# block 1

Fig. 1: block 1, signal wires on met1
Scale: 4 px per um.
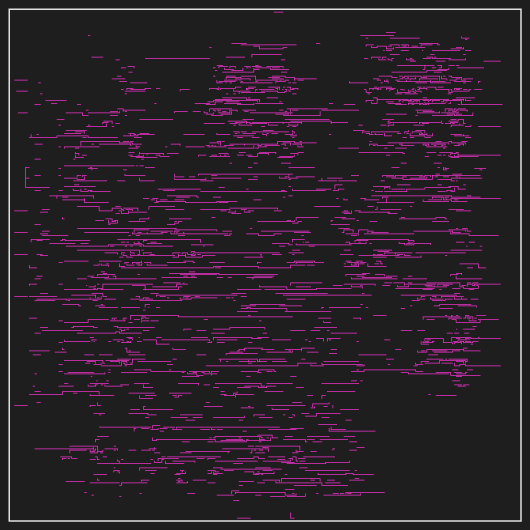

[src/rtl/fir_coeff_pkg.sv]
// Shared definitions for the FIR coefficient load controller: command word
// layout, opcodes, counter widths and FSM state encoding.
package fir_coeff_pkg;

  localparam int unsigned CMD_W        = 32;
  localparam int unsigned OP_W         = 3;
  localparam int unsigned ADDR_FIELD_W = 10;
  localparam int unsigned COEF_FIELD_W = 18;
  localparam int unsigned CMD_CNT_W    = 16;
  localparam int unsigned ERR_CNT_W    = 8;

  // Command field bit positions within the 32-bit register word.
  localparam int unsigned TOG_BIT  = 31;
  localparam int unsigned OP_MSB   = 30;
  localparam int unsigned OP_LSB   = 28;
  localparam int unsigned ADDR_MSB = 27;
  localparam int unsigned ADDR_LSB = 18;
  localparam int unsigned COEF_MSB = 17;
  localparam int unsigned COEF_LSB = 0;

  localparam logic [OP_W-1:0] OP_WRITE = 3'b001;
  localparam logic [OP_W-1:0] OP_CLEAR = 3'b010;
  localparam logic [OP_W-1:0] OP_SWAP  = 3'b011;

  // Decoded command without its toggle bit (what the FSM acts on).
  typedef struct packed {
    logic [OP_W-1:0]         op;
    logic [ADDR_FIELD_W-1:0] addr;
    logic [COEF_FIELD_W-1:0] coef;
  } cmd_payload_t;

  // Full register word: toggle bit on top of the payload.
  typedef struct packed {
    logic         tog;
    cmd_payload_t payload;
  } cmd_t;

  typedef enum logic [2:0] {
    ST_SYNC  = 3'd0,
    ST_IDLE  = 3'd1,
    ST_WRITE = 3'd2,
    ST_CLEAR = 3'd3,
    ST_ARMED = 3'd4
  } state_e;

endpackage

[src/rtl/fir_coeff_cmd_sync.sv]
// Brings the asynchronously written command register into clk, qualifies it
// as stable, and flags a new command when its toggle differs from the last
// acknowledged toggle.
// Ports:
//   clk, rst_n   clock, async active-low reset
//   reg_data     raw software command word (async to clk)
//   tog_ack      pulse: take the current word's toggle as the new reference
//   cmd_stable   registered: the sampled word has been steady for a cycle
//   cmd_valid    registered: stable word with an unacknowledged toggle
//   cmd          registered payload of the stable word
module fir_coeff_cmd_sync
  import fir_coeff_pkg::*;
(
  input  logic             clk,
  input  logic             rst_n,
  input  logic [CMD_W-1:0] reg_data,
  input  logic             tog_ack,
  output logic             cmd_stable,
  output logic             cmd_valid,
  output cmd_payload_t     cmd
);

  logic [CMD_W-1:0] q1_q, q1_d;
  logic [CMD_W-1:0] q2_q, q2_d;
  logic [1:0]       fill_q, fill_d;
  logic             last_tog_q, last_tog_d;
  logic             stable_q, stable_d;
  logic             valid_q, valid_d;
  cmd_t             word_q, word_d;

  // Sampling pipe and qualification. fill_q keeps the reset values of the
  // sample stages from looking like a real stable word.
  always_comb begin
    q1_d       = reg_data;
    q2_d       = q1_q;
    fill_d     = {fill_q[0], 1'b1};
    stable_d   = fill_q[1] && (q1_q == q2_q);
    last_tog_d = tog_ack ? word_q.tog : last_tog_q;
    word_d     = cmd_t'(q2_q);
    // Compare against the post-ack toggle so an acknowledged word never
    // re-asserts valid on the following cycle.
    valid_d    = stable_d && (word_d.tog != last_tog_d);
  end

  always_ff @(posedge clk or negedge rst_n) begin
    if (!rst_n) begin
      q1_q       <= '0;
      q2_q       <= '0;
      fill_q     <= '0;
      last_tog_q <= 1'b0;
      stable_q   <= 1'b0;
      valid_q    <= 1'b0;
      word_q     <= '0;
    end else begin
      q1_q       <= q1_d;
      q2_q       <= q2_d;
      fill_q     <= fill_d;
      last_tog_q <= last_tog_d;
      stable_q   <= stable_d;
      valid_q    <= valid_d;
      word_q     <= word_d;
    end
  end

  assign cmd_stable = stable_q;
  assign cmd_valid  = valid_q;
  assign cmd        = word_q.payload;

endmodule

[src/rtl/fir_coeff_load_ctrl.sv]
// Sequences FIR coefficient loading into a double-buffered coefficient RAM:
// single-tap writes and full clears go to the shadow bank, and a swap makes
// the shadow bank active only on a datapath frame boundary.
// Ports:
//   user_clk, user_rst_n  clock, async active-low reset
//   reg_data              software command register (async)
//   frame_sync            one-cycle frame boundary pulse from the FIR
//   coef_we/bank/waddr/wdata  shadow-bank write port
//   active_bank           bank the FIR reads
//   busy, swap_pending, swap_done, cmd_count, err_count  status readback
module fir_coeff_load_ctrl
  import fir_coeff_pkg::*;
#(
  parameter int unsigned NUM_TAPS = 256,
  parameter int unsigned TAP_AW   = 8,
  parameter int unsigned COEF_W   = 18
) (
  input  logic                 user_clk,
  input  logic                 user_rst_n,
  input  logic [CMD_W-1:0]     reg_data,
  input  logic                 frame_sync,
  output logic                 coef_we,
  output logic                 coef_bank,
  output logic [TAP_AW-1:0]    coef_waddr,
  output logic [COEF_W-1:0]    coef_wdata,
  output logic                 active_bank,
  output logic                 busy,
  output logic                 swap_pending,
  output logic                 swap_done,
  output logic [CMD_CNT_W-1:0] cmd_count,
  output logic [ERR_CNT_W-1:0] err_count
);

  localparam logic [TAP_AW-1:0] LAST_TAP = TAP_AW'(NUM_TAPS - 1);

  state_e                 state_q, state_d;
  logic                   we_q, we_d;
  logic [TAP_AW-1:0]      waddr_q, waddr_d;
  logic [COEF_W-1:0]      wdata_q, wdata_d;
  logic                   bank_q, bank_d;
  logic                   wbank_q, wbank_d;
  logic                   busy_q, busy_d;
  logic                   pend_q, pend_d;
  logic                   sdone_q, sdone_d;
  logic [CMD_CNT_W-1:0]   cmd_cnt_q, cmd_cnt_d;
  logic [ERR_CNT_W-1:0]   err_cnt_q, err_cnt_d;

  logic                   tog_ack;
  logic                   err_inc;
  logic                   addr_ok;
  logic                   cmd_stable;
  logic                   cmd_valid;
  cmd_payload_t           cmd;

  fir_coeff_cmd_sync u_cmd_sync (
    .clk        (user_clk),
    .rst_n      (user_rst_n),
    .reg_data   (reg_data),
    .tog_ack    (tog_ack),
    .cmd_stable (cmd_stable),
    .cmd_valid  (cmd_valid),
    .cmd        (cmd)
  );

  // Full-field compare also rejects any set upper address bit.
  assign addr_ok = 32'(cmd.addr) < NUM_TAPS;

  // Next-state and registered-output logic; outputs follow the next state.
  always_comb begin
    state_d   = state_q;
    we_d      = 1'b0;
    waddr_d   = waddr_q;
    wdata_d   = wdata_q;
    bank_d    = bank_q;
    sdone_d   = 1'b0;
    cmd_cnt_d = cmd_cnt_q;
    err_cnt_d = err_cnt_q;
    tog_ack   = 1'b0;
    err_inc   = 1'b0;

    case (state_q)
      ST_SYNC: begin
        // Adopt the toggle present at reset without executing it.
        if (cmd_stable) begin
          tog_ack = 1'b1;
          state_d = ST_IDLE;
        end
      end
      ST_IDLE: begin
        if (cmd_valid) begin
          tog_ack   = 1'b1;
          cmd_cnt_d = cmd_cnt_q + CMD_CNT_W'(1);
          case (cmd.op)
            OP_WRITE: begin
              if (addr_ok) begin
                state_d = ST_WRITE;
                we_d    = 1'b1;
                waddr_d = TAP_AW'(cmd.addr);
                wdata_d = COEF_W'(cmd.coef);
              end else begin
                err_inc = 1'b1;
              end
            end
            OP_CLEAR: begin
              state_d = ST_CLEAR;
              we_d    = 1'b1;
              waddr_d = '0;
              wdata_d = '0;
            end
            OP_SWAP: begin
              state_d = ST_ARMED;
            end
            default: begin
              err_inc = 1'b1;
            end
          endcase
        end
      end
      ST_WRITE: begin
        state_d = ST_IDLE;
      end
      ST_CLEAR: begin
        // waddr_q doubles as the sweep counter.
        if (waddr_q == LAST_TAP) begin
          state_d = ST_IDLE;
        end else begin
          we_d    = 1'b1;
          waddr_d = waddr_q + TAP_AW'(1);
        end
      end
      ST_ARMED: begin
        if (frame_sync) begin
          bank_d  = ~bank_q;
          sdone_d = 1'b1;
          state_d = ST_IDLE;
        end
      end
      default: begin
        state_d = ST_SYNC;
      end
    endcase

    if (err_inc && (err_cnt_q != {ERR_CNT_W{1'b1}})) begin
      err_cnt_d = err_cnt_q + ERR_CNT_W'(1);
    end

    wbank_d = ~bank_d;
    busy_d  = (state_d != ST_IDLE);
    pend_d  = (state_d == ST_ARMED);
  end

  always_ff @(posedge user_clk or negedge user_rst_n) begin
    if (!user_rst_n) begin
      state_q   <= ST_SYNC;
      we_q      <= 1'b0;
      waddr_q   <= '0;
      wdata_q   <= '0;
      bank_q    <= 1'b0;
      wbank_q   <= 1'b1;
      busy_q    <= 1'b1;
      pend_q    <= 1'b0;
      sdone_q   <= 1'b0;
      cmd_cnt_q <= '0;
      err_cnt_q <= '0;
    end else begin
      state_q   <= state_d;
      we_q      <= we_d;
      waddr_q   <= waddr_d;
      wdata_q   <= wdata_d;
      bank_q    <= bank_d;
      wbank_q   <= wbank_d;
      busy_q    <= busy_d;
      pend_q    <= pend_d;
      sdone_q   <= sdone_d;
      cmd_cnt_q <= cmd_cnt_d;
      err_cnt_q <= err_cnt_d;
    end
  end

  assign coef_we      = we_q;
  assign coef_bank    = wbank_q;
  assign coef_waddr   = waddr_q;
  assign coef_wdata   = wdata_q;
  assign active_bank  = bank_q;
  assign busy         = busy_q;
  assign swap_pending = pend_q;
  assign swap_done    = sdone_q;
  assign cmd_count    = cmd_cnt_q;
  assign err_count    = err_cnt_q;

endmodule

[config.mk]
export PLATFORM = sky130hd
export DESIGN_NAME = fir_coeff_load_ctrl
export DESIGN_NICKNAME = d
export VERILOG_FILES = /design/src/rtl/fir_coeff_pkg.sv /design/src/rtl/fir_coeff_cmd_sync.sv /design/src/rtl/fir_coeff_load_ctrl.sv
export SDC_FILE = /design/constraint.sdc
export NUM_CORES = 1
export LEC_CHECK = 0
export ABC_AREA = 1
export ABC_CLOCK_PERIOD_IN_PS = 1600
export CORE_MARGIN = 4
export CORE_UTILIZATION = 45
export CTS_CLUSTER_DIAMETER = 50
export DETAILED_ROUTE_END_ITERATION = 8
export DONT_BUFFER_PORTS = 1
export GPL_TIMING_DRIVEN = 0
export PLACE_DENSITY = 0.59
export SLEW_MARGIN = 10
export SYNTH_ARGS = -nofsm -noshare
export SYNTH_HDL_FRONTEND = slang
export SYNTH_HIERARCHICAL = 1
export SYNTH_SLANG_ARGS = --single-unit
[constraint.sdc]
create_clock -name user_clk -period 1.6 [get_ports user_clk]
set_input_delay 0.32 -clock user_clk [delete_from_list [all_inputs] [get_ports user_clk]]
set_output_delay 0.32 -clock user_clk [all_outputs]
set_load 0.01 [all_outputs]
# block 2

[src/rtl/siso_pkg.sv]
// Shared definitions for the serial frame transmitter and the SIPO receivers.
package siso_pkg;

  typedef enum logic [1:0] {
    IDLE  = 2'd0,
    START = 2'd1,
    DATA  = 2'd2,
    STOP  = 2'd3
  } tx_state_t;

  // Line levels; the receiver keys on a high start bit out of a low idle line.
  localparam logic START_LEVEL = 1'b1;
  localparam logic STOP_LEVEL  = 1'b0;
  localparam logic IDLE_LEVEL  = 1'b0;

endpackage

[src/rtl/bit_tick_counter.sv]
// Bit-period timer: tick marks the last clock of each BIT_CYCLES-long bit.
module bit_tick_counter #(
  parameter int BIT_CYCLES = 1
) (
  input  logic clk,
  input  logic rst,
  input  logic clear,
  output logic tick
);

  localparam int CW = (BIT_CYCLES > 1) ? $clog2(BIT_CYCLES) : 1;
  localparam logic [CW-1:0] LAST = CW'(BIT_CYCLES - 1);

  logic [CW-1:0] r_cnt;

  // With BIT_CYCLES=1 LAST is 0, so tick is high on every non-cleared clock.
  assign tick = !clear && (r_cnt == LAST);

  // Count 0..LAST and wrap at each bit boundary; held at 0 while cleared.
  always_ff @(posedge clk) begin
    if (rst || clear)
      r_cnt <= '0;
    else if (r_cnt == LAST)
      r_cnt <= '0;
    else
      r_cnt <= r_cnt + CW'(1);
  end

endmodule

[src/rtl/piso_frame_tx.sv]
// Parallel-in serial-out framed transmitter: start bit, WIDTH data bits, stop bit.
module piso_frame_tx
  import siso_pkg::*;
#(
  parameter int WIDTH      = 8,
  parameter int BIT_CYCLES = 1,
  parameter bit MSB_FIRST  = 1'b1
) (
  input  logic             clk,
  input  logic             rst,
  input  logic [WIDTH-1:0] din,
  input  logic             din_valid,
  output logic             din_ready,
  output logic             sout,
  output logic             busy,
  output logic             frame_done
);

  // Bit counter reaches WIDTH after the last data bit, so it needs WIDTH+1 codes.
  localparam int BCW = $clog2(WIDTH + 1);

  tx_state_t        r_state, w_state_nxt;
  logic [WIDTH-1:0] r_shift, w_shift_nxt;
  logic [BCW-1:0]   r_bitcnt, w_bitcnt_nxt;
  logic             r_sout, r_din_ready, r_busy, r_frame_done;
  logic             w_tick, w_clear, w_xfer, w_head_nxt, w_sout_nxt;

  assign w_clear = (r_state == IDLE);
  assign w_xfer  = din_valid && r_din_ready;

  bit_tick_counter #(
    .BIT_CYCLES(BIT_CYCLES)
  ) u_tick (
    .clk  (clk),
    .rst  (rst),
    .clear(w_clear),
    .tick (w_tick)
  );

  // Next-state, shift and bit-count logic; sout is derived from the next state
  // so the registered line shows each bit in the first cycle of its state.
  always_comb begin
    w_state_nxt  = r_state;
    w_shift_nxt  = r_shift;
    w_bitcnt_nxt = r_bitcnt;
    case (r_state)
      IDLE: begin
        if (w_xfer) begin
          w_shift_nxt  = din;
          w_bitcnt_nxt = '0;
          w_state_nxt  = START;
        end
      end
      START: begin
        if (w_tick) begin
          w_bitcnt_nxt = '0;
          w_state_nxt  = DATA;
        end
      end
      DATA: begin
        if (w_tick) begin
          w_shift_nxt  = MSB_FIRST ? {r_shift[WIDTH-2:0], 1'b0}
                                   : {1'b0, r_shift[WIDTH-1:1]};
          w_bitcnt_nxt = r_bitcnt + BCW'(1);
          if (r_bitcnt == BCW'(WIDTH - 1))
            w_state_nxt = STOP;
        end
      end
      STOP: begin
        if (w_tick) begin
          w_bitcnt_nxt = '0;
          w_state_nxt  = IDLE;
        end
      end
      default: w_state_nxt = IDLE;
    endcase

    w_head_nxt = MSB_FIRST ? w_shift_nxt[WIDTH-1] : w_shift_nxt[0];

    w_sout_nxt = IDLE_LEVEL;
    case (w_state_nxt)
      START:   w_sout_nxt = START_LEVEL;
      DATA:    w_sout_nxt = w_head_nxt;
      STOP:    w_sout_nxt = STOP_LEVEL;
      default: w_sout_nxt = IDLE_LEVEL;
    endcase
  end

  // State and output registers; rst aborts any frame in flight.
  always_ff @(posedge clk) begin
    if (rst) begin
      r_state      <= IDLE;
      r_shift      <= '0;
      r_bitcnt     <= '0;
      r_sout       <= IDLE_LEVEL;
      r_din_ready  <= 1'b1;
      r_busy       <= 1'b0;
      r_frame_done <= 1'b0;
    end else begin
      r_state      <= w_state_nxt;
      r_shift      <= w_shift_nxt;
      r_bitcnt     <= w_bitcnt_nxt;
      r_sout       <= w_sout_nxt;
      r_din_ready  <= (w_state_nxt == IDLE);
      r_busy       <= (w_state_nxt != IDLE);
      r_frame_done <= (r_state == STOP) && w_tick;
    end
  end

  assign sout       = r_sout;
  assign din_ready  = r_din_ready;
  assign busy       = r_busy;
  assign frame_done = r_frame_done;

endmodule

[config.mk]
export PLATFORM = sky130hd
export DESIGN_NAME = piso_frame_tx
export DESIGN_NICKNAME = d
export VERILOG_FILES = /design/src/rtl/siso_pkg.sv /design/src/rtl/bit_tick_counter.sv /design/src/rtl/piso_frame_tx.sv
export SDC_FILE = /design/constraint.sdc
export NUM_CORES = 1
export LEC_CHECK = 0
export CORE_MARGIN = 5
export CORE_UTILIZATION = 45
export CTS_BUF_LIST = sky130_fd_sc_hd__clkbuf_4
export DETAILED_ROUTE_END_ITERATION = 8
export PLACE_DENSITY = 0.69
export SYNTH_ARGS = -nofsm -noshare
export SYNTH_HDL_FRONTEND = slang
export SYNTH_HIERARCHICAL = 1
export SYNTH_SLANG_ARGS = --single-unit
[constraint.sdc]
create_clock -name clk -period 3.75 [get_ports clk]
set_input_delay 0.75 -clock clk [delete_from_list [all_inputs] [get_ports clk]]
set_output_delay 0.75 -clock clk [all_outputs]
set_load 0.005 [all_outputs]

==> layout pictures side by side <==
Cell sizes after repair.
picture 1
Scale: 3 px per um.
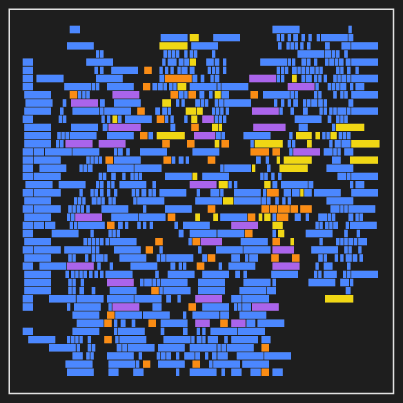
picture 2
Scale: 6 px per um.
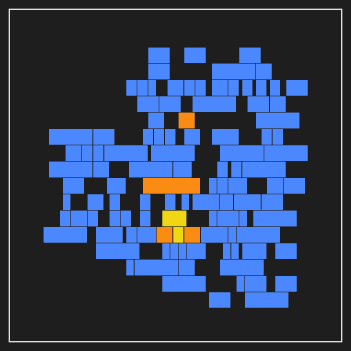
Picture 2 comes from block 2.
Picture 1 comes from block 1.
The one with the most cells is picture 1.
The one with the largest die is picture 1.

Fig. 2: block 1, cells colored by class
Scale: 3 px per um.
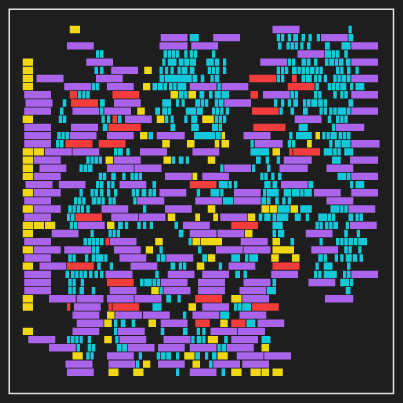
Yellow shows other buffers and delay cells, cells 83. Cyan shows combinational and other logic, cells 476. Purple shows flops, cells 160. Red shows clock drivers and dummy loads, cells 29.

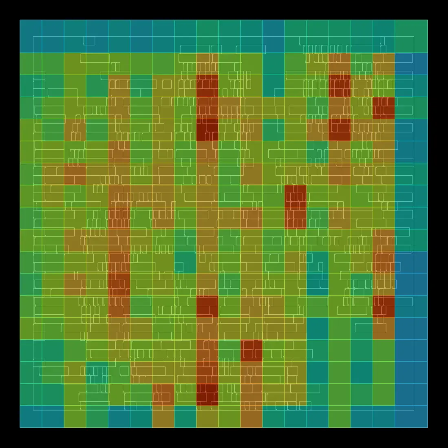
Fig. 3. Routing congestion (block 1).
final design utilization: 55.4%
GRT Overall Usage: 16.2%
met3 track demand over resource in global routing: 4.97%

## Picture notes: Fig. 1
The longest straight run is 28.5 um. The layer carries 5,220 um of wire.

==> tab_implementation.tex, block 1 <==
% Yosys + OpenROAD metrics
\begin{tabular}{lr}
\hline
Metric & Value \\
\hline
\multicolumn{2}{l}{\textbf{Final layout}} \\
Share of final-layout standard cells stronger than drive strength 1 & 15.4\% \\
\# diodes & 0 \\
Number of nets in the layout & roughly 780 \\
\multicolumn{2}{l}{\textbf{GRT}} \\
Wire length of the first global-routing pass & slightly above 20,000 um \\
Largest net degree at the start of global routing & about 160 \\
\multicolumn{2}{l}{\textbf{STA}} \\
Worst hold margin & -395 ps \\
Final WS setup & 97.9 ps \\
Count of endpoints failing hold in the final timing report & 160 \\
Final worst-path cycle share & a little over nine tenths \\
\multicolumn{2}{l}{\textbf{Clock tree}} \\
CTS tree & built \\
Worst-case clock buffer depth & 2 \\
\multicolumn{2}{l}{\textbf{Power}} \\
Cell internal power dissipation & 6.69 mW \\
Switching share of power & 19.8\% \\
Clk pwr share & 45.6\% \\
Portion of total power attributed to sequential cells & slightly above 50\% \\
\multicolumn{2}{l}{\textbf{Routing}} \\
Final ANT Viol Nets & 0 \\
\multicolumn{2}{l}{\textbf{Critical path}} \\
Startpoint Class & register \\
Instance count on the critical path & 9 \\
\multicolumn{2}{l}{\textbf{Place}} \\
Cell Count Post-Placement & approximately 860 \\
\multicolumn{2}{l}{\textbf{Status}} \\
Violations in the final reports & negative hold slack \\
Status & finished with violations \\
\hline
\end{tabular}
block 1: worst max path at each step:
stage	from	to	slack, ps
2_1_floorplan	coef_waddr[1]	coef_waddr[4]	160
3_3_place_gp	u_cmd_sync/cmd[29]	coef_waddr[1]	-160
3_5_place_dp	u_cmd_sync/cmd[29]	coef_waddr[1]	-140
4_1_cts	state_q[2]	u_cmd_sync/cmd_valid	8
5_1_grt	coef_waddr[0]	coef_waddr[4]	-20
6_report	state_q[2]	coef_waddr[7]	100
block 1: cells in the final DEF, fill, tap and decap left out, drive strengths merged, types with 2 or more instances in the layout:
master       count
buf             45
bufinv           2
clkbuf          29
clkinv           2
clkinvlp         3
dfrtp          158
dfstp            2
dlygate4sd3     32
ha               3
inv             74
nand2          223
nand3           30
nand4            8
nor2            58
o21ai           45
o21bai           2
o31ai            2
xnor2           12
xor2            13
block 1: per-layer routing:
metal  up-vias  wire [um]  GRT usage, %
li1       2175          -             -
met1      2063       5220          20.2
met2        99       6130          26.5
met3        18        698          4.97
met4         0        268          5.93
met5         -          0             0
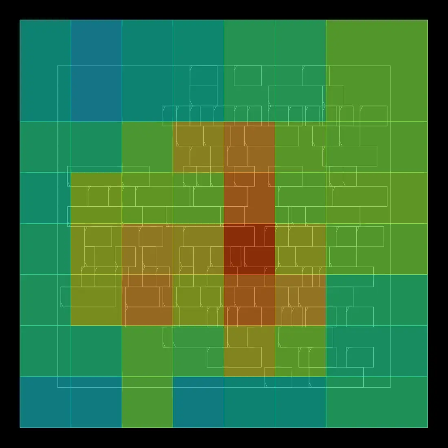
Fig. 4. Routing congestion (block 2).
most congested layer reported by global routing: met2
average routed wire per standard cell: 13.3 um

==> tab_implementation.tex, block 2 <==
% Yosys + OpenROAD metrics
\begin{tabular}{lr}
\hline
Metric & Value \\
\hline
\multicolumn{2}{l}{\textbf{Final layout}} \\
Growth of design area from synthesis to finish & 14.6\% \\
\# diodes & 0 \\
Post-route cell area & 1050 sq um \\
Number of cells in the finished layout apart from fillers & 134 \\
\multicolumn{2}{l}{\textbf{Die}} \\
Placeable core region & approximately 2000 sq um \\
Count of standard-cell rows & 16 \\
\multicolumn{2}{l}{\textbf{Synth}} \\
Sequential element share of the synthesized area & 41.5\% \\
Area share of the leading cell type in the synthesized netlist & 41.5\% \\
Top cell types by occurrence after synthesis & 19 x sky130\_fd\_sc\_hd\_\_dfxtp\_1, 13 x sky130\_fd\_sc\_hd\_\_nand3\_1, 12 x sky130\_fd\_sc\_hd\_\_a21oi\_1 \\
\multicolumn{2}{l}{\textbf{Clock tree}} \\
Post-CTS Resized & 0 \\
\multicolumn{2}{l}{\textbf{Power}} \\
Clk pwr share & roughly 24\% \\
Logic pwr share & slightly above 20\% \\
Total power divided by cell area & roughly 390 nW/um\^{}2 \\
\multicolumn{2}{l}{\textbf{Place}} \\
Cell Count Post-Placement & 130 \\
Count of buffers from port buffering & 14 \\
Final weighted congestion of routability-driven global placement & approximately 0.73 \\
\multicolumn{2}{l}{\textbf{Routing}} \\
Amount of wire on met2 after detailed routing & approximately 880 um \\
Remaining design rule violation count & 0 \\
Number of vias in the routed layout & 716 \\
Final ANT Viol Nets & 0 \\
\multicolumn{2}{l}{\textbf{STA}} \\
Unrepaired setup endpoints after global routing & false \\
Final worst-path cycle share & between 60\% and 70\% \\
\multicolumn{2}{l}{\textbf{Status}} \\
Status & completed \\
\multicolumn{2}{l}{\textbf{Critical path}} \\
Instance count on the critical path & 8 \\
\hline
\end{tabular}
==> block 2: routing by layer <==
metal  up-vias  global-route usage, %
li1        369                      -
met1       329                   16.1
met2        14                   23.6
met3         4                   3.22
met4         0                   8.50
met5         -                      0
==> block 2: worst register-to-register path: cells and delay by family (launching register included) <==
kind	cells	cell delay [ps]
flops	1	530
fa+ha+maj	1	330
compound gates	3	410
simple gates	4	1050
==> block 2: area by class of cell <==
class / instances / area, sq um
fillers: 197 / 911
multi-input cells: 66 / 454
flip-flops and latches: 19 / 380
repair buffers: 14 / 140
well taps: 27 / 33.8
clock buffers: 3 / 22.5
inverters: 4 / 15.0
clock inverters: 1 / 5.00
==> block 2: cells by family after synthesis <==
group                      Yosys count  share of synthesized area (%)
other                                1                          0.409
DFF                                 19                           41.5
and+or+nand+nor                     33                           21.7
adders and majority gates            4                           5.46
muxes                                2                           2.18
xor gates and xnor gates             1                          0.955
AOI/OAI and AO/OA                   25                           18.8
buffers and inverters               11                           9.00
==> block 2: sequential cells by signal, summed over array words and instances, names as in the netlist <==
signal	count
din_ready	1
busy	1
r_state	2
frame_done	1
r_shift	8
sout	1
r_bitcnt	4
u_tick/r_cnt	1

# block 3

Fig. 5: block 3, routing congestion
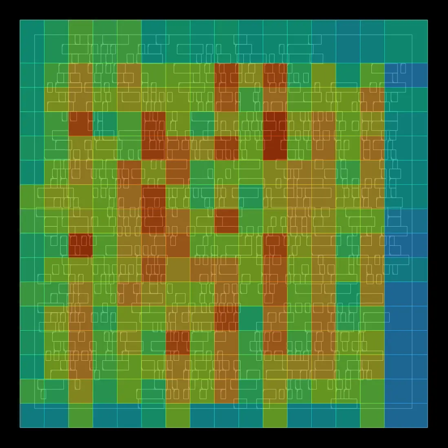

$ cat src/rtl/rope_electro_ctrl_pkg.sv
// Shared types for the rope electrification scheduler: rope FSM states, status encodings, LFSR step.
// Optional WARN phase is controlled by the ROPE_ELECTRO_WARN_EN macro in the cell.
package electro_pkg;

   typedef enum logic [1:0] {
      OFF  = 2'd0,
      WARN = 2'd1,
      LIVE = 2'd2,
      COOL = 2'd3
   } rope_state_t;

   localparam logic [1:0] E_OFF  = 2'b00;
   localparam logic [1:0] E_WARN = 2'b01;
   localparam logic [1:0] E_LIVE = 2'b10;

   // Fibonacci taps 8,6,5,4 expressed as bit positions 7,5,4,3
   localparam logic [7:0] LFSR_TAPS = 8'hB8;

   function automatic logic [7:0] lfsr_step(input logic [7:0] q);
      return {q[6:0], ^(q & LFSR_TAPS)};
   endfunction

endpackage

$ cat src/rtl/rope_electro_ctrl_if.sv
// Frame/enable inputs and per-rope status outputs of the rope electrification scheduler.
interface rope_electro_if #(
   parameter int ROPES = 6
) ();
   logic                  startOfFrame;
   logic                  enable;
   logic [ROPES-1:0][1:0] electroStatus;
   logic [3:0]            activeCount;

   modport master (
      output startOfFrame,
      output enable,
      input  electroStatus,
      input  activeCount
   );

   modport slave (
      input  startOfFrame,
      input  enable,
      output electroStatus,
      output activeCount
   );
endinterface

$ cat src/rtl/rope_electro_ctrl_cell.sv
// One rope: OFF -> WARN -> LIVE -> COOL -> OFF, each phase lasting its parameter in frames.
// Without ROPE_ELECTRO_WARN_EN a spawn goes straight from OFF to LIVE.
module rope_electro_cell
   import electro_pkg::*;
#(
   parameter int WARN_FRAMES = 30,
   parameter int LIVE_FRAMES = 60,
   parameter int COOL_FRAMES = 45
) (
   input  logic        clk,
   input  logic        resetN,
   input  logic        startOfFrame,
   input  logic        clear,
   input  logic        spawn,
   output rope_state_t state,
   output logic [1:0]  status,
   output logic        active_next
);
   localparam int MAXD_A = (WARN_FRAMES > LIVE_FRAMES) ? WARN_FRAMES : LIVE_FRAMES;
   localparam int MAXD   = (MAXD_A > COOL_FRAMES) ? MAXD_A : COOL_FRAMES;
   localparam int CW     = (MAXD > 1) ? $clog2(MAXD) : 1;

   rope_state_t   state_reg, state_next;
   logic [CW-1:0] cnt_reg, cnt_next;

   always_ff @(posedge clk) begin
      if (!resetN) begin
         state_reg <= OFF;
         cnt_reg   <= '0;
      end else begin
         state_reg <= state_next;
         cnt_reg   <= cnt_next;
      end
   end

   // Counter holds frames remaining minus one; a frame with counter zero takes the transition
   always_comb begin
      state_next = state_reg;
      cnt_next   = cnt_reg;
      if (clear) begin
         state_next = OFF;
         cnt_next   = '0;
      end else if (startOfFrame) begin
         case (state_reg)
            OFF: begin
               if (spawn) begin
`ifdef ROPE_ELECTRO_WARN_EN
                  state_next = WARN;
                  cnt_next   = CW'(WARN_FRAMES - 1);
`else
                  state_next = LIVE;
                  cnt_next   = CW'(LIVE_FRAMES - 1);
`endif
               end
            end
            WARN: begin
               if (cnt_reg != '0) begin
                  cnt_next = cnt_reg - CW'(1);
               end else begin
                  state_next = LIVE;
                  cnt_next   = CW'(LIVE_FRAMES - 1);
               end
            end
            LIVE: begin
               if (cnt_reg != '0) begin
                  cnt_next = cnt_reg - CW'(1);
               end else begin
                  state_next = COOL;
                  cnt_next   = CW'(COOL_FRAMES - 1);
               end
            end
            COOL: begin
               if (cnt_reg != '0) begin
                  cnt_next = cnt_reg - CW'(1);
               end else begin
                  state_next = OFF;
                  cnt_next   = '0;
               end
            end
            default: begin
               state_next = OFF;
               cnt_next   = '0;
            end
         endcase
      end
   end

   always_comb begin
      active_next = (state_next == WARN) || (state_next == LIVE);
      case (state_reg)
         WARN:    status = E_WARN;
         LIVE:    status = E_LIVE;
         default: status = E_OFF;
      endcase
   end

   assign state = state_reg;

endmodule

$ cat src/rtl/rope_electro_ctrl.sv
// Rope electrification scheduler: frame-stepped LFSR picks a candidate rope, spawn timer paces attempts.
// ROPE_ELECTRO_WARN_EN enables the WARN (sparking) phase before LIVE.
module rope_electro_ctrl
   import electro_pkg::*;
#(
   parameter int         ROPES        = 6,
   parameter int         WARN_FRAMES  = 30,
   parameter int         LIVE_FRAMES  = 60,
   parameter int         COOL_FRAMES  = 45,
   parameter int         SPAWN_FRAMES = 90,
   parameter int         MAX_ACTIVE   = 2,
   parameter logic [7:0] LFSR_SEED    = 8'hA5
) (
   input  logic           clk,
   input  logic           resetN,
   rope_electro_if.slave  bus
);
   localparam int TW = (SPAWN_FRAMES > 1) ? $clog2(SPAWN_FRAMES) : 1;

   logic [7:0]       lfsr_reg;
   logic [TW-1:0]    timer_reg, timer_next;
   logic [3:0]       count_reg, count_next;
   rope_state_t      rope_state  [ROPES];
   logic [1:0]       rope_status [ROPES];
   logic [ROPES-1:0] act_next;
   logic [ROPES-1:0] spawn_vec;
   logic [7:0]       cand_free;
   logic [2:0]       cand;
   logic             timer_sat;
   logic             spawn_ok;

   assign cand      = lfsr_reg[2:0];
   assign timer_sat = (timer_reg == TW'(SPAWN_FRAMES - 1));

   // Candidates 6/7 beyond ROPES stay 0 here, so those attempts simply fail
   always_comb begin
      cand_free = '0;
      for (int i = 0; i < ROPES; i++) begin
         cand_free[i] = (rope_state[i] == OFF);
      end
   end

   assign spawn_ok = bus.startOfFrame && bus.enable && timer_sat && cand_free[cand]
                     && (count_reg < 4'(MAX_ACTIVE));

   generate
      for (genvar gi = 0; gi < ROPES; gi++) begin : g_rope
         assign spawn_vec[gi] = spawn_ok && (cand == 3'(gi));

         rope_electro_cell #(
            .WARN_FRAMES (WARN_FRAMES),
            .LIVE_FRAMES (LIVE_FRAMES),
            .COOL_FRAMES (COOL_FRAMES)
         ) u_cell (
            .clk          (clk),
            .resetN       (resetN),
            .startOfFrame (bus.startOfFrame),
            .clear        (!bus.enable),
            .spawn        (spawn_vec[gi]),
            .state        (rope_state[gi]),
            .status       (rope_status[gi]),
            .active_next  (act_next[gi])
         );

         assign bus.electroStatus[gi] = rope_status[gi];
      end
   endgenerate

   always_comb begin
      timer_next = timer_reg;
      if (!bus.enable) begin
         timer_next = '0;
      end else if (bus.startOfFrame) begin
         if (spawn_ok) begin
            timer_next = '0;
         end else if (!timer_sat) begin
            timer_next = timer_reg + TW'(1);
         end
      end
   end

   always_comb begin
      count_next = '0;
      for (int i = 0; i < ROPES; i++) begin
         count_next = count_next + 4'(act_next[i]);
      end
   end

   always_ff @(posedge clk) begin
      if (!resetN) begin
         lfsr_reg  <= LFSR_SEED;
         timer_reg <= '0;
         count_reg <= '0;
      end else begin
         if (bus.startOfFrame) begin
            lfsr_reg <= lfsr_step(lfsr_reg);
         end
         timer_reg <= timer_next;
         count_reg <= count_next;
      end
   end

   assign bus.activeCount = count_reg;

endmodule
$ cat src/flat_wrapper.sv
// flat-port wrapper written by rule: the top's interface ports become plain ports
module rope_electro_ctrl_flat import electro_pkg::*;
#(
   parameter int         ROPES        = 6,
   parameter int         WARN_FRAMES  = 30,
   parameter int         LIVE_FRAMES  = 60,
   parameter int         COOL_FRAMES  = 45,
   parameter int         SPAWN_FRAMES = 90,
   parameter int         MAX_ACTIVE   = 2,
   parameter logic [7:0] LFSR_SEED    = 8'hA5
)
  (clk, resetN, bus_startOfFrame, bus_enable, bus_electroStatus, bus_activeCount);
  rope_electro_if #(.ROPES(ROPES)) bus_i ();
  input  logic clk;
  input  logic resetN;
  input wire logic [$bits(bus_i.startOfFrame)-1:0] bus_startOfFrame;
  input wire logic [$bits(bus_i.enable)-1:0] bus_enable;
  output wire logic [$bits(bus_i.electroStatus)-1:0] bus_electroStatus;
  output wire logic [$bits(bus_i.activeCount)-1:0] bus_activeCount;
  assign bus_i.startOfFrame = bus_startOfFrame;
  assign bus_i.enable = bus_enable;
  assign bus_electroStatus = bus_i.electroStatus;
  assign bus_activeCount = bus_i.activeCount;
  rope_electro_ctrl #(.ROPES(ROPES), .WARN_FRAMES(WARN_FRAMES), .LIVE_FRAMES(LIVE_FRAMES), .COOL_FRAMES(COOL_FRAMES), .SPAWN_FRAMES(SPAWN_FRAMES), .MAX_ACTIVE(MAX_ACTIVE), .LFSR_SEED(LFSR_SEED)) u_core (.clk(clk), .resetN(resetN), .bus(bus_i));
endmodule
$ cat config.mk
export PLATFORM = sky130hd
export DESIGN_NAME = rope_electro_ctrl_flat
export DESIGN_NICKNAME = d
export VERILOG_FILES = /design/src/rtl/rope_electro_ctrl_pkg.sv /design/src/rtl/rope_electro_ctrl_if.sv /design/src/rtl/rope_electro_ctrl_cell.sv /design/src/rtl/rope_electro_ctrl.sv /design/src/flat_wrapper.sv
export SDC_FILE = /design/constraint.sdc
export NUM_CORES = 1
export LEC_CHECK = 0
export ABC_AREA = 1
export CAP_MARGIN = 20
export CELL_PAD_IN_SITES_DETAIL_PLACEMENT = 1
export CELL_PAD_IN_SITES_GLOBAL_PLACEMENT = 1
export CORE_MARGIN = 4
export CORE_UTILIZATION = 36
export CTS_BUF_LIST = sky130_fd_sc_hd__clkbuf_2 sky130_fd_sc_hd__clkbuf_4 sky130_fd_sc_hd__clkbuf_8
export DETAILED_ROUTE_END_ITERATION = 10
export GPL_ROUTABILITY_DRIVEN = 0
export PLACE_DENSITY_LB_ADDON = 0.12
export SLEW_MARGIN = 20
export SYNTH_ARGS = -nofsm -noshare
export SYNTH_HDL_FRONTEND = slang
export SYNTH_SLANG_ARGS = --single-unit
$ cat constraint.sdc
create_clock -name clk -period 5.63 [get_ports clk]
set_input_delay 1.4075 -clock clk [delete_from_list [all_inputs] [get_ports clk]]
set_output_delay 1.4075 -clock clk [all_outputs]
set_load 0.01 [all_outputs]
# block 4

$ cat src/rtl/level_pkg.sv
// Shared definitions for the level sequencer: state encoding, default
// game constants and a counter-width helper.
package level_pkg;

  typedef enum logic [2:0] {
    S_IDLE,
    S_PLAY,
    S_ADVANCE,
    S_OVER,
    S_WIN
  } state_t;

  localparam logic [4:0] MAX_LEVEL_DEF    = 5'd31;
  localparam logic [1:0] LIVES_DEF        = 2'd3;
  localparam int         PAUSE_CYCLES_DEF = 50_000_000;
  localparam int         BLINK_CYCLES_DEF = 12_500_000;

  // Bits needed to hold a down/up counter spanning 0..n-1 (at least 1 bit).
  function automatic int cnt_width(input int n);
    return (n < 2) ? 1 : $clog2(n);
  endfunction

endpackage

$ cat src/rtl/btn_edge.sv
// Pushbutton conditioning: two-flop synchronizer followed by a rising-edge
// detector with a registered one-cycle pulse. All flops holding the button
// level reset to 1, so a button held through reset is seen as "already
// pressed" and only a release followed by a new press produces a pulse.
module btn_edge (
  input  logic CLK,
  input  logic RST,
  input  logic start,
  output logic pulse
);

  logic sync_p0;
  logic sync_p1;
  logic prev_p2;

  // Synchronize the raw button, remember the last synced level, register the edge.
  always_ff @(posedge CLK or posedge RST) begin
    if (RST) begin
      sync_p0 <= 1'b1;
      sync_p1 <= 1'b1;
      prev_p2 <= 1'b1;
      pulse   <= 1'b0;
    end else begin
      sync_p0 <= start;
      sync_p1 <= sync_p0;
      prev_p2 <= sync_p1;
      pulse   <= sync_p1 & ~prev_p2;
    end
  end

endmodule

$ cat src/rtl/level_sequencer.sv
// Game level sequencer: walks the player through levels, tracks lives,
// blinks the level display during the pause between levels and reports
// win / game-over. All outputs are registered and change on the edge that
// enters the corresponding state.
module level_sequencer
  import level_pkg::*;
#(
  parameter logic [4:0] MAX_LEVEL    = MAX_LEVEL_DEF,
  parameter logic [1:0] LIVES        = LIVES_DEF,
  parameter int         PAUSE_CYCLES = PAUSE_CYCLES_DEF,
  parameter int         BLINK_CYCLES = BLINK_CYCLES_DEF
) (
  input  logic       CLK,
  input  logic       RST,
  input  logic       start,
  input  logic       level_done,
  input  logic       life_lost,
  output logic [4:0] current_level,
  output logic       on,
  output logic [1:0] lives,
  output logic       playing,
  output logic       game_over,
  output logic       win
);

  localparam int TW = cnt_width(PAUSE_CYCLES);
  localparam int BW = cnt_width(BLINK_CYCLES);

  // The pause timer counts PAUSE_CYCLES-1 down to 0, so ADVANCE occupies
  // exactly PAUSE_CYCLES cycles including the entry cycle.
  localparam logic [TW-1:0] PAUSE_LOAD = TW'(PAUSE_CYCLES - 1);
  localparam logic [BW-1:0] BLINK_LAST = BW'(BLINK_CYCLES - 1);

  state_t        state;
  logic [TW-1:0] pause_cnt;
  logic [BW-1:0] blink_cnt;
  logic          start_pulse;

  btn_edge u_btn_edge (
    .CLK   (CLK),
    .RST   (RST),
    .start (start),
    .pulse (start_pulse)
  );

  // Main game FSM with registered outputs, pause timer and blink counter.
  always_ff @(posedge CLK or posedge RST) begin
    if (RST) begin
      state         <= S_IDLE;
      current_level <= 5'd1;
      lives         <= LIVES;
      on            <= 1'b0;
      playing       <= 1'b0;
      game_over     <= 1'b0;
      win           <= 1'b0;
      pause_cnt     <= '0;
      blink_cnt     <= '0;
    end else begin
      case (state)
        S_IDLE: begin
          current_level <= 5'd1;
          lives         <= LIVES;
          on            <= 1'b0;
          if (start_pulse) begin
            state   <= S_PLAY;
            on      <= 1'b1;
            playing <= 1'b1;
          end
        end

        S_PLAY: begin
          // level_done has priority; a coincident life_lost is dropped.
          if (level_done) begin
            playing <= 1'b0;
            on      <= 1'b1;
            if (current_level < MAX_LEVEL) begin
              state         <= S_ADVANCE;
              current_level <= current_level + 5'd1;
              pause_cnt     <= PAUSE_LOAD;
              blink_cnt     <= '0;
            end else begin
              state <= S_WIN;
              win   <= 1'b1;
            end
          end else if (life_lost) begin
            if (lives > 2'd1) begin
              lives <= lives - 2'd1;
            end else begin
              state     <= S_OVER;
              lives     <= 2'd0;
              playing   <= 1'b0;
              game_over <= 1'b1;
            end
          end
        end

        S_ADVANCE: begin
          if (pause_cnt == '0) begin
            state     <= S_PLAY;
            on        <= 1'b1;
            playing   <= 1'b1;
            blink_cnt <= '0;
          end else begin
            pause_cnt <= pause_cnt - 1'b1;
            if (blink_cnt == BLINK_LAST) begin
              blink_cnt <= '0;
              on        <= ~on;
            end else begin
              blink_cnt <= blink_cnt + 1'b1;
            end
          end
        end

        S_OVER, S_WIN: begin
          on <= 1'b1;
          if (start_pulse) begin
            state         <= S_IDLE;
            current_level <= 5'd1;
            lives         <= LIVES;
            on            <= 1'b0;
            game_over     <= 1'b0;
            win           <= 1'b0;
          end
        end

        default: begin
          state         <= S_IDLE;
          current_level <= 5'd1;
          lives         <= LIVES;
          on            <= 1'b0;
          playing       <= 1'b0;
          game_over     <= 1'b0;
          win           <= 1'b0;
        end
      endcase
    end
  end

endmodule

$ cat config.mk
export PLATFORM = sky130hd
export DESIGN_NAME = level_sequencer
export DESIGN_NICKNAME = d
export VERILOG_FILES = /design/src/rtl/level_pkg.sv /design/src/rtl/btn_edge.sv /design/src/rtl/level_sequencer.sv
export SDC_FILE = /design/constraint.sdc
export NUM_CORES = 1
export LEC_CHECK = 0
export ABC_AREA = 1
export CORE_ASPECT_RATIO = 1.5
export CORE_MARGIN = 1.5
export CORE_UTILIZATION = 55
export DETAILED_ROUTE_END_ITERATION = 8
export PLACE_DENSITY = 0.7
export SYNTH_ARGS = -nofsm -noshare
export SYNTH_HDL_FRONTEND = slang
export SYNTH_SLANG_ARGS = --single-unit
$ cat constraint.sdc
create_clock -name CLK -period 5.7 [get_ports CLK]
set_input_delay 0.57 -clock CLK [delete_from_list [all_inputs] [get_ports CLK]]
set_output_delay 0.57 -clock CLK [all_outputs]
set_load 0.005 [all_outputs]
Fig. 6: block 3, signal wires on met1
Scale: 4 px per um.
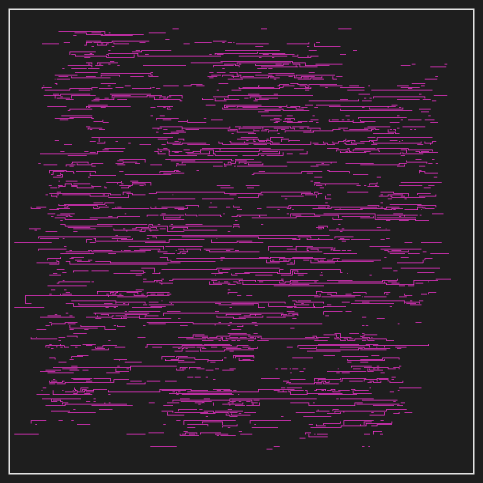
The wires run mostly horizontal. 639 nets have wire on it.

## Picture notes: Fig. 5
most congested layer reported by global routing: met2
average routed wire per standard cell: 14.3 um
met1 Usage GRT: 23.4%

==> tab_implementation.tex, block 3 <==
% Yosys + OpenROAD metrics
\begin{tabular}{lr}
\hline
Metric & Value \\
\hline
\multicolumn{2}{l}{\textbf{Status}} \\
Status & completed \\
\multicolumn{2}{l}{\textbf{Critical path}} \\
Required @ worst endpoint & around 5900 ps \\
\multicolumn{2}{l}{\textbf{Clock tree}} \\
Number of buffers created by CTS & 9 \\
Clock transition at the register clock pins on the worst setup and hold paths after CTS & $\sim$70 ps \\
H-tree levels & 3 \\
\multicolumn{2}{l}{\textbf{Place}} \\
Post-DP HPWL & about 8300 um \\
\multicolumn{2}{l}{\textbf{Routing}} \\
Wirelength, routed & roughly 11,000 um \\
Remaining design rule violation count & 0 \\
Via density per instance & $\sim$5.1 \\
\multicolumn{2}{l}{\textbf{Run}} \\
OpenROAD warnings & 33 \\
\multicolumn{2}{l}{\textbf{Final layout}} \\
Proportion of cell area occupied by multi-input gates & 52.6\% \\
Largest contributor to cell area by class & logic gates \\
Count of multi-input combinational gates & approximately 470 \\
Signal inverters & between 80 and 90 \\
\multicolumn{2}{l}{\textbf{Synth}} \\
Floorplan net count & roughly 660 \\
YS chip area & 4180 sq um \\
\multicolumn{2}{l}{\textbf{Power}} \\
Static leakage & just under 2 nW \\
\multicolumn{2}{l}{\textbf{STA}} \\
Maximum operating frequency & approximately 210 MHz \\
\hline
\end{tabular}
-- block 3: worst paths after layout --
kind / startpoint / end
max: bus_startOfFrame / u_core.bus.activeCount[1]
min: u_core.lfsr_reg[6] / u_core.lfsr_reg[7]
max reg2reg: u_core.timer_reg[1] / u_core.bus.activeCount[1]
min reg2reg: u_core.lfsr_reg[6] / u_core.lfsr_reg[7]
-- block 3: worst register-to-register path: cells and delay by family, from the launching register on --
family        cells  cell delay (ps)
buf+inv           5              320
fa+ha+maj         5             1740
flops             1              330
simple gates     11             1410
-- block 3: power breakdown --
part / total [mW] / internal (mW) / switching, mW
sequential: 0.498 / 0.482 / 0.0160
combinational: 0.157 / 0.0562 / 0.101
clock: 0.378 / 0.185 / 0.193
-- block 3: cells by family after synthesis --
family / count (synthesis) / synth area share [%]
compound gates: 131 / 16.9
xor+xnor: 17 / 3.56
fa+ha+maj: 18 / 5.93
buf+inv: 100 / 9.88
flops: 66 / 31.6
other cells: 1 / 0.0898
simple gates: 303 / 32.0
-- block 3: routing by layer --
layer	vias to the layer above	global-route usage, %	wire length [um]
li1	2094	-	-
met1	1941	23.4	5630
met2	31	31.2	5380
met3	14	3.34	219
met4	0	7.12	184
met5	-	0	0
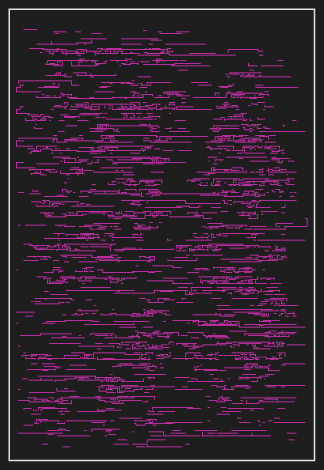
Fig. 7. Signal wires on met1 (block 4).
Scale: 4 px per um.
The longest straight run is 18.4 um. The layer carries 4,190 um of wire. The wires run mostly horizontal. 615 nets have wire on it.
met1 Usage GRT: 28.0%
wirelength, routed: 10,100 um
number of vias in the routed layout: 4,026

==> tab_implementation.tex, block 4 <==
% Yosys + OpenROAD metrics
\begin{tabular}{lr}
\hline
Metric & Value \\
\hline
\multicolumn{2}{l}{\textbf{Power}} \\
Switching share of power & 43.1\% \\
Total power divided by cell area & 436 nW/um\^{}2 \\
Top power consumer group & combinational logic \\
Combinational power & slightly below 0.9 mW \\
Portion of total power attributed to sequential cells & between 30\% and 40\% \\
\multicolumn{2}{l}{\textbf{Critical path}} \\
Instance count on the critical path & 8 \\
Startpoint Class & register \\
Reg-to-reg endpoint & pause\_cnt[0] \\
\multicolumn{2}{l}{\textbf{Synth}} \\
Post-Synthesis Cell Area & around 4400 sq um \\
Count of library flops with an enable pin & 0 \\
Registers, synthesis & slightly below 70 \\
Floorplan net count & 647 \\
\multicolumn{2}{l}{\textbf{GRT}} \\
Largest net degree at the start of global routing & 69 \\
\multicolumn{2}{l}{\textbf{Final layout}} \\
Largest contributor to cell area by class & logic gates \\
Non-CTS buffers & 16 \\
Share of final-layout standard cells stronger than drive strength 1 & $\sim$8.5\% \\
\multicolumn{2}{l}{\textbf{Routing}} \\
Remaining design rule violation count & 0 \\
\multicolumn{2}{l}{\textbf{STA}} \\
Unrepaired setup endpoints after global routing & false \\
Maximum operating frequency & about 380 MHz \\
\multicolumn{2}{l}{\textbf{Clock tree}} \\
Latency at later pin & between 300 and 400 ps \\
\multicolumn{2}{l}{\textbf{Status}} \\
Status & completed \\
\multicolumn{2}{l}{\textbf{Place}} \\
Count of buffers from port buffering & 15 \\
\hline
\end{tabular}
==> block 4: cell usage after synthesis (4+ instances only) <==
cell	instances	area share, %
sky130_fd_sc_hd__nand2_1	185	16
sky130_fd_sc_hd__nor2_1	110	9.4
sky130_fd_sc_hd__nand3_1	58	6.6
sky130_fd_sc_hd__a21oi_1	4	0.46
sky130_fd_sc_hd__inv_2	4	0.34
sky130_fd_sc_hd__o21ai_1	29	3.3
sky130_fd_sc_hd__nor3_1	4	0.46
sky130_fd_sc_hd__nand2_2	6	0.86
sky130_fd_sc_hd__o21ai_0	14	1.6
sky130_fd_sc_hd__xnor2_1	4	0.80
sky130_fd_sc_hd__nor2_2	11	1.6
sky130_fd_sc_hd__xor2_1	13	2.6
sky130_fd_sc_hd__dfrtp_1	62	35
sky130_fd_sc_hd__nand4_1	26	3.7
sky130_fd_sc_hd__buf_6	6	1.5
sky130_fd_sc_hd__dfstp_2	6	3.6
sky130_fd_sc_hd__inv_1	64	5.5
==> block 4: per-layer routing <==
metal	GRT usage (%)	part of all wire (%)	up-vias
met5	0	0	-
met4	14.2	4.0	0
met3	4.63	3.2	35
met2	44.5	51	78
met1	28.0	42	1839
li1	-	-	2074

# block 5

Fig. 8: block 5, layout detail
Window x 18 to 43, y 41 to 66 um. Cells in gray, sequential cells in the stronger gray; small squares are vias.
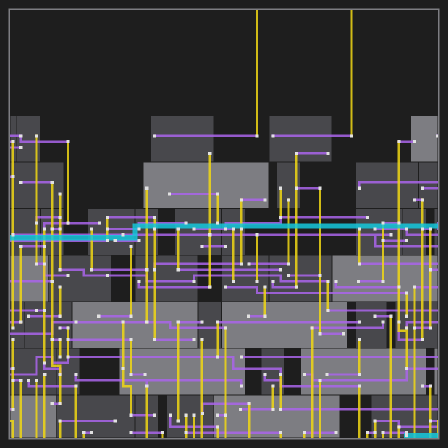

$ cat config.mk
export PLATFORM = sky130hd
export DESIGN_NAME = result_display_driver
export DESIGN_NICKNAME = d
export VERILOG_FILES = /design/src/rtl/result_display_driver.sv
export SDC_FILE = /design/constraint.sdc
export NUM_CORES = 1
export LEC_CHECK = 0
export CAP_MARGIN = 20
export CORE_ASPECT_RATIO = 0.5
export CORE_MARGIN = 10
export CORE_UTILIZATION = 58
export DETAILED_ROUTE_END_ITERATION = 16
export PLACE_DENSITY = 0.76
export SYNTH_ARGS = -nofsm -noshare
export SYNTH_HDL_FRONTEND = slang
export SYNTH_SLANG_ARGS = --single-unit
$ cat constraint.sdc
create_clock -name clk -period 2.4 [get_ports clk]
set_clock_uncertainty 0.05 [all_clocks]
set_input_delay 0.72 -clock clk [delete_from_list [all_inputs] [get_ports clk]]
set_output_delay 0.72 -clock clk [all_outputs]
set_load 0.1 [all_outputs]
$ cat src/rtl/result_display_driver.sv
// Display stage: double-dabble BCD conversion of the adder sum and
// multiplexed 7-segment scan with leading-zero blanking.
module result_display_driver #(
  parameter int unsigned SCAN_DIV = 1000
) (
  input  logic       clk,
  input  logic       rst,
  input  logic       ena,
  input  logic       load_valid,
  input  logic [7:0] load_data,
  output logic       load_ready,
  output logic       busy,
  output logic [6:0] seg,
  output logic [2:0] dig_sel
);

  typedef enum logic {IDLE, CONV} state_t;

  localparam logic [15:0] LAST = 16'(SCAN_DIV - 1);

  state_t      state;
  logic [7:0]  sh;
  logic [11:0] bcd;
  logic [2:0]  cnt;
  logic [3:0]  hund, tens, ones;
  logic [15:0] scan_cnt;
  logic [1:0]  dig_idx;

  logic [11:0] bcd_adj;
  logic [19:0] shifted;
  logic [3:0]  cur_val;
  logic [2:0]  cur_sel;
  logic        cur_blank;

  function automatic logic [3:0] adj(input logic [3:0] n);
    return (n >= 4'd5) ? n + 4'd3 : n;
  endfunction

  function automatic logic [6:0] seg7(input logic [3:0] d);
    logic [6:0] p;
    unique case (d)
      4'd0:    p = 7'h3F;
      4'd1:    p = 7'h06;
      4'd2:    p = 7'h5B;
      4'd3:    p = 7'h4F;
      4'd4:    p = 7'h66;
      4'd5:    p = 7'h6D;
      4'd6:    p = 7'h7D;
      4'd7:    p = 7'h07;
      4'd8:    p = 7'h7F;
      4'd9:    p = 7'h6F;
      default: p = 7'h00;
    endcase
    return p;
  endfunction

  assign load_ready = (state == IDLE);
  assign busy       = (state == CONV);

  always_comb begin
    bcd_adj = {adj(bcd[11:8]), adj(bcd[7:4]), adj(bcd[3:0])};
    shifted = {bcd_adj, sh} << 1;
  end

  // Index 3 is unreachable; it falls back to the ones digit.
  always_comb begin
    cur_val   = ones;
    cur_sel   = 3'b001;
    cur_blank = 1'b0;
    unique case (dig_idx)
      2'd1: begin
        cur_val   = tens;
        cur_sel   = 3'b010;
        cur_blank = (hund == 4'd0) && (tens == 4'd0);
      end
      2'd2: begin
        cur_val   = hund;
        cur_sel   = 3'b100;
        cur_blank = (hund == 4'd0);
      end
      default: begin
        cur_val   = ones;
        cur_sel   = 3'b001;
        cur_blank = 1'b0;
      end
    endcase
  end

  always_ff @(posedge clk) begin
    if (rst) begin
      state    <= IDLE;
      sh       <= '0;
      bcd      <= '0;
      cnt      <= '0;
      hund     <= '0;
      tens     <= '0;
      ones     <= '0;
      scan_cnt <= '0;
      dig_idx  <= '0;
      seg      <= '0;
      dig_sel  <= '0;
    end else if (ena) begin
      unique case (state)
        IDLE: begin
          if (load_valid) begin
            sh    <= load_data;
            bcd   <= '0;
            cnt   <= '0;
            state <= CONV;
          end
        end
        CONV: begin
          sh  <= shifted[7:0];
          bcd <= shifted[19:8];
          cnt <= cnt + 3'd1;
          if (cnt == 3'd7) begin
            hund  <= shifted[19:16];
            tens  <= shifted[15:12];
            ones  <= shifted[11:8];
            state <= IDLE;
          end
        end
        default: state <= IDLE;
      endcase

      if (scan_cnt == LAST) begin
        scan_cnt <= '0;
        dig_idx  <= (dig_idx == 2'd2) ? 2'd0 : dig_idx + 2'd1;
      end else begin
        scan_cnt <= scan_cnt + 16'd1;
      end

      dig_sel <= cur_sel;
      seg     <= cur_blank ? 7'h00 : seg7(cur_val);
    end
  end

endmodule

# block 6

### src/rtl/axis_line_fifo.sv
// First-word fall-through FIFO for Axis beats with sof/eol sideband, fill level and complete-line count.
// Optional protocol checker (proto_err output) enabled by defining AXIS_LINE_FIFO_PROTOCOL_CHECK_EN.
module axis_line_fifo #(
  parameter  int DataWidth = 8,
  parameter  int Depth     = 16,
  localparam int AddrWidth = $clog2(Depth)
) (
  input  logic                 clk,
  input  logic                 rst,
  input  logic                 flush,
  input  logic [DataWidth-1:0] s_data,
  input  logic                 s_valid,
  input  logic                 s_sof,
  input  logic                 s_eol,
  output logic                 s_ready,
  output logic [DataWidth-1:0] m_data,
  output logic                 m_valid,
  output logic                 m_sof,
  output logic                 m_eol,
  input  logic                 m_ready,
  output logic [AddrWidth:0]   level,
  output logic [AddrWidth:0]   lines,
  output logic                 line_avail
`ifdef AXIS_LINE_FIFO_PROTOCOL_CHECK_EN
  ,output logic                proto_err
`endif
);

  localparam logic [AddrWidth:0] One  = (AddrWidth+1)'(1);
  localparam logic [AddrWidth:0] Full = (AddrWidth+1)'(Depth);

  logic [DataWidth+1:0] mem [Depth];

  logic [AddrWidth:0] wr_ptr_reg, wr_ptr_next;
  logic [AddrWidth:0] rd_ptr_reg, rd_ptr_next;
  logic [AddrWidth:0] level_reg, level_next;
  logic [AddrWidth:0] lines_reg, lines_next;
  logic               s_ready_reg, s_ready_next;
  logic               line_avail_reg, line_avail_next;
  logic [DataWidth+1:0] head;
  logic               push, pop, push_eol, pop_eol;

  assign head       = mem[rd_ptr_reg[AddrWidth-1:0]];
  assign m_valid    = (level_reg != '0);
  assign m_data     = head[DataWidth-1:0];
  assign m_eol      = head[DataWidth];
  assign m_sof      = head[DataWidth+1];
  assign s_ready    = s_ready_reg;
  assign level      = level_reg;
  assign lines      = lines_reg;
  assign line_avail = line_avail_reg;

  assign push     = s_valid & s_ready_reg;
  assign pop      = m_valid & m_ready;
  assign push_eol = push & s_eol;
  assign pop_eol  = pop & m_eol;

  always_comb begin
    wr_ptr_next = wr_ptr_reg;
    rd_ptr_next = rd_ptr_reg;
    level_next  = level_reg;
    lines_next  = lines_reg;
    if (flush) begin
      wr_ptr_next = '0;
      rd_ptr_next = '0;
      level_next  = '0;
      lines_next  = '0;
    end else begin
      if (push) wr_ptr_next = wr_ptr_reg + One;
      if (pop)  rd_ptr_next = rd_ptr_reg + One;
      if (push && !pop)      level_next = level_reg + One;
      else if (pop && !push) level_next = level_reg - One;
      if (push_eol && !pop_eol)      lines_next = lines_reg + One;
      else if (pop_eol && !push_eol) lines_next = lines_reg - One;
    end
    // Ready is registered from the next level, so a pop while full frees the slot one cycle later.
    s_ready_next    = (level_next != Full);
    line_avail_next = (lines_next != '0);
  end

  always_ff @(posedge clk or negedge rst) begin
    if (!rst) begin
      wr_ptr_reg     <= '0;
      rd_ptr_reg     <= '0;
      level_reg      <= '0;
      lines_reg      <= '0;
      s_ready_reg    <= 1'b0;
      line_avail_reg <= 1'b0;
    end else begin
      wr_ptr_reg     <= wr_ptr_next;
      rd_ptr_reg     <= rd_ptr_next;
      level_reg      <= level_next;
      lines_reg      <= lines_next;
      s_ready_reg    <= s_ready_next;
      line_avail_reg <= line_avail_next;
    end
  end

  // Storage carries no reset; validity is tracked entirely by the pointers and level.
  always_ff @(posedge clk) begin
    if (push && !flush) mem[wr_ptr_reg[AddrWidth-1:0]] <= {s_sof, s_eol, s_data};
  end

`ifdef AXIS_LINE_FIFO_PROTOCOL_CHECK_EN
  logic last_eol_reg, last_eol_next;
  logic pend_reg, pend_next;
  logic proto_err_reg, proto_err_next;

  always_comb begin
    last_eol_next  = last_eol_reg;
    pend_next      = 1'b0;
    proto_err_next = proto_err_reg;
    if (flush) begin
      last_eol_next  = 1'b1;
      proto_err_next = 1'b0;
    end else begin
      // pend_reg marks a beat offered but not accepted last cycle; dropping valid then is an error.
      if ((push && s_sof && !last_eol_reg) || (pend_reg && !s_valid)) proto_err_next = 1'b1;
      if (push) last_eol_next = s_eol;
      pend_next = s_valid & ~push;
    end
  end

  always_ff @(posedge clk or negedge rst) begin
    if (!rst) begin
      last_eol_reg  <= 1'b1;
      pend_reg      <= 1'b0;
      proto_err_reg <= 1'b0;
    end else begin
      last_eol_reg  <= last_eol_next;
      pend_reg      <= pend_next;
      proto_err_reg <= proto_err_next;
    end
  end

  assign proto_err = proto_err_reg;
`endif

endmodule
### config.mk
export PLATFORM = sky130hd
export DESIGN_NAME = axis_line_fifo
export DESIGN_NICKNAME = d
export VERILOG_FILES = /design/src/rtl/axis_line_fifo.sv
export SDC_FILE = /design/constraint.sdc
export NUM_CORES = 1
export LEC_CHECK = 0
export CAP_MARGIN = 20
export CORE_AREA = 2 2 126 128
export CTS_CLUSTER_SIZE = 14
export DETAILED_ROUTE_END_ITERATION = 6
export DIE_AREA = 0 0 128 130
export PLACE_DENSITY = 0.71
export SLEW_MARGIN = 15
export SYNTH_ARGS = -nofsm -noshare
export SYNTH_HDL_FRONTEND = slang
export SYNTH_SLANG_ARGS = --single-unit
### constraint.sdc
create_clock -name clk -period 3.55 [get_ports clk]
set_clock_uncertainty 0.2 [all_clocks]
set_input_delay 0.71 -clock clk [delete_from_list [all_inputs] [get_ports clk]]
set_output_delay 0.71 -clock clk [all_outputs]
set_load 0.005 [all_outputs]
# block 7

## config.mk

```make
export PLATFORM = sky130hd
export DESIGN_NAME = config_chain_loader
export DESIGN_NICKNAME = d
export VERILOG_FILES = /design/src/rtl/config_chain_loader_pkg.sv /design/src/rtl/config_chain_loader.sv
export SDC_FILE = /design/constraint.sdc
export NUM_CORES = 1
export LEC_CHECK = 0
export ABC_AREA = 1
export ABC_CLOCK_PERIOD_IN_PS = 4400
export CORE_MARGIN = 1
export CORE_UTILIZATION = 40
export DETAILED_ROUTE_END_ITERATION = 12
export SLEW_MARGIN = 20
export SYNTH_ARGS = -nofsm -noshare
export SYNTH_HDL_FRONTEND = slang
export SYNTH_SLANG_ARGS = --single-unit
```

## constraint.sdc

```tcl
create_clock -name clock -period 4.4 [get_ports clock]
set_clock_uncertainty 0.1 [all_clocks]
set_input_delay 0.88 -clock clock [delete_from_list [all_inputs] [get_ports clock]]
set_output_delay 0.88 -clock clock [all_outputs]
set_load 0.01 [all_outputs]
```

## src/rtl/config_chain_loader_pkg.sv

```systemverilog
// Shared types for the configuration chain loader: FSM state encoding and a
// parameter sanity check used at elaboration.
package config_chain_loader_pkg;

   typedef enum logic [2:0] {
      IDLE,
      CLEAR,
      LOAD,
      SHIFT,
      DONE
   } state_t;

   function automatic bit chain_length_ok(input int chain_length);
      return chain_length >= 1;
   endfunction

endpackage

```

## src/rtl/config_chain_loader.sv

```systemverilog
// Clears a tile configuration shift chain, then streams handshaked bitstream
// words into it MSB-first, one bit per cycle, until CHAIN_LENGTH bits are in.
module config_chain_loader
   import config_chain_loader_pkg::*;
#(
   parameter int WORD_WIDTH   = 32,
   parameter int CHAIN_LENGTH = 36,
   parameter int COUNT_WIDTH  = $clog2(CHAIN_LENGTH + 1)
) (
   input  logic                  clock,
   input  logic                  reset,
   input  logic                  start,
   input  logic                  word_valid,
   input  logic [WORD_WIDTH-1:0] word_data,
   output logic                  word_ready,
   output logic                  config_nreset,
   output logic                  config_enable,
   output logic                  config_data,
   output logic                  busy,
   output logic                  done
);

   localparam int IDX_WIDTH = $clog2(WORD_WIDTH + 1);
   localparam logic [COUNT_WIDTH-1:0] COUNT_LAST = COUNT_WIDTH'(CHAIN_LENGTH - 1);
   localparam logic [IDX_WIDTH-1:0]   IDX_LAST   = IDX_WIDTH'(WORD_WIDTH - 1);

   if (!chain_length_ok(CHAIN_LENGTH)) begin : g_bad_chain_length
      $error("config_chain_loader: CHAIN_LENGTH must be at least 1");
   end

   state_t                 state_q, state_d;
   logic [WORD_WIDTH-1:0]  buffer_q, buffer_d;
   logic [COUNT_WIDTH-1:0] count_q, count_d;
   logic [IDX_WIDTH-1:0]   index_q, index_d;
   logic                   word_ready_q, word_ready_d;
   logic                   config_nreset_q, config_nreset_d;
   logic                   config_enable_q, config_enable_d;
   logic                   config_data_q, config_data_d;
   logic                   busy_q, busy_d;
   logic                   done_q, done_d;

   // config_data_q carries the bit being shifted now; buffer_q holds the bits still to come.
   always_comb begin
      state_d       = state_q;
      buffer_d      = buffer_q;
      count_d       = count_q;
      index_d       = index_q;
      config_data_d = 1'b0;
      unique case (state_q)
         IDLE: begin
            count_d = '0;
            index_d = '0;
            if (start) state_d = CLEAR;
         end
         CLEAR: state_d = LOAD;
         LOAD: begin
            if (word_valid && word_ready_q) begin
               config_data_d = word_data[WORD_WIDTH-1];
               buffer_d      = word_data << 1;
               index_d       = '0;
               state_d       = SHIFT;
            end
         end
         SHIFT: begin
            count_d = count_q + COUNT_WIDTH'(1);
            index_d = index_q + IDX_WIDTH'(1);
            if (count_q == COUNT_LAST) begin
               state_d = DONE;
            end else if (index_q == IDX_LAST) begin
               state_d = LOAD;
            end else begin
               config_data_d = buffer_q[WORD_WIDTH-1];
               buffer_d      = buffer_q << 1;
            end
         end
         DONE:    state_d = IDLE;
         default: state_d = IDLE;
      endcase

      word_ready_d    = (state_d == LOAD);
      config_nreset_d = (state_d != CLEAR);
      config_enable_d = (state_d == SHIFT);
      busy_d          = (state_d != IDLE);
      done_d          = (state_d == DONE);
   end

   // Outputs are registered from the next state so each one lines up with the state it describes.
   always_ff @(posedge clock) begin
      if (reset) begin
         state_q         <= IDLE;
         buffer_q        <= '0;
         count_q         <= '0;
         index_q         <= '0;
         word_ready_q    <= 1'b0;
         config_nreset_q <= 1'b0;
         config_enable_q <= 1'b0;
         config_data_q   <= 1'b0;
         busy_q          <= 1'b0;
         done_q          <= 1'b0;
      end else begin
         state_q         <= state_d;
         buffer_q        <= buffer_d;
         count_q         <= count_d;
         index_q         <= index_d;
         word_ready_q    <= word_ready_d;
         config_nreset_q <= config_nreset_d;
         config_enable_q <= config_enable_d;
         config_data_q   <= config_data_d;
         busy_q          <= busy_d;
         done_q          <= done_d;
      end
   end

   assign word_ready    = word_ready_q;
   assign config_nreset = config_nreset_q;
   assign config_enable = config_enable_q;
   assign config_data   = config_data_q;
   assign busy          = busy_q;
   assign done          = done_q;

endmodule

```


==> screenshots <==
Cell sizes after repair.
shot_01.png
Scale: 4 px per um.
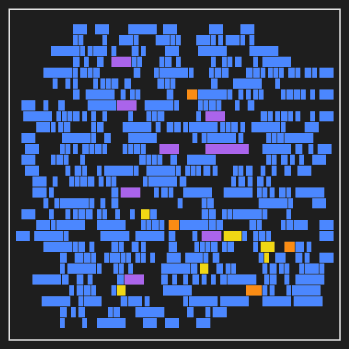
shot_02.png
Scale: 3 px per um.
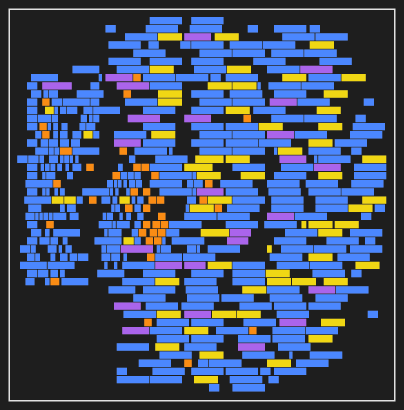
shot_03.png
Scale: 4 px per um.
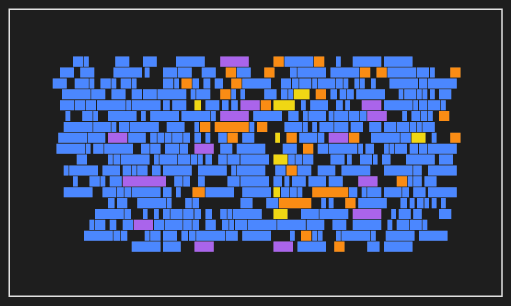
shot_02.png comes from block 6.
shot_03.png comes from block 5.
shot_01.png comes from block 7.
Of these, smallest die: shot_01.png
Of these, largest die: shot_02.png

Key to shot_02.png:
Blue shows _0 and _1 cells, cells 352, share 74%. Orange shows _3 and _4 cells, cells 39, share 8.2%. Purple shows _6 and larger, cells 25, share 5.2%. Yellow shows _2 cells, cells 61, share 13%.

Fig. 9: block 7, routing congestion
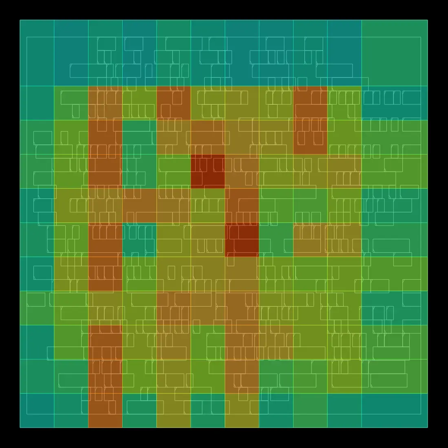
GR Util met2: 30.4%
met1 Usage GRT: 22.8%
average routed wire per standard cell: 10.8 um
final design utilization: 51.5%
GRT Overall Usage: 17.9%

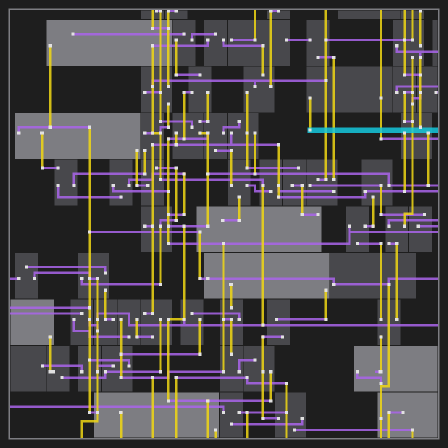
Fig. 10. Layout detail (block 7).
Window x 8 to 33, y 49 to 74 um. Cells in gray, sequential cells in the stronger gray; small squares are vias.
Cyan shows metal 3. Yellow shows metal 2. Purple shows metal 1.
Sequential cells in the window: 6. Netlist names of flops here include `buffer_q` (6). 53 logic cells have their middle in the window. Most frequent: nor2_1 (13), nand2_1 (11).

==> tab_implementation.tex, block 7 <==
% Yosys + OpenROAD metrics
\begin{tabular}{lr}
\hline
Metric & Value \\
\hline
\multicolumn{2}{l}{\textbf{Status}} \\
Status & completed \\
\multicolumn{2}{l}{\textbf{Die}} \\
Die height & 82.3 um \\
Placeable core region & 6060 sq um \\
\multicolumn{2}{l}{\textbf{GRT}} \\
Largest net degree at the start of global routing & 65 \\
\multicolumn{2}{l}{\textbf{Power}} \\
Cell internal power dissipation & around 0.75 mW \\
Top power consumer group & registers \\
Power attributed to sequential cells & approximately 0.5 mW \\
Switching share of power & a little under a quarter \\
\multicolumn{2}{l}{\textbf{Critical path}} \\
Cells along the critical path & clkdlybuf4s50\_1, inv\_1, buf\_4, o21ai\_0, a21oi\_1 \\
\multicolumn{2}{l}{\textbf{Routing}} \\
Final ANT Viol Nets & 0 \\
Via density per instance & 4.80 \\
\multicolumn{2}{l}{\textbf{STA}} \\
Unrepaired setup endpoints after global routing & false \\
Maximum operating frequency & between 300 and 400 MHz \\
\multicolumn{2}{l}{\textbf{Synth}} \\
Sequential element share of the synthesized area & about two fifths \\
YS chip area & between 2000 and 3000 sq um \\
Cell count after synthesis & $\sim$410 \\
Post-synth ARST share & 0\% \\
\multicolumn{2}{l}{\textbf{Place}} \\
Final weighted congestion of routability-driven global placement & 0.761 \\
DP Area & 2990 sq um \\
\multicolumn{2}{l}{\textbf{Clock tree}} \\
Latency at later pin & $\sim$300 ps \\
H-tree levels & 2 \\
\hline
\end{tabular}
block 7: routing by layer:
layer / global-route usage, % / share of wire [%] / up-vias / routed length, um
met5: 0 / 0 / - / 0
met4: 5.26 / 1.2 / 0 / 66
met3: 3.63 / 4.4 / 8 / 241
met2: 30.4 / 46 / 49 / 2540
met1: 22.8 / 48 / 1074 / 2640
li1: - / - / 1319 / -
block 7: stage by stage:
stage                     power (mW)  setup WS [ps]
final                          0.968           1840
after CTS                      0.985           1830
after global routing            1.02           1670
after global placement         0.626           1470
after floorplan                0.576           2580
after detailed placement       0.626           1490
block 7: flip-flops by register name, summed over array words and instances (netlist names):
| signal | flops |
|---|---|
| count_q | 6 |
| config_nreset | 1 |
| buffer_q | 31 |
| config_data | 1 |
| index_q | 6 |
| busy | 1 |
| done | 1 |
| config_enable | 1 |
| word_ready | 1 |
| state_q | 3 |
block 7: cell type report:
type	instances	area (sq um)	area share (%)
inverters	50	188	6.02
multi-input cells	281	1240	39.7
clock inverters	1	30.0	0.963
clock buffers	7	96.3	3.09
well taps	75	93.8	3.01
repair buffers	44	433	13.9
flip-flops and latches	52	1040	33.4
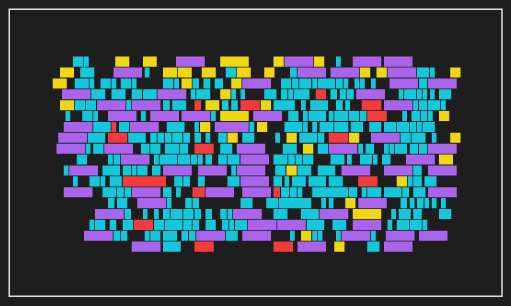
Fig. 11. Cells colored by class (block 5).
Scale: 4 px per um.
Red shows clock drivers and dummy loads, cells 16. Cyan shows combinational and other logic, cells 261. Yellow shows other buffers and delay cells, cells 37. Purple shows flops, cells 64.

## Picture notes: Fig. 8
Cyan shows metal 3. Yellow shows metal 2. Purple shows metal 1.
35 logic cells have their middle in the window. Sequential cells in the window: 7. Netlist names of flops here include `sh` (5), `bcd` (2). Most frequent: nor2_1 (9), dfxtp_1 (7).

==> tab_implementation.tex, block 5 <==
% Yosys + OpenROAD metrics
\begin{tabular}{lr}
\hline
Metric & Value \\
\hline
\multicolumn{2}{l}{\textbf{Final layout}} \\
Number of cells in the finished layout apart from fillers & between 400 and 500 \\
Growth of design area from synthesis to finish & 18.8\% \\
Number of nets in the layout & slightly above 400 \\
Final design utilization & $\sim$72\% \\
\multicolumn{2}{l}{\textbf{Power}} \\
Maximum VDD drop & approximately 0.4 mV \\
\multicolumn{2}{l}{\textbf{Routing}} \\
Average routed wire per standard cell & 14.6 um \\
Number of vias in the routed layout & 2,523 \\
Via density per instance & around 5.6 \\
\multicolumn{2}{l}{\textbf{Min path}} \\
End point of the worst hold path & sh[0] \\
\multicolumn{2}{l}{\textbf{Status}} \\
Status & completed \\
\multicolumn{2}{l}{\textbf{Place}} \\
DP Area & 3430 sq um \\
Cell Count Post-Placement & 432 \\
\multicolumn{2}{l}{\textbf{Synth}} \\
Sequential element share of the synthesized area & 41.8\% \\
\multicolumn{2}{l}{\textbf{Critical path}} \\
Buffers and inverters on the worst path & 2 \\
Worst setup path startpoint & dig\_idx[0] \\
Crit Path Max Fanout & 5 \\
\multicolumn{2}{l}{\textbf{GRT}} \\
Vias in the first global route & between 2,000 and 2,500 \\
\hline
\end{tabular}
block 5: per-layer routing:
layer,GRT usage [%],routed length (um),up-vias,share of wire [%]
met1,18.2,2970,1197,46
met3,5.47,346,4,5.3
li1,-,-,1273,-
met4,3.38,26,0,0.40
met5,0,0,-,0
met2,24.7,3170,49,49
block 5: area by class of cell:
cell class | count | share of cell area (%)
Inverter | 15 | 1.65
Tap cell | 70 | 2.41
Sequential cell | 64 | 35.3
Multi-Input combinational cell | 246 | 45.8
Clock inverter | 5 | 1.55
Clock buffer | 11 | 3.88
Timing Repair Buffer | 37 | 9.42
block 5: power breakdown:
group / total, mW / internal [mW] / switching [mW]
registers: 1.11 / 1.09 / 0.0253
logic: 0.231 / 0.0791 / 0.152
clock network: 0.923 / 0.506 / 0.417
block 5: worst min-delay path, cell delays in order, from the launching register on:
cell                      delay, ps
sky130_fd_sc_hd__dfxtp_1        320
sky130_fd_sc_hd__nand2_1         50
sky130_fd_sc_hd__a21oi_1         50
block 5: registers in the layout, summed over array words and instances (netlist names):
register  count
bcd          12
busy          1
cnt           3
dig_idx       2
dig_sel       3
hund          4
ones          4
scan_cnt     16
seg           7
sh            8
tens          4
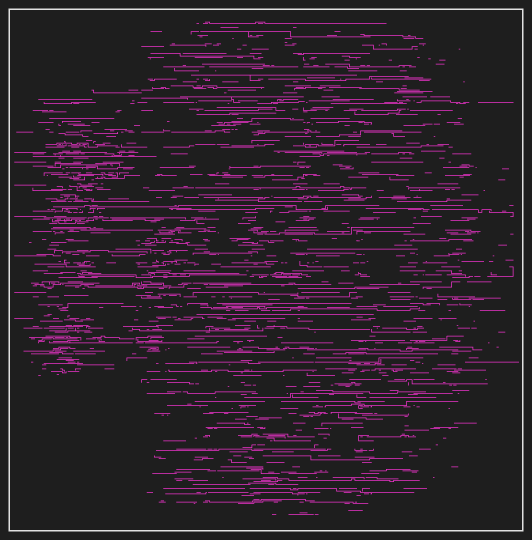
Fig. 12. Signal wires on met1 (block 6).
Scale: 4 px per um.
The longest straight run is 44.2 um. The wires run mostly horizontal. 455 nets have wire on it. The layer carries 6,370 um of wire. The layer holds 41% of the routed length.
number of vias in the routed layout: 3,928
wirelength, routed: 15,500 um

==> tab_implementation.tex, block 6 <==
% Yosys + OpenROAD metrics
\begin{tabular}{lr}
\hline
Metric & Value \\
\hline
\multicolumn{2}{l}{\textbf{Routing}} \\
Remaining design rule violation count & 0 \\
\multicolumn{2}{l}{\textbf{GRT}} \\
Largest net degree at the start of global routing & 41 \\
Vias in the first global route & 4,046 \\
\multicolumn{2}{l}{\textbf{STA}} \\
Setup-violating endpoint count in the final report & 0 \\
Worst slew margin & a little over half \\
Setup\_tns & 0 ps \\
Worst hold margin & about 380 ps \\
Measured slew at the worst slew-check pin & $\sim$680 ps \\
\multicolumn{2}{l}{\textbf{Clock tree}} \\
Clock sink count & approximately 180 \\
H-tree levels & 4 \\
Setup Buffers After CTS & 0 \\
\multicolumn{2}{l}{\textbf{Status}} \\
Status & completed \\
\multicolumn{2}{l}{\textbf{Synth}} \\
Mux share & 15.4\% \\
Simple-gate portion of the synthesized area & approximately 6.5\% \\
\multicolumn{2}{l}{\textbf{Die}} \\
Fp util & roughly half \\
\multicolumn{2}{l}{\textbf{Critical path}} \\
Cells along the critical path & buf\_12, mux4\_2, mux4\_2, clkdlybuf4s50\_1 \\
Stage delay of the slowest cell on the critical path & around 530 ps \\
\multicolumn{2}{l}{\textbf{Place}} \\
Post-DP HPWL & a little under 10,000 um \\
\multicolumn{2}{l}{\textbf{Power}} \\
Cell internal power dissipation & approximately 4.2 mW \\
\hline
\end{tabular}
## block 6: synthesized netlist by cell type (all sizes together), types with 2 or more instances
library cell / n / area (sq um)
a21oi: 5 / 25.0
mux2i: 2 / 20.0
ha: 9 / 113
xor2: 3 / 26.3
nand2b: 3 / 18.8
buf: 10 / 60.1
nand4: 6 / 37.5
or4b: 3 / 30.0
and2: 15 / 96.3
o21ai: 2 / 10.0
a31o: 2 / 17.5
nor2: 18 / 67.6
o311ai: 2 / 17.5
nor3: 9 / 45.0
clkbuf: 11 / 42.5
nor4: 2 / 12.5
dfrtp: 20 / 500
xnor2: 7 / 61.3
a22o: 3 / 26.3
and4: 3 / 26.3
nand3: 11 / 55.1
edfxtp: 160 / 4800
inv: 8 / 30.0
nand2: 12 / 52.6
mux4: 50 / 1130
## block 6: cell type report
type	count	area (sq um)
Inverter	8	30.0
Clock inverter	10	156
Sequential cell	180	5310
Fill cell	1144	6510
Timing Repair Buffer	75	713
Multi-Input combinational cell	182	2020
Clock buffer	22	444
Tap cell	192	240
## block 6: layer usage
layer	part of all wire, %	routed length (um)	GRT usage (%)
met4	2.4	378	8.53
met5	0	0	0
met3	6.0	929	4.06
met1	41	6370	27.2
met2	50	7810	32.4

# block 8

Fig. 13: block 8, signal wires on met1
Scale: 6 px per um.
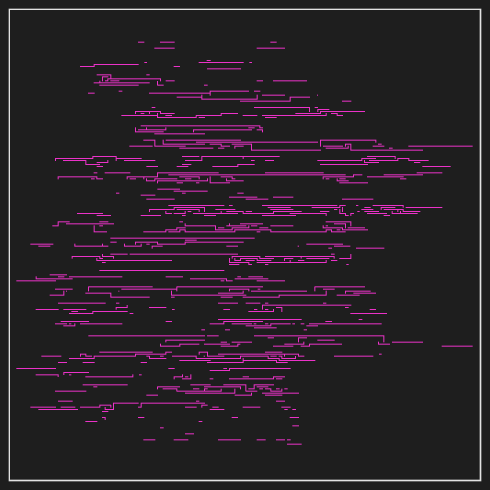

$ cat src/rtl/multiplicador_seq_ctrl_if.sv
`timescale 1ns/1ps
`default_nettype none
// ============================================================================
// Module   : multiplicador_seq_ctrl_if
// Purpose  : Bundles the operand/request, partial-product generator and
//            result signals of the sequential shift-and-add multiplier
//            controller.
// Signals  : start, A, B          request and operands (towards controller)
//            pp_a, pp_b_i         operands for the external AND-array
//            pp_out               partial product returned (same cycle)
//            busy, done, produto  status and 2*WIDTH-bit result
// Modports : slave  - the controller itself
//            master - the environment (operand source + PP generator + sink)
// Revision : 1.0 - initial release
// ============================================================================
interface multiplicador_seq_ctrl_if #(
    parameter int WIDTH = 4
);
    logic                   start;
    logic [WIDTH-1:0]       A;
    logic [WIDTH-1:0]       B;
    logic [WIDTH-1:0]       pp_a;
    logic                   pp_b_i;
    logic [WIDTH-1:0]       pp_out;
    logic                   busy;
    logic                   done;
    logic [2*WIDTH-1:0]     produto;

    modport slave (
        input  start, A, B, pp_out,
        output pp_a, pp_b_i, busy, done, produto
    );

    modport master (
        output start, A, B, pp_out,
        input  pp_a, pp_b_i, busy, done, produto
    );
endinterface
`default_nettype wire

$ cat src/rtl/multiplicador_seq_ctrl.sv
`timescale 1ns/1ps
`default_nettype none
// ============================================================================
// Module   : multiplicador_seq_ctrl
// Purpose  : Sequential unsigned WIDTH x WIDTH shift-and-add multiplier
//            controller. One external partial-product generator (A AND B_i)
//            is time-shared over up to WIDTH cycles; each returned partial
//            product is shifted by the bit index and added into a 2*WIDTH-bit
//            accumulator. FSM: IDLE -> CALC -> FIM -> IDLE.
// Ports    : clk  - rising-edge clock
//            rst  - synchronous active-high reset
//            bus  - multiplicador_seq_ctrl_if.slave (start, A, B, pp_a,
//                   pp_b_i, pp_out, busy, done, produto)
// Options  : MULT_EARLY_TERM_EN - when defined, CALC ends as soon as no set
//            multiplier bit remains above the current index. Results are
//            identical; only latency differs.
// Revision : 1.0 - initial release
// ============================================================================
module multiplicador_seq_ctrl #(
    parameter int WIDTH = 4
) (
    input  wire                      clk,
    input  wire                      rst,
    multiplicador_seq_ctrl_if.slave  bus
);
    localparam int CW = $clog2(WIDTH) + 1;
    localparam int PW = 2 * WIDTH;

    typedef enum logic [1:0] {
        S_IDLE = 2'd0,
        S_CALC = 2'd1,
        S_FIM  = 2'd2
    } state_t;

    state_t              r_state;
    logic [CW-1:0]       r_cnt;
    logic [PW-1:0]       r_acc;
    logic [PW-1:0]       r_produto;
    // Multiplier bits above the one currently on pp_b_i; shifted down each
    // CALC cycle so the next bit is always r_b_hi[0].
    logic [WIDTH-1:0]    r_b_hi;
    // Registered generator operands double as the captured multiplicand
    // and the current multiplier bit (reg_a / reg_b[cnt]).
    logic [WIDTH-1:0]    r_pp_a;
    logic                r_pp_b;
    logic                r_busy;
    logic                r_done;

    logic [PW-1:0]       w_pp_ext;
    logic [PW-1:0]       w_sum;
    logic [CW-1:0]       w_cnt_nxt;
    logic                w_last;

    assign w_pp_ext  = {{WIDTH{1'b0}}, bus.pp_out} << r_cnt;
    assign w_sum     = r_acc + w_pp_ext;
    assign w_cnt_nxt = r_cnt + CW'(1);

`ifdef MULT_EARLY_TERM_EN
    // Stop once the remaining upper multiplier bits are all zero.
    assign w_last = (r_cnt == CW'(WIDTH - 1)) || (r_b_hi == '0);
`else
    assign w_last = (r_cnt == CW'(WIDTH - 1));
`endif

    always_ff @(posedge clk) begin
        if (rst) begin
            r_state   <= S_IDLE;
            r_cnt     <= '0;
            r_acc     <= '0;
            r_produto <= '0;
            r_b_hi    <= '0;
            r_pp_a    <= '0;
            r_pp_b    <= 1'b0;
            r_busy    <= 1'b0;
            r_done    <= 1'b0;
        end else begin
            case (r_state)
                S_IDLE: begin
                    r_done <= 1'b0;
                    if (bus.start) begin
                        r_pp_a  <= bus.A;
                        r_pp_b  <= bus.B[0];
                        r_b_hi  <= bus.B >> 1;
                        r_acc   <= '0;
                        r_cnt   <= '0;
                        r_busy  <= 1'b1;
                        r_state <= S_CALC;
                    end
                end
                S_CALC: begin
                    r_acc  <= w_sum;
                    r_cnt  <= w_cnt_nxt;
                    r_b_hi <= r_b_hi >> 1;
                    if (w_last) begin
                        // Final accumulation goes straight to the result.
                        r_produto <= w_sum;
                        r_pp_a    <= '0;
                        r_pp_b    <= 1'b0;
                        r_busy    <= 1'b0;
                        r_done    <= 1'b1;
                        r_state   <= S_FIM;
                    end else begin
                        r_pp_b <= r_b_hi[0];
                    end
                end
                S_FIM: begin
                    r_done  <= 1'b0;
                    r_state <= S_IDLE;
                end
                default: begin
                    r_busy  <= 1'b0;
                    r_done  <= 1'b0;
                    r_pp_a  <= '0;
                    r_pp_b  <= 1'b0;
                    r_state <= S_IDLE;
                end
            endcase
        end
    end

    assign bus.pp_a    = r_pp_a;
    assign bus.pp_b_i  = r_pp_b;
    assign bus.busy    = r_busy;
    assign bus.done    = r_done;
    assign bus.produto = r_produto;

endmodule
`default_nettype wire

$ cat src/flat_wrapper.sv
// flat-port wrapper written by rule: the top's interface ports become plain ports
module multiplicador_seq_ctrl_flat 
#(
    parameter int WIDTH = 4
)
  (clk, rst, bus_start, bus_A, bus_B, bus_pp_out, bus_pp_a, bus_pp_b_i, bus_busy, bus_done, bus_produto);
  multiplicador_seq_ctrl_if #(.WIDTH(WIDTH)) bus_i ();
  input  wire clk;
  input  wire rst;
  input wire logic [$bits(bus_i.start)-1:0] bus_start;
  input wire logic [$bits(bus_i.A)-1:0] bus_A;
  input wire logic [$bits(bus_i.B)-1:0] bus_B;
  input wire logic [$bits(bus_i.pp_out)-1:0] bus_pp_out;
  output wire logic [$bits(bus_i.pp_a)-1:0] bus_pp_a;
  output wire logic [$bits(bus_i.pp_b_i)-1:0] bus_pp_b_i;
  output wire logic [$bits(bus_i.busy)-1:0] bus_busy;
  output wire logic [$bits(bus_i.done)-1:0] bus_done;
  output wire logic [$bits(bus_i.produto)-1:0] bus_produto;
  assign bus_i.start = bus_start;
  assign bus_i.A = bus_A;
  assign bus_i.B = bus_B;
  assign bus_i.pp_out = bus_pp_out;
  assign bus_pp_a = bus_i.pp_a;
  assign bus_pp_b_i = bus_i.pp_b_i;
  assign bus_busy = bus_i.busy;
  assign bus_done = bus_i.done;
  assign bus_produto = bus_i.produto;
  multiplicador_seq_ctrl #(.WIDTH(WIDTH)) u_core (.clk(clk), .rst(rst), .bus(bus_i));
endmodule
$ cat config.mk
export PLATFORM = sky130hd
export DESIGN_NAME = multiplicador_seq_ctrl_flat
export DESIGN_NICKNAME = d
export VERILOG_FILES = /design/src/rtl/multiplicador_seq_ctrl_if.sv /design/src/rtl/multiplicador_seq_ctrl.sv /design/src/flat_wrapper.sv
export SDC_FILE = /design/constraint.sdc
export NUM_CORES = 1
export LEC_CHECK = 0
export CAP_MARGIN = 20
export CORE_MARGIN = 3
export CORE_UTILIZATION = 30
export DETAILED_ROUTE_END_ITERATION = 8
export GPL_TIMING_DRIVEN = 0
export HOLD_SLACK_MARGIN = 0.06
export PLACE_DENSITY = 0.54
export SYNTH_ARGS = -nofsm -noshare
export SYNTH_HDL_FRONTEND = slang
export SYNTH_SLANG_ARGS = --single-unit
$ cat constraint.sdc
create_clock -name clk -period 3.5 [get_ports clk]
set_clock_uncertainty 0.15 [all_clocks]
set_input_delay 0.525 -clock clk [delete_from_list [all_inputs] [get_ports clk]]
set_output_delay 0.525 -clock clk [all_outputs]
set_load 0.01 [all_outputs]
# block 9

File: config.mk
export PLATFORM = sky130hd
export DESIGN_NAME = down_counter_timer_flat
export DESIGN_NICKNAME = d
export VERILOG_FILES = /design/src/rtl/down_counter_timer_if.sv /design/src/rtl/down_counter_timer.sv /design/src/flat_wrapper.sv
export SDC_FILE = /design/constraint.sdc
export NUM_CORES = 1
export LEC_CHECK = 0
export CORE_AREA = 10 10 47 49
export DETAILED_ROUTE_END_ITERATION = 12
export DIE_AREA = 0 0 57 59
export GPL_TIMING_DRIVEN = 0
export PLACE_DENSITY = 0.68
export SLEW_MARGIN = 20
export SYNTH_ARGS = -nofsm -noshare
export SYNTH_HDL_FRONTEND = slang
export SYNTH_SLANG_ARGS = --single-unit
export TNS_END_PERCENT = 100
File: constraint.sdc
create_clock -name clk -period 4.8 [get_ports clk]
set_clock_uncertainty 0.15 [all_clocks]
set_input_delay 0.96 -clock clk [delete_from_list [all_inputs] [get_ports clk]]
set_output_delay 0.96 -clock clk [all_outputs]
set_load 0.02 [all_outputs]
File: src/rtl/down_counter_timer_if.sv
// down_counter_timer_if
//   Signal bundle for the loadable down-counter timer.
//   master modport : the block that drives the commands (clr, load, load_val,
//                    en, and auto_reload when DOWN_COUNTER_TIMER_RELOAD_EN is
//                    defined) and observes count/tc/busy.
//   slave modport  : the timer itself.
//   Handshake: there is no valid/ready pair. Every command input is a level
//   sampled on each rising clk edge. Every status output is registered and
//   changes only on that edge or on asynchronous reset.
//   Optional macro: DOWN_COUNTER_TIMER_RELOAD_EN adds the auto_reload input.
interface down_counter_timer_if #(
  parameter int WIDTH = 4
);
  logic             clr;
  logic             load;
  logic [WIDTH-1:0] load_val;
  logic             en;
`ifdef DOWN_COUNTER_TIMER_RELOAD_EN
  logic             auto_reload;
`endif
  logic [WIDTH-1:0] count;
  logic             tc;
  logic             busy;

`ifdef DOWN_COUNTER_TIMER_RELOAD_EN
  modport master (output clr, load, load_val, en, auto_reload,
                  input  count, tc, busy);
  modport slave  (input  clr, load, load_val, en, auto_reload,
                  output count, tc, busy);
`else
  modport master (output clr, load, load_val, en,
                  input  count, tc, busy);
  modport slave  (input  clr, load, load_val, en,
                  output count, tc, busy);
`endif
endinterface

File: src/rtl/down_counter_timer.sv
// down_counter_timer
//   Loadable down-counter used as a programmable delay or timeout. A load
//   captures a start value. Each enabled cycle in RUN then decrements the
//   count. Reaching zero gives a one-cycle tc pulse, and the block parks in
//   DONE until the next load.
//   Ports:
//     clk       rising-edge clock
//     rst       asynchronous reset, active-low
//     bus       down_counter_timer_if.slave (clr, load, load_val, en,
//               [auto_reload], count, tc, busy)
//     state_dbg current FSM state (0 IDLE, 1 RUN, 2 DONE)
//   Optional macro: DOWN_COUNTER_TIMER_RELOAD_EN. When it is defined, a
//   terminal event with auto_reload=1 reloads the count from the last loaded
//   value and stays in RUN, so tc repeats periodically.
//   Edge priority: clr > load > decrement > hold.
module down_counter_timer #(
  parameter int WIDTH = 4
) (
  input  logic                    clk,
  input  logic                    rst,
  down_counter_timer_if.slave     bus,
  output logic [1:0]              state_dbg
);

  typedef enum logic [1:0] {
    S_IDLE = 2'd0,
    S_RUN  = 2'd1,
    S_DONE = 2'd2
  } state_e;

  state_e           state_q, state_d;
  logic [WIDTH-1:0] count_q, count_d;
  logic [WIDTH-1:0] reload_q, reload_d;
  logic             tc_q, tc_d;
  logic             busy_q, busy_d;

  always_comb begin
    state_d  = state_q;
    count_d  = count_q;
    reload_d = reload_q;
    tc_d     = 1'b0;

    if (bus.clr) begin
      // reload_q is left untouched by clr.
      count_d = '0;
      state_d = S_IDLE;
    end else if (bus.load) begin
      // A load of zero parks in IDLE and never produces tc.
      count_d  = bus.load_val;
      reload_d = bus.load_val;
      state_d  = (bus.load_val != '0) ? S_RUN : S_IDLE;
    end else if (state_q == S_RUN && bus.en) begin
      if (count_q > WIDTH'(1)) begin
        count_d = count_q - WIDTH'(1);
      end else if (count_q == WIDTH'(1)) begin
        tc_d = 1'b1;
`ifdef DOWN_COUNTER_TIMER_RELOAD_EN
        if (bus.auto_reload) begin
          // RUN is only entered with a non-zero load, so reload_q is non-zero
          // here and the count never reloads to zero.
          count_d = reload_q;
        end else begin
          count_d = '0;
          state_d = S_DONE;
        end
`else
        count_d = '0;
        state_d = S_DONE;
`endif
      end else begin
        // A zero count in RUN cannot arise from the transitions above. Park
        // the block safely instead of wrapping below zero.
        state_d = S_DONE;
      end
    end

    // busy is registered from the next state, so it falls on the tc edge.
    busy_d = (state_d == S_RUN);
  end

  always_ff @(posedge clk or negedge rst) begin
    if (!rst) begin
      state_q  <= S_IDLE;
      count_q  <= '0;
      reload_q <= '0;
      tc_q     <= 1'b0;
      busy_q   <= 1'b0;
    end else begin
      state_q  <= state_d;
      count_q  <= count_d;
      reload_q <= reload_d;
      tc_q     <= tc_d;
      busy_q   <= busy_d;
    end
  end

  assign bus.count = count_q;
  assign bus.tc    = tc_q;
  assign bus.busy  = busy_q;
  assign state_dbg = state_q;

endmodule

File: src/flat_wrapper.sv
// flat-port wrapper written by rule: the top's interface ports become plain ports
module down_counter_timer_flat 
#(
  parameter int WIDTH = 4
)
  (clk, rst, state_dbg, bus_clr, bus_load, bus_load_val, bus_en, bus_count, bus_tc, bus_busy);
  down_counter_timer_if #(.WIDTH(WIDTH)) bus_i ();
  input  logic clk;
  input  logic rst;
  output logic [1:0] state_dbg;
  input wire logic [$bits(bus_i.clr)-1:0] bus_clr;
  input wire logic [$bits(bus_i.load)-1:0] bus_load;
  input wire logic [$bits(bus_i.load_val)-1:0] bus_load_val;
  input wire logic [$bits(bus_i.en)-1:0] bus_en;
  output wire logic [$bits(bus_i.count)-1:0] bus_count;
  output wire logic [$bits(bus_i.tc)-1:0] bus_tc;
  output wire logic [$bits(bus_i.busy)-1:0] bus_busy;
  assign bus_i.clr = bus_clr;
  assign bus_i.load = bus_load;
  assign bus_i.load_val = bus_load_val;
  assign bus_i.en = bus_en;
  assign bus_count = bus_i.count;
  assign bus_tc = bus_i.tc;
  assign bus_busy = bus_i.busy;
  down_counter_timer #(.WIDTH(WIDTH)) u_core (.clk(clk), .rst(rst), .bus(bus_i), .state_dbg(state_dbg));
endmodule
# block 10

### config.mk
export PLATFORM = sky130hd
export DESIGN_NAME = imm_narrower
export DESIGN_NICKNAME = d
export VERILOG_FILES = /design/src/rtl/imm_narrower.sv
export SDC_FILE = /design/constraint.sdc
export NUM_CORES = 1
export LEC_CHECK = 0
export CAP_MARGIN = 20
export CORE_ASPECT_RATIO = 0.7
export CORE_MARGIN = 5
export CORE_UTILIZATION = 46
export CTS_CLUSTER_DIAMETER = 60
export DETAILED_ROUTE_END_ITERATION = 10
export GPL_TIMING_DRIVEN = 1
export PLACE_DENSITY = 0.86
export SYNTH_ARGS = -nofsm -noshare
export SYNTH_HDL_FRONTEND = slang
export SYNTH_SLANG_ARGS = --single-unit
### constraint.sdc
create_clock -name clk -period 3.5 [get_ports clk]
set_input_delay 0.7 -clock clk [delete_from_list [all_inputs] [get_ports clk]]
set_output_delay 0.7 -clock clk [all_outputs]
set_load 0.005 [all_outputs]
### src/rtl/imm_narrower.sv
// Narrows a 32-bit signed word to a 16-bit immediate behind a one-deep valid/ready stage.
// Optional macro IMM_NARROWER_SAT_EN clamps non-fitting words instead of truncating them.
module imm_narrower #(
  parameter int CNT_W = 16
) (
  input  logic                clk,
  input  logic                reset,
  input  logic                in_valid,
  output logic                in_ready,
  input  logic signed [31:0]  value_in,
  output logic                out_valid,
  input  logic                out_ready,
  output logic        [15:0]  imm_out,
  output logic                fits,
  input  logic                clr_count,
  output logic [CNT_W-1:0]    ovf_count
);

  localparam logic [CNT_W-1:0] CNT_MAX = {CNT_W{1'b1}};

  logic             vld_q, vld_d;
  logic [15:0]      imm_q, imm_d;
  logic             fits_q, fits_d;
  logic [CNT_W-1:0] cnt_q, cnt_d;
  logic             xfer_in;
  logic             fits_w;

  // Exactly representable in 16 bits when the top 17 bits are all copies of the sign.
  function automatic logic word_fits(input logic signed [31:0] v);
    return (v[31:15] == {17{v[31]}});
  endfunction

  function automatic logic [15:0] narrow(input logic signed [31:0] v, input logic ok);
    logic [15:0] r;
    r = v[15:0];
`ifdef IMM_NARROWER_SAT_EN
    if (!ok) r = v[31] ? 16'h8000 : 16'h7FFF;
`else
    if (!ok) r = v[15:0];
`endif
    return r;
  endfunction

  assign in_ready = !vld_q || out_ready;
  assign xfer_in  = in_valid && in_ready;
  assign fits_w   = word_fits(value_in);

  always_comb begin
    vld_d  = vld_q;
    imm_d  = imm_q;
    fits_d = fits_q;
    cnt_d  = cnt_q;
    if (xfer_in) begin
      vld_d  = 1'b1;
      imm_d  = narrow(value_in, fits_w);
      fits_d = fits_w;
    end else if (out_ready) begin
      vld_d  = 1'b0;
    end
    if (clr_count)
      cnt_d = '0;
    else if (xfer_in && !fits_w && cnt_q != CNT_MAX)
      cnt_d = cnt_q + 1'b1;
  end

  // Output stage: everything visible to the consumer comes straight from these registers.
  always_ff @(posedge clk or posedge reset) begin
    if (reset) begin
      vld_q  <= 1'b0;
      imm_q  <= 16'h0000;
      fits_q <= 1'b0;
      cnt_q  <= '0;
    end else begin
      vld_q  <= vld_d;
      imm_q  <= imm_d;
      fits_q <= fits_d;
      cnt_q  <= cnt_d;
    end
  end

  assign out_valid = vld_q;
  assign imm_out   = imm_q;
  assign fits      = fits_q;
  assign ovf_count = cnt_q;

endmodule

# block 11

**src/rtl/muldiv_pkg.sv**
```systemverilog
// Shared definitions for the multiply/divide sequencer.
// Function codes match the ALU operation encoding. The package also holds the
// sequencer state type.
package muldiv_pkg;

  localparam logic [5:0] OP_MULT  = 6'b011000;
  localparam logic [5:0] OP_MULTU = 6'b011001;
  localparam logic [5:0] OP_DIV   = 6'b011010;
  localparam logic [5:0] OP_DIVU  = 6'b011011;
  localparam logic [5:0] OP_MTHI  = 6'b010001;
  localparam logic [5:0] OP_MTLO  = 6'b010011;

  typedef enum logic [1:0] {
    StIdle,
    StRun,
    StFix
  } state_e;

endpackage

```
**src/rtl/div_step.sv**
```systemverilog
// One combinational restoring-division iteration.
// Ports:
//   rem          in  WIDTH  partial remainder before this step
//   dividend_bit in  1      next dividend bit, shifted into the remainder
//   divisor      in  WIDTH  divisor magnitude
//   rem_next     out WIDTH  partial remainder after this step
//   q_bit        out 1      quotient bit produced by this step
module div_step #(
  parameter int unsigned WIDTH = 32
) (
  input  logic [WIDTH-1:0] rem,
  input  logic             dividend_bit,
  input  logic [WIDTH-1:0] divisor,
  output logic [WIDTH-1:0] rem_next,
  output logic             q_bit
);

  logic [WIDTH:0] shifted;
  logic [WIDTH:0] diff;

  always_comb begin
    shifted  = {rem, dividend_bit};
    diff     = shifted - {1'b0, divisor};
    q_bit    = (shifted >= {1'b0, divisor});
    // When the trial subtraction succeeds, the difference is below the
    // divisor, so it always fits in WIDTH bits.
    rem_next = q_bit ? diff[WIDTH-1:0] : shifted[WIDTH-1:0];
  end

endmodule

```
**src/rtl/muldiv_sequencer.sv**
```systemverilog
// Multi-cycle multiply/divide controller that owns the HI/LO register pair.
// It sequences MULT/MULTU/DIV/DIVU and executes MTHI/MTLO.
// Configuration macro: MULDIV_ITERATIVE_MULT_EN. When it is defined, multiply
// runs shift-add over WIDTH cycles. When it is undefined, multiply takes one
// RUN cycle using '*'.
// Ports:
//   clk        in  1      clock, rising edge
//   reset      in  1      synchronous active-high reset
//   start      in  1      issue strobe
//   op         in  6      function code
//   operand_a  in  WIDTH  rs: multiplicand / dividend / MTHI-MTLO data
//   operand_b  in  WIDTH  rt: multiplier / divisor
//   busy       out 1      unit occupied
//   done       out 1      one-cycle pulse when HI/LO hold a new result
//   hi, lo     out WIDTH  architectural HI/LO registers
module muldiv_sequencer
  import muldiv_pkg::*;
#(
  parameter int unsigned WIDTH = 32
) (
  input  logic             clk,
  input  logic             reset,
  input  logic             start,
  input  logic [5:0]       op,
  input  logic [WIDTH-1:0] operand_a,
  input  logic [WIDTH-1:0] operand_b,
  output logic             busy,
  output logic             done,
  output logic [WIDTH-1:0] hi,
  output logic [WIDTH-1:0] lo
);

  localparam int unsigned     CntW     = $clog2(WIDTH);
  localparam logic [CntW-1:0] LastIter = CntW'(WIDTH - 1);

  state_e             state_q, state_d;
  logic [CntW-1:0]    cnt_q, cnt_d;
  logic [WIDTH-1:0]   a_q, a_d;        // |dividend|, becomes the quotient; |multiplicand|
  logic [WIDTH-1:0]   b_q, b_d;        // |divisor| or |multiplier|
  logic [2*WIDTH-1:0] acc_q, acc_d;    // product, or remainder in the low half
  logic [WIDTH-1:0]   hi_q, hi_d;
  logic [WIDTH-1:0]   lo_q, lo_d;
  logic               busy_q, busy_d;
  logic               done_q, done_d;
  logic               is_div_q, is_div_d;
  logic               neg_q, neg_d;          // negate product / quotient
  logic               rem_neg_q, rem_neg_d;  // remainder takes dividend sign
  logic               dbz_q, dbz_d;          // divide by zero

  logic               is_mul_op, is_div_op, is_signed_op, a_neg, b_neg;
  logic [WIDTH-1:0]   a_mag, b_mag;
  logic [WIDTH-1:0]   step_rem;
  logic               step_q;
  logic [2*WIDTH-1:0] prod_fix;
  logic [WIDTH-1:0]   quot_fix, rem_fix;

`ifdef MULDIV_ITERATIVE_MULT_EN
  logic [WIDTH:0]     add_sum;
`else
  logic [2*WIDTH-1:0] ext_a, ext_b;
`endif

  div_step #(
    .WIDTH(WIDTH)
  ) u_div_step (
    .rem          (acc_q[WIDTH-1:0]),
    .dividend_bit (a_q[WIDTH-1]),
    .divisor      (b_q),
    .rem_next     (step_rem),
    .q_bit        (step_q)
  );

  // Operand decode and magnitude extraction, used at issue.
  always_comb begin
    is_mul_op    = (op == OP_MULT) || (op == OP_MULTU);
    is_div_op    = (op == OP_DIV) || (op == OP_DIVU);
    is_signed_op = (op == OP_MULT) || (op == OP_DIV);
    a_neg        = is_signed_op & operand_a[WIDTH-1];
    b_neg        = is_signed_op & operand_b[WIDTH-1];
    a_mag        = a_neg ? -operand_a : operand_a;
    b_mag        = b_neg ? -operand_b : operand_b;
  end

  // Sign fix-up applied in FIX.
  always_comb begin
    prod_fix = neg_q ? -acc_q : acc_q;
    // Divide by zero leaves the quotient as all ones. The remainder equals
    // |dividend|, so restoring its sign returns the dividend as given.
    quot_fix = (neg_q && !dbz_q) ? -a_q : a_q;
    rem_fix  = rem_neg_q ? -acc_q[WIDTH-1:0] : acc_q[WIDTH-1:0];
  end

  always_comb begin
    state_d   = state_q;
    cnt_d     = cnt_q;
    a_d       = a_q;
    b_d       = b_q;
    acc_d     = acc_q;
    hi_d      = hi_q;
    lo_d      = lo_q;
    busy_d    = busy_q;
    done_d    = 1'b0;
    is_div_d  = is_div_q;
    neg_d     = neg_q;
    rem_neg_d = rem_neg_q;
    dbz_d     = dbz_q;
`ifdef MULDIV_ITERATIVE_MULT_EN
    add_sum   = {1'b0, acc_q[2*WIDTH-1:WIDTH]} + (b_q[0] ? {1'b0, a_q} : '0);
`else
    ext_a     = {{WIDTH{1'b0}}, a_q};
    ext_b     = {{WIDTH{1'b0}}, b_q};
`endif

    unique case (state_q)
      StIdle: begin
        if (start) begin
          if (is_mul_op || is_div_op) begin
            a_d       = a_mag;
            b_d       = b_mag;
            acc_d     = '0;
            cnt_d     = '0;
            is_div_d  = is_div_op;
            neg_d     = a_neg ^ b_neg;
            rem_neg_d = a_neg;
            dbz_d     = (operand_b == '0);
            busy_d    = 1'b1;
            state_d   = StRun;
          end else if (op == OP_MTHI) begin
            hi_d = operand_a;
          end else if (op == OP_MTLO) begin
            lo_d = operand_a;
          end
        end
      end

      StRun: begin
        if (is_div_q) begin
          // The quotient shifts into a_q as the dividend bits shift out.
          a_d   = {a_q[WIDTH-2:0], step_q};
          acc_d = {{WIDTH{1'b0}}, step_rem};
          cnt_d = cnt_q + 1'b1;
          if (cnt_q == LastIter) begin
            state_d = StFix;
          end
        end else begin
`ifdef MULDIV_ITERATIVE_MULT_EN
          // Right-shifting shift-add: the upper half accumulates, and
          // finished low bits move down into the lower half.
          acc_d = {add_sum, acc_q[WIDTH-1:1]};
          b_d   = b_q >> 1;
          cnt_d = cnt_q + 1'b1;
          if (cnt_q == LastIter) begin
            state_d = StFix;
          end
`else
          acc_d   = ext_a * ext_b;
          state_d = StFix;
`endif
        end
      end

      StFix: begin
        if (is_div_q) begin
          hi_d = rem_fix;
          lo_d = quot_fix;
        end else begin
          {hi_d, lo_d} = prod_fix;
        end
        done_d  = 1'b1;
        busy_d  = 1'b0;
        state_d = StIdle;
      end

      default: begin
        busy_d  = 1'b0;
        state_d = StIdle;
      end
    endcase
  end

  always_ff @(posedge clk) begin
    if (reset) begin
      state_q   <= StIdle;
      cnt_q     <= '0;
      a_q       <= '0;
      b_q       <= '0;
      acc_q     <= '0;
      hi_q      <= '0;
      lo_q      <= '0;
      busy_q    <= 1'b0;
      done_q    <= 1'b0;
      is_div_q  <= 1'b0;
      neg_q     <= 1'b0;
      rem_neg_q <= 1'b0;
      dbz_q     <= 1'b0;
    end else begin
      state_q   <= state_d;
      cnt_q     <= cnt_d;
      a_q       <= a_d;
      b_q       <= b_d;
      acc_q     <= acc_d;
      hi_q      <= hi_d;
      lo_q      <= lo_d;
      busy_q    <= busy_d;
      done_q    <= done_d;
      is_div_q  <= is_div_d;
      neg_q     <= neg_d;
      rem_neg_q <= rem_neg_d;
      dbz_q     <= dbz_d;
    end
  end

  assign busy = busy_q;
  assign done = done_q;
  assign hi   = hi_q;
  assign lo   = lo_q;

endmodule

```
**config.mk**
```make
export PLATFORM = sky130hd
export DESIGN_NAME = muldiv_sequencer
export DESIGN_NICKNAME = d
export VERILOG_FILES = /design/src/rtl/muldiv_pkg.sv /design/src/rtl/div_step.sv /design/src/rtl/muldiv_sequencer.sv
export SDC_FILE = /design/constraint.sdc
export NUM_CORES = 2
export LEC_CHECK = 0
export CAP_MARGIN = 15
export CORE_MARGIN = 5
export CORE_UTILIZATION = 54
export DETAILED_ROUTE_END_ITERATION = 10
export GPL_TIMING_DRIVEN = 0
export PLACE_DENSITY = 0.8
export SYNTH_ARGS = -nofsm -noshare
export SYNTH_HDL_FRONTEND = slang
export SYNTH_SLANG_ARGS = --single-unit
```
**constraint.sdc**
```tcl
create_clock -name clk -period 16.36 [get_ports clk]
set_input_delay 1.636 -clock clk [delete_from_list [all_inputs] [get_ports clk]]
set_output_delay 1.636 -clock clk [all_outputs]
set_load 0.01 [all_outputs]
```

==> layout pictures side by side <==
Cells colored by class.
panel A
Scale: 1 px per um.
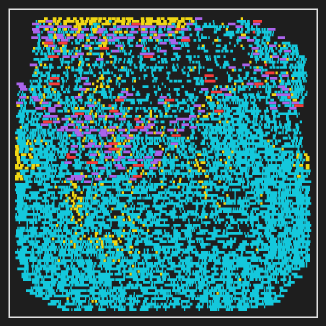
panel B
Scale: 6 px per um.
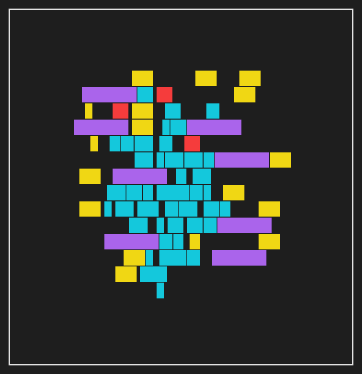
panel C
Scale: 4 px per um.
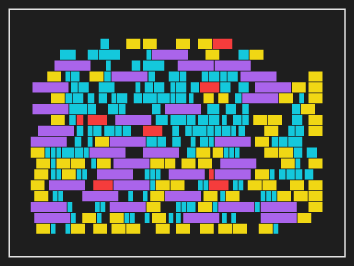
panel D
Scale: 4 px per um.
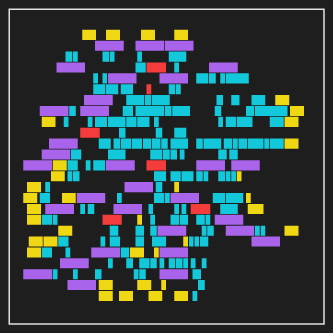
- largest die: panel A
block 8 -> panel D
block 11 -> panel A
block 10 -> panel C
block 9 -> panel B

Fig. 14: block 9, layout detail
Window x 2 to 27, y 32 to 57 um. Cells in gray, sequential cells in the stronger gray; small squares are vias.
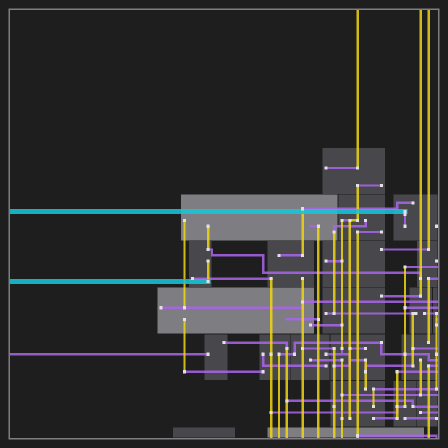
Yellow shows metal 2. Cyan shows metal 3. Purple shows metal 1.
Netlist names of flops here include `u_core.state_dbg` (2). Sequential cells in the window: 2. 17 logic cells have their middle in the window. Most frequent: clkdlybuf4s50_1 (3).

==> tab_implementation.tex, block 9 <==
% Yosys + OpenROAD metrics
\begin{tabular}{lr}
\hline
Metric & Value \\
\hline
\multicolumn{2}{l}{\textbf{Routing}} \\
WL met3 & 90 um \\
Average routed wire per standard cell & roughly 15 um \\
\multicolumn{2}{l}{\textbf{Clock tree}} \\
Post-cts hold buffer count & 0 \\
Worst-case clock buffer depth & 2 \\
Clock transition at the register clock pins on the worst setup and hold paths after CTS & 60 ps \\
\multicolumn{2}{l}{\textbf{Final layout}} \\
Largest register FFs & 4 \\
Top Layout Cells & 14 x sky130\_fd\_sc\_hd\_\_clkdlybuf4s50\_1, 8 x sky130\_fd\_sc\_hd\_\_dfrtp\_1, 4 x sky130\_fd\_sc\_hd\_\_inv\_1, 4 x sky130\_fd\_sc\_hd\_\_a311oi\_1 \\
\multicolumn{2}{l}{\textbf{Synth}} \\
Post-synth ARST share & 100\% \\
Floorplan net count & 63 \\
Library cells used by synthesis & 28 \\
Top cell types by occurrence after synthesis & 8 x sky130\_fd\_sc\_hd\_\_dfrtp\_1, 4 x sky130\_fd\_sc\_hd\_\_a311oi\_1, 4 x sky130\_fd\_sc\_hd\_\_inv\_1 \\
\multicolumn{2}{l}{\textbf{Run}} \\
OpenROAD warnings & 27 \\
\multicolumn{2}{l}{\textbf{Die}} \\
Width of the die & 57 um \\
Die outline area & 3360 sq um \\
Count of standard-cell rows & 14 \\
\multicolumn{2}{l}{\textbf{Place}} \\
Final weighted congestion of routability-driven global placement & 0.868 \\
\multicolumn{2}{l}{\textbf{GRT}} \\
Vias in the first global route & 478 \\
Met3 track demand over resource in global routing & $\sim$4.5\% \\
\multicolumn{2}{l}{\textbf{Status}} \\
Status & completed \\
\multicolumn{2}{l}{\textbf{Critical path}} \\
Startpoint Class & register \\
\hline
\end{tabular}
[block 9: path summary, 6_finish.rpt]
check	end	cells past startpoint	from	slack (ps)
setup reg to reg	u_core.bus.count[3]	6	u_core.bus.count[0]	2800
setup / recovery	bus_count[0]	1	u_core.bus.count[0]	2350
hold / removal	u_core.state_dbg[1]	2	u_core.state_dbg[1]	480
max in group asynchronous	u_core.state_dbg[1]	1	rst	3380
hold reg to reg	u_core.state_dbg[1]	2	u_core.state_dbg[1]	480
min in group asynchronous	u_core.bus.count[3]	1	rst	850
[block 9: per-stage QoR]
stage / hold slack [ps] / std cells / setup WS (ps) / util [%]
2_1_floorplan: 514 / 52 / 2810 / -
3_3_place_gp: 452 / 82 / 2270 / 47.1
3_5_place_dp: 472 / 82 / 2250 / 47.1
4_1_cts: 484 / 85 / 2330 / 48.8
5_1_grt: 542 / 85 / 2270 / 48.8
6_report: 482 / 85 / 2350 / 48.8
[block 9: layout make-up]
class                      instances  area (sq um)
buffer                             3          12.5
fill                             143           718
clock buffer                       3          22.5
timing repair buffer              14           140
multi-input combinational         37           273
inverter                           4          15.0
sequential                         8           200
tap                               16          20.0
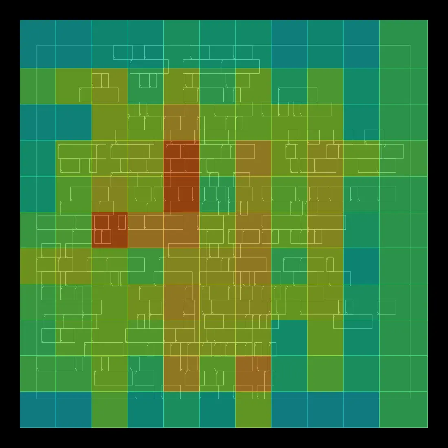
Fig. 15. Routing congestion (block 8).
met3 track demand over resource in global routing: 4.70%
met1 Usage GRT: 17.3%

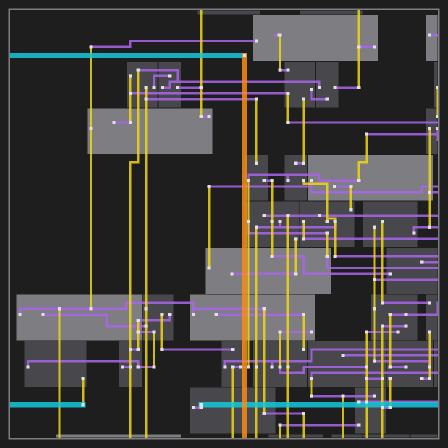
Fig. 16. Layout detail (block 8).
Window x 7 to 32, y 46 to 71 um. Cells in gray, sequential cells in the stronger gray; small squares are vias.
Purple shows metal 1. Cyan shows metal 3. Orange shows metal 4. Yellow shows metal 2.
26 logic cells have their middle in the window. Most frequent: nand2_1 (6), dfxtp_1 (6), a21oi_1 (4). Netlist names of flops here include `u_core.bus.produto` (3), `u_core.r_acc` (3). Sequential cells in the window: 6.

Notes on Fig. 13 above:
The longest straight run is 29.4 um. 219 nets have wire on it. The layer carries 1,840 um of wire.
wirelength, routed: 3550 um
number of vias in the routed layout: 1,355

==> tab_implementation.tex, block 8 <==
% Yosys + OpenROAD metrics
\begin{tabular}{lr}
\hline
Metric & Value \\
\hline
\multicolumn{2}{l}{\textbf{STA}} \\
Worst hold margin & roughly 300 ps \\
Maximum operating frequency & $\sim$350 MHz \\
\multicolumn{2}{l}{\textbf{Synth}} \\
Dominant combinational family & simple AND/OR/NAND/NOR gates \\
Area share of the leading cell type in the synthesized netlist & a little under 40\% \\
\multicolumn{2}{l}{\textbf{Clock tree}} \\
Latency at later pin & about 280 ps \\
\multicolumn{2}{l}{\textbf{Run}} \\
OpenROAD warnings & 26 \\
\multicolumn{2}{l}{\textbf{Routing}} \\
Final ANT Viol Nets & 0 \\
\multicolumn{2}{l}{\textbf{Die}} \\
Die height & roughly 80 um \\
Count of standard-cell rows & 25 \\
\multicolumn{2}{l}{\textbf{Status}} \\
Status & completed \\
\multicolumn{2}{l}{\textbf{Critical path}} \\
Endpoint kind of the worst setup timing path & register \\
Worst setup path startpoint & bus\_pp\_out[0] \\
\multicolumn{2}{l}{\textbf{Power}} \\
Portion of total power attributed to sequential cells & roughly 50\% \\
Logic pwr share & approximately 17\% \\
Combinational power & roughly 0.13 mW \\
\multicolumn{2}{l}{\textbf{GRT}} \\
Vias in the first global route & $\sim$1,300 \\
Residual overflow from global routing & 0 \\
\hline
\end{tabular}
==> block 8: metal layers <==
metal / global-route usage, % / up-vias / share of wire [%]
met4: 5.24 / 0 / 1.8
met1: 17.3 / 615 / 52
met3: 4.70 / 7 / 5.7
met2: 18.2 / 27 / 41
met5: 0 / - / 0
li1: - / 706 / -
==> block 8: critical path: cells and delay by family <==
| family | cells | cell delay (ps) |
|---|---|---|
| buffers and inverters | 1 | 440 |
| adder cells (fa/ha/maj) | 1 | 370 |
| multiplexers | 1 | 510 |
| AND-OR/OR-AND | 3 | 370 |
| AND/OR/NAND/NOR | 3 | 740 |
==> block 8: layout make-up <==
type | count | share of cell area, %
Timing Repair Buffer | 28 | 14.0
Sequential cell | 31 | 31.0
Inverter | 2 | 0.375
Multi-Input combinational cell | 139 | 45.0
Buffer | 8 | 1.87
Tap cell | 67 | 4.18
Clock buffer | 6 | 3.62
==> block 8: flip-flops by register name, indices dropped and copies added (netlist names) <==
name                count
u_core.bus.busy         1
u_core.bus.produto      8
u_core.bus.pp_a         4
u_core.r_b_hi           3
u_core.r_state          2
u_core.r_acc            8
u_core.bus.done         1
u_core.bus.pp_b_i       1
u_core.r_cnt            3
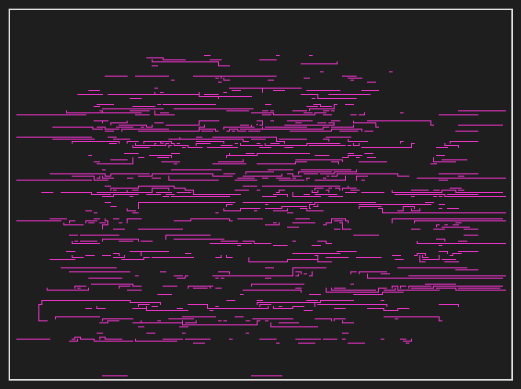
Fig. 17. Signal wires on met1 (block 10).
Scale: 6 px per um.
The wires run mostly horizontal. 266 nets have wire on it.

==> tab_implementation.tex, block 10 <==
% Yosys + OpenROAD metrics
\begin{tabular}{lr}
\hline
Metric & Value \\
\hline
\multicolumn{2}{l}{\textbf{Status}} \\
Status & completed \\
\multicolumn{2}{l}{\textbf{Routing}} \\
Detailed-router iteration count before antenna repair & 4 \\
Via density per instance & between 5 and 6 \\
Wirelength, routed & between 4000 and 5000 um \\
\multicolumn{2}{l}{\textbf{Synth}} \\
Complex Gates by Area & under 10\% \\
YS chip area & between 1500 and 2000 sq um \\
Registers, synthesis & 34 \\
Library cells used by synthesis & 37 \\
Post-synth ARST share & 100\% \\
Sequential element share of the synthesized area & just under 50\% \\
\multicolumn{2}{l}{\textbf{Critical path}} \\
Worst setup path startpoint & value\_in[17] \\
Instance count on the critical path & 6 \\
Arrival time at the worst endpoint & between 2000 and 3000 ps \\
Endpoint kind of the worst setup timing path & register \\
Startpoint Class & input port \\
\multicolumn{2}{l}{\textbf{Power}} \\
Combinational power & around 0.17 mW \\
Power in the clock group & roughly 0.30 mW \\
\multicolumn{2}{l}{\textbf{STA}} \\
Final worst-path cycle share & between 70\% and 80\% \\
Unrepaired setup endpoints after global routing & false \\
\multicolumn{2}{l}{\textbf{Clock tree}} \\
Post-cts hold buffer count & 0 \\
Post-CTS Resized & 0 \\
H-tree levels & 2 \\
\multicolumn{2}{l}{\textbf{Final layout}} \\
Sequential cell area & 851 sq um \\
Largest contributor to cell area by class & flip-flops and latches \\
Growth of design area from synthesis to finish & 47.8\% \\
Count of multi-input combinational gates & 148 \\
Proportion of cell area spent on the clock network & under 10\% \\
\multicolumn{2}{l}{\textbf{Die}} \\
Count of standard-cell rows & 18 \\
\hline
\end{tabular}
-- block 10: kinds of logic after synthesis --
family,Yosys count
buffers and inverters,13
flip-flops,34
multiplexers,4
AND/OR/NAND/NOR,118
AND-OR/OR-AND,25
adder cells (fa/ha/maj),1
-- block 10: per-layer routing --
metal	track usage, %	wire length, um	vias up
met5	0	0	-
met2	29.9	2000	65
li1	-	-	836
met1	23.5	2040	789
met4	7.57	89	0
met3	7.09	387	12
-- block 10: sequential cells by signal (all words and copies together) (netlist names) --
signal,cells
ovf_count,16
fits,1
out_valid,1
imm_out,16
-- block 10: metrics by stage --
stage | hold WS, ps | util [%] | cells | worst slack, ps | instance area [sq um]
floorplan | 470 | - | 195 | 1290 | 1740
global placement | 457 | 69.2 | 308 | 535 | 2480
detailed placement | 465 | 69.2 | 308 | 538 | 2480
CTS | 481 | 71.7 | 316 | 840 | 2570
global route | 502 | 71.9 | 317 | 726 | 2580
finish | 477 | 71.9 | 317 | 848 | 2580
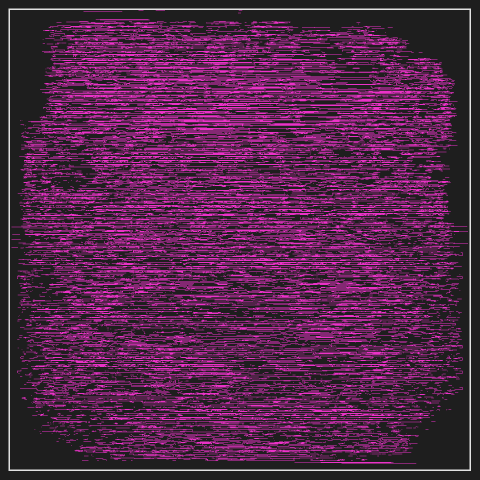
Fig. 18. Signal wires on met1 (block 11).
Scale: 1.5 px per um.
The layer holds 37% of the routed length. The longest straight run is 142 um. The wires run mostly horizontal. 6,595 nets have wire on it.

==> tab_implementation.tex, block 11 <==
% Yosys + OpenROAD metrics
\begin{tabular}{lr}
\hline
Metric & Value \\
\hline
\multicolumn{2}{l}{\textbf{Status}} \\
Status & completed \\
\multicolumn{2}{l}{\textbf{Place}} \\
Final weighted congestion of routability-driven global placement & 1.12 \\
Post-DP HPWL & approximately 170,000 um \\
\multicolumn{2}{l}{\textbf{Synth}} \\
Most used flip-flop cell & sky130\_fd\_sc\_hd\_\_dfxtp\_1 \\
Post-synthesis cell count from yosys & 5,667 \\
Average instance area after synthesis & approximately 8.4 sq um \\
Xor+xnor area frac & 4.67\% \\
Dominant combinational family & adder cells \\
\multicolumn{2}{l}{\textbf{Routing}} \\
Remaining design rule violation count & 0 \\
WL met3 & between 30,000 and 40,000 um \\
\multicolumn{2}{l}{\textbf{STA}} \\
Worst-case clock skew & about 43 ps \\
\multicolumn{2}{l}{\textbf{Clock tree}} \\
Latency at later pin & approximately 600 ps \\
\multicolumn{2}{l}{\textbf{Power}} \\
Logic pwr share & about a fifth \\
Static leakage & 23.8 nW \\
Cell internal power dissipation & about 0.95 mW \\
\multicolumn{2}{l}{\textbf{Critical path}} \\
Slowest cell on crit path & sky130\_fd\_sc\_hd\_\_o21ai\_0 \\
\multicolumn{2}{l}{\textbf{GRT}} \\
GRT Overall Usage & $\sim$43\% \\
Met3 track demand over resource in global routing & between 15 and 20\% \\
GR Util met2 & between 60 and 70\% \\
Vias in the first global route & between 40,000 and 50,000 \\
\multicolumn{2}{l}{\textbf{Run}} \\
OpenROAD warnings & 27 \\
\multicolumn{2}{l}{\textbf{Die}} \\
I/O pins & 139 \\
\hline
\end{tabular}
-- block 11: worst paths after layout --
kind         startpoint   endpoint  slack, ps  cells after the start
max             a_q[19]  acc_q[60]       5720                     23
min                busy       busy        480                      2
max reg2reg     a_q[19]  acc_q[60]       5720                     23
min reg2reg        busy       busy        480                      2
-- block 11: synthesized netlist by cell type, drive strengths merged, types with 51 or more instances --
master / count
clkbuf: 360
fa: 897
nor2: 297
xor2: 108
a21oi: 221
and2: 543
a211oi: 76
ha: 302
xnor2: 145
nand2: 746
a21o: 51
nor3: 53
dfxtp: 205
inv: 909
o21ai: 172
-- block 11: final cells by class --
type / count / share of cell area (%)
Multi-Input combinational cell: 4154 / 75.0
Sequential cell: 205 / 8.01
Inverter: 909 / 6.66
Buffer: 399 / 2.96
Tap cell: 1155 / 2.82
Timing Repair Buffer: 141 / 2.76
Clock buffer: 30 / 1.26
Clock inverter: 14 / 0.455
Antenna cell: 8 / 0.0391
-- block 11: registers in the layout (all words and copies together) (netlist names) --
register / count
acc_q: 64
a_q: 32
b_q: 32
hi: 32
lo: 32
cnt_q: 5
state_q: 2
busy: 1
dbz_q: 1
done: 1
is_div_q: 1
neg_q: 1
rem_neg_q: 1


==> layout pictures side by side <==
Layout detail.
Plate I
Window x 16 to 41, y 74 to 99 um. Cells in gray, sequential cells in the stronger gray; small squares are vias.
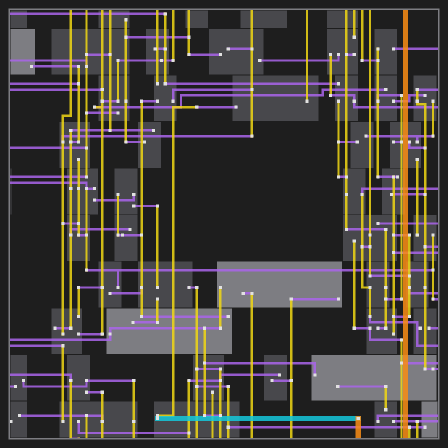
Plate II
Window x 19 to 44, y 83 to 108 um. Cells in gray, sequential cells in the stronger gray; small squares are vias.
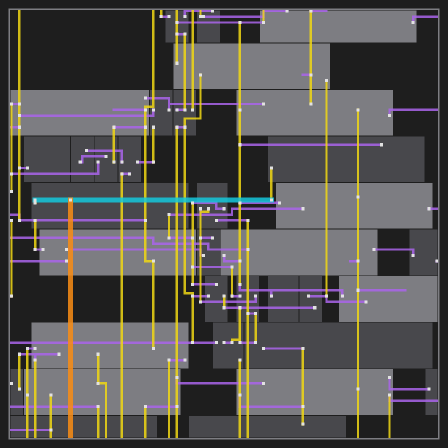
Plate III
Window x 1 to 26, y 29 to 54 um. Cells in gray, sequential cells in the stronger gray; small squares are vias.
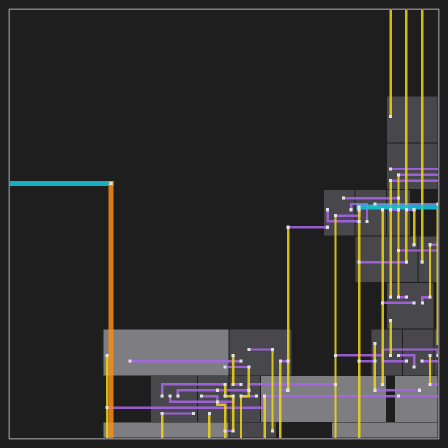
Plate IV
Window x 64 to 89, y 217 to 242 um. Cells in gray, sequential cells in the stronger gray; small squares are vias.
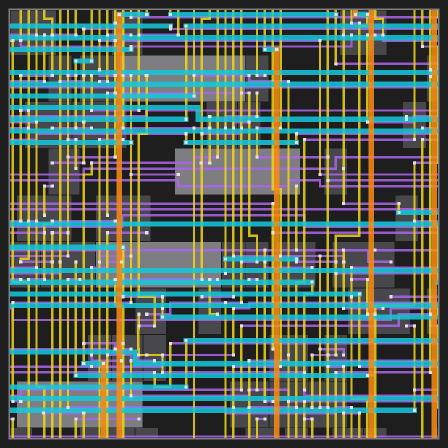
Plate V
Window x 8 to 33, y 34 to 59 um. Cells in gray, sequential cells in the stronger gray; small squares are vias.
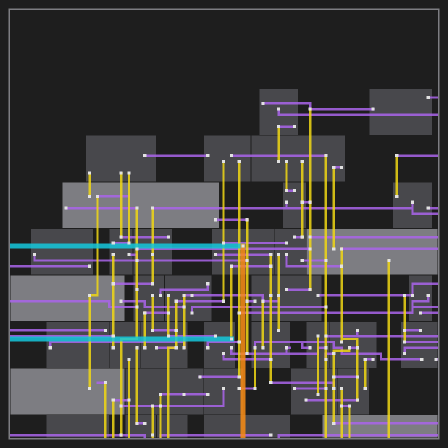
Plate VI
Window x 20 to 45, y 85 to 110 um. Cells in gray, sequential cells in the stronger gray; small squares are vias.
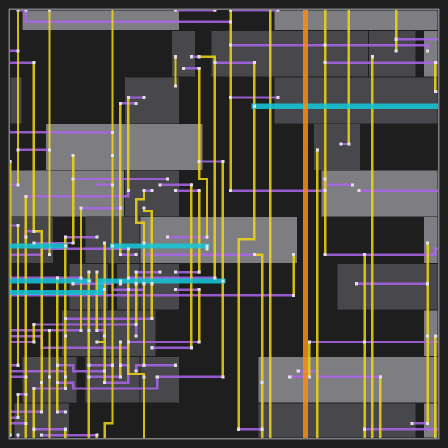
| from | picture |
|---|---|
| block 2 | Plate III |
| block 6 | Plate VI |
| block 11 | Plate IV |
| block 1 | Plate II |
| block 10 | Plate V |
| block 3 | Plate I |

Key to Plate IV:
Yellow shows metal 2. Cyan shows metal 3. Purple shows metal 1. Orange shows metal 4.
Most frequent: clkbuf_1 (9), a21oi_1 (4), dfxtp_1 (4). Netlist names of flops here include `state_q` (2). 39 logic cells have their middle in the window. Sequential cells in the window: 4.


## Gallery

Signal wires on met1.
(a)
Scale: 8 px per um.
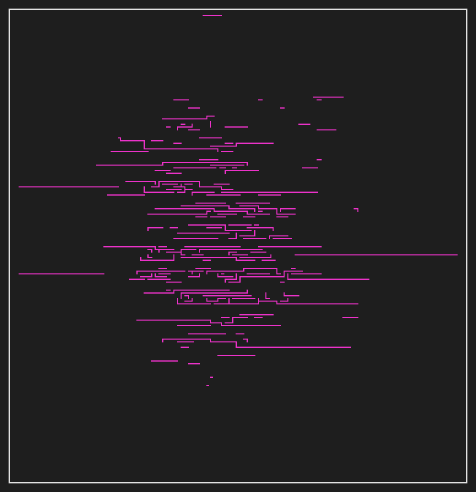
(b)
Scale: 8 px per um.
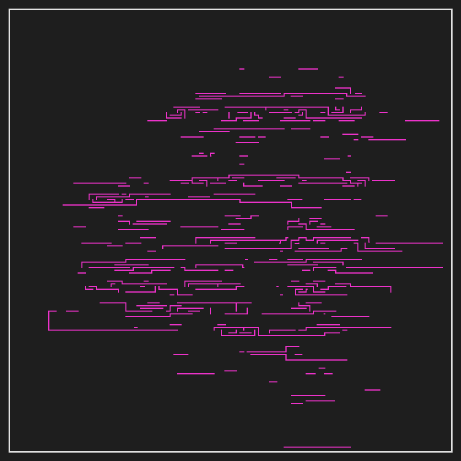
(c)
Scale: 6 px per um.
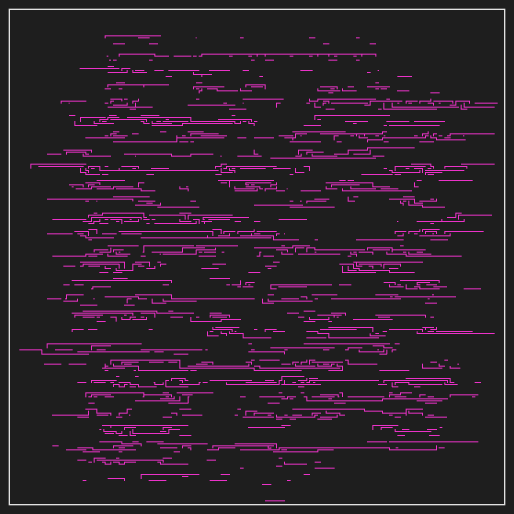
(d)
Scale: 4 px per um.
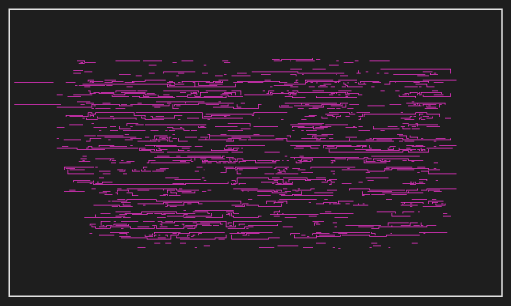
(d) -> block 5
(b) -> block 2
(a) -> block 9
(c) -> block 7
Of these, largest die: (d)

Key to (c):
428 nets have wire on it. The longest straight run is 29.0 um. The layer carries 2,640 um of wire. The wires run mostly horizontal.

Power and IR drop assume default switching activity.
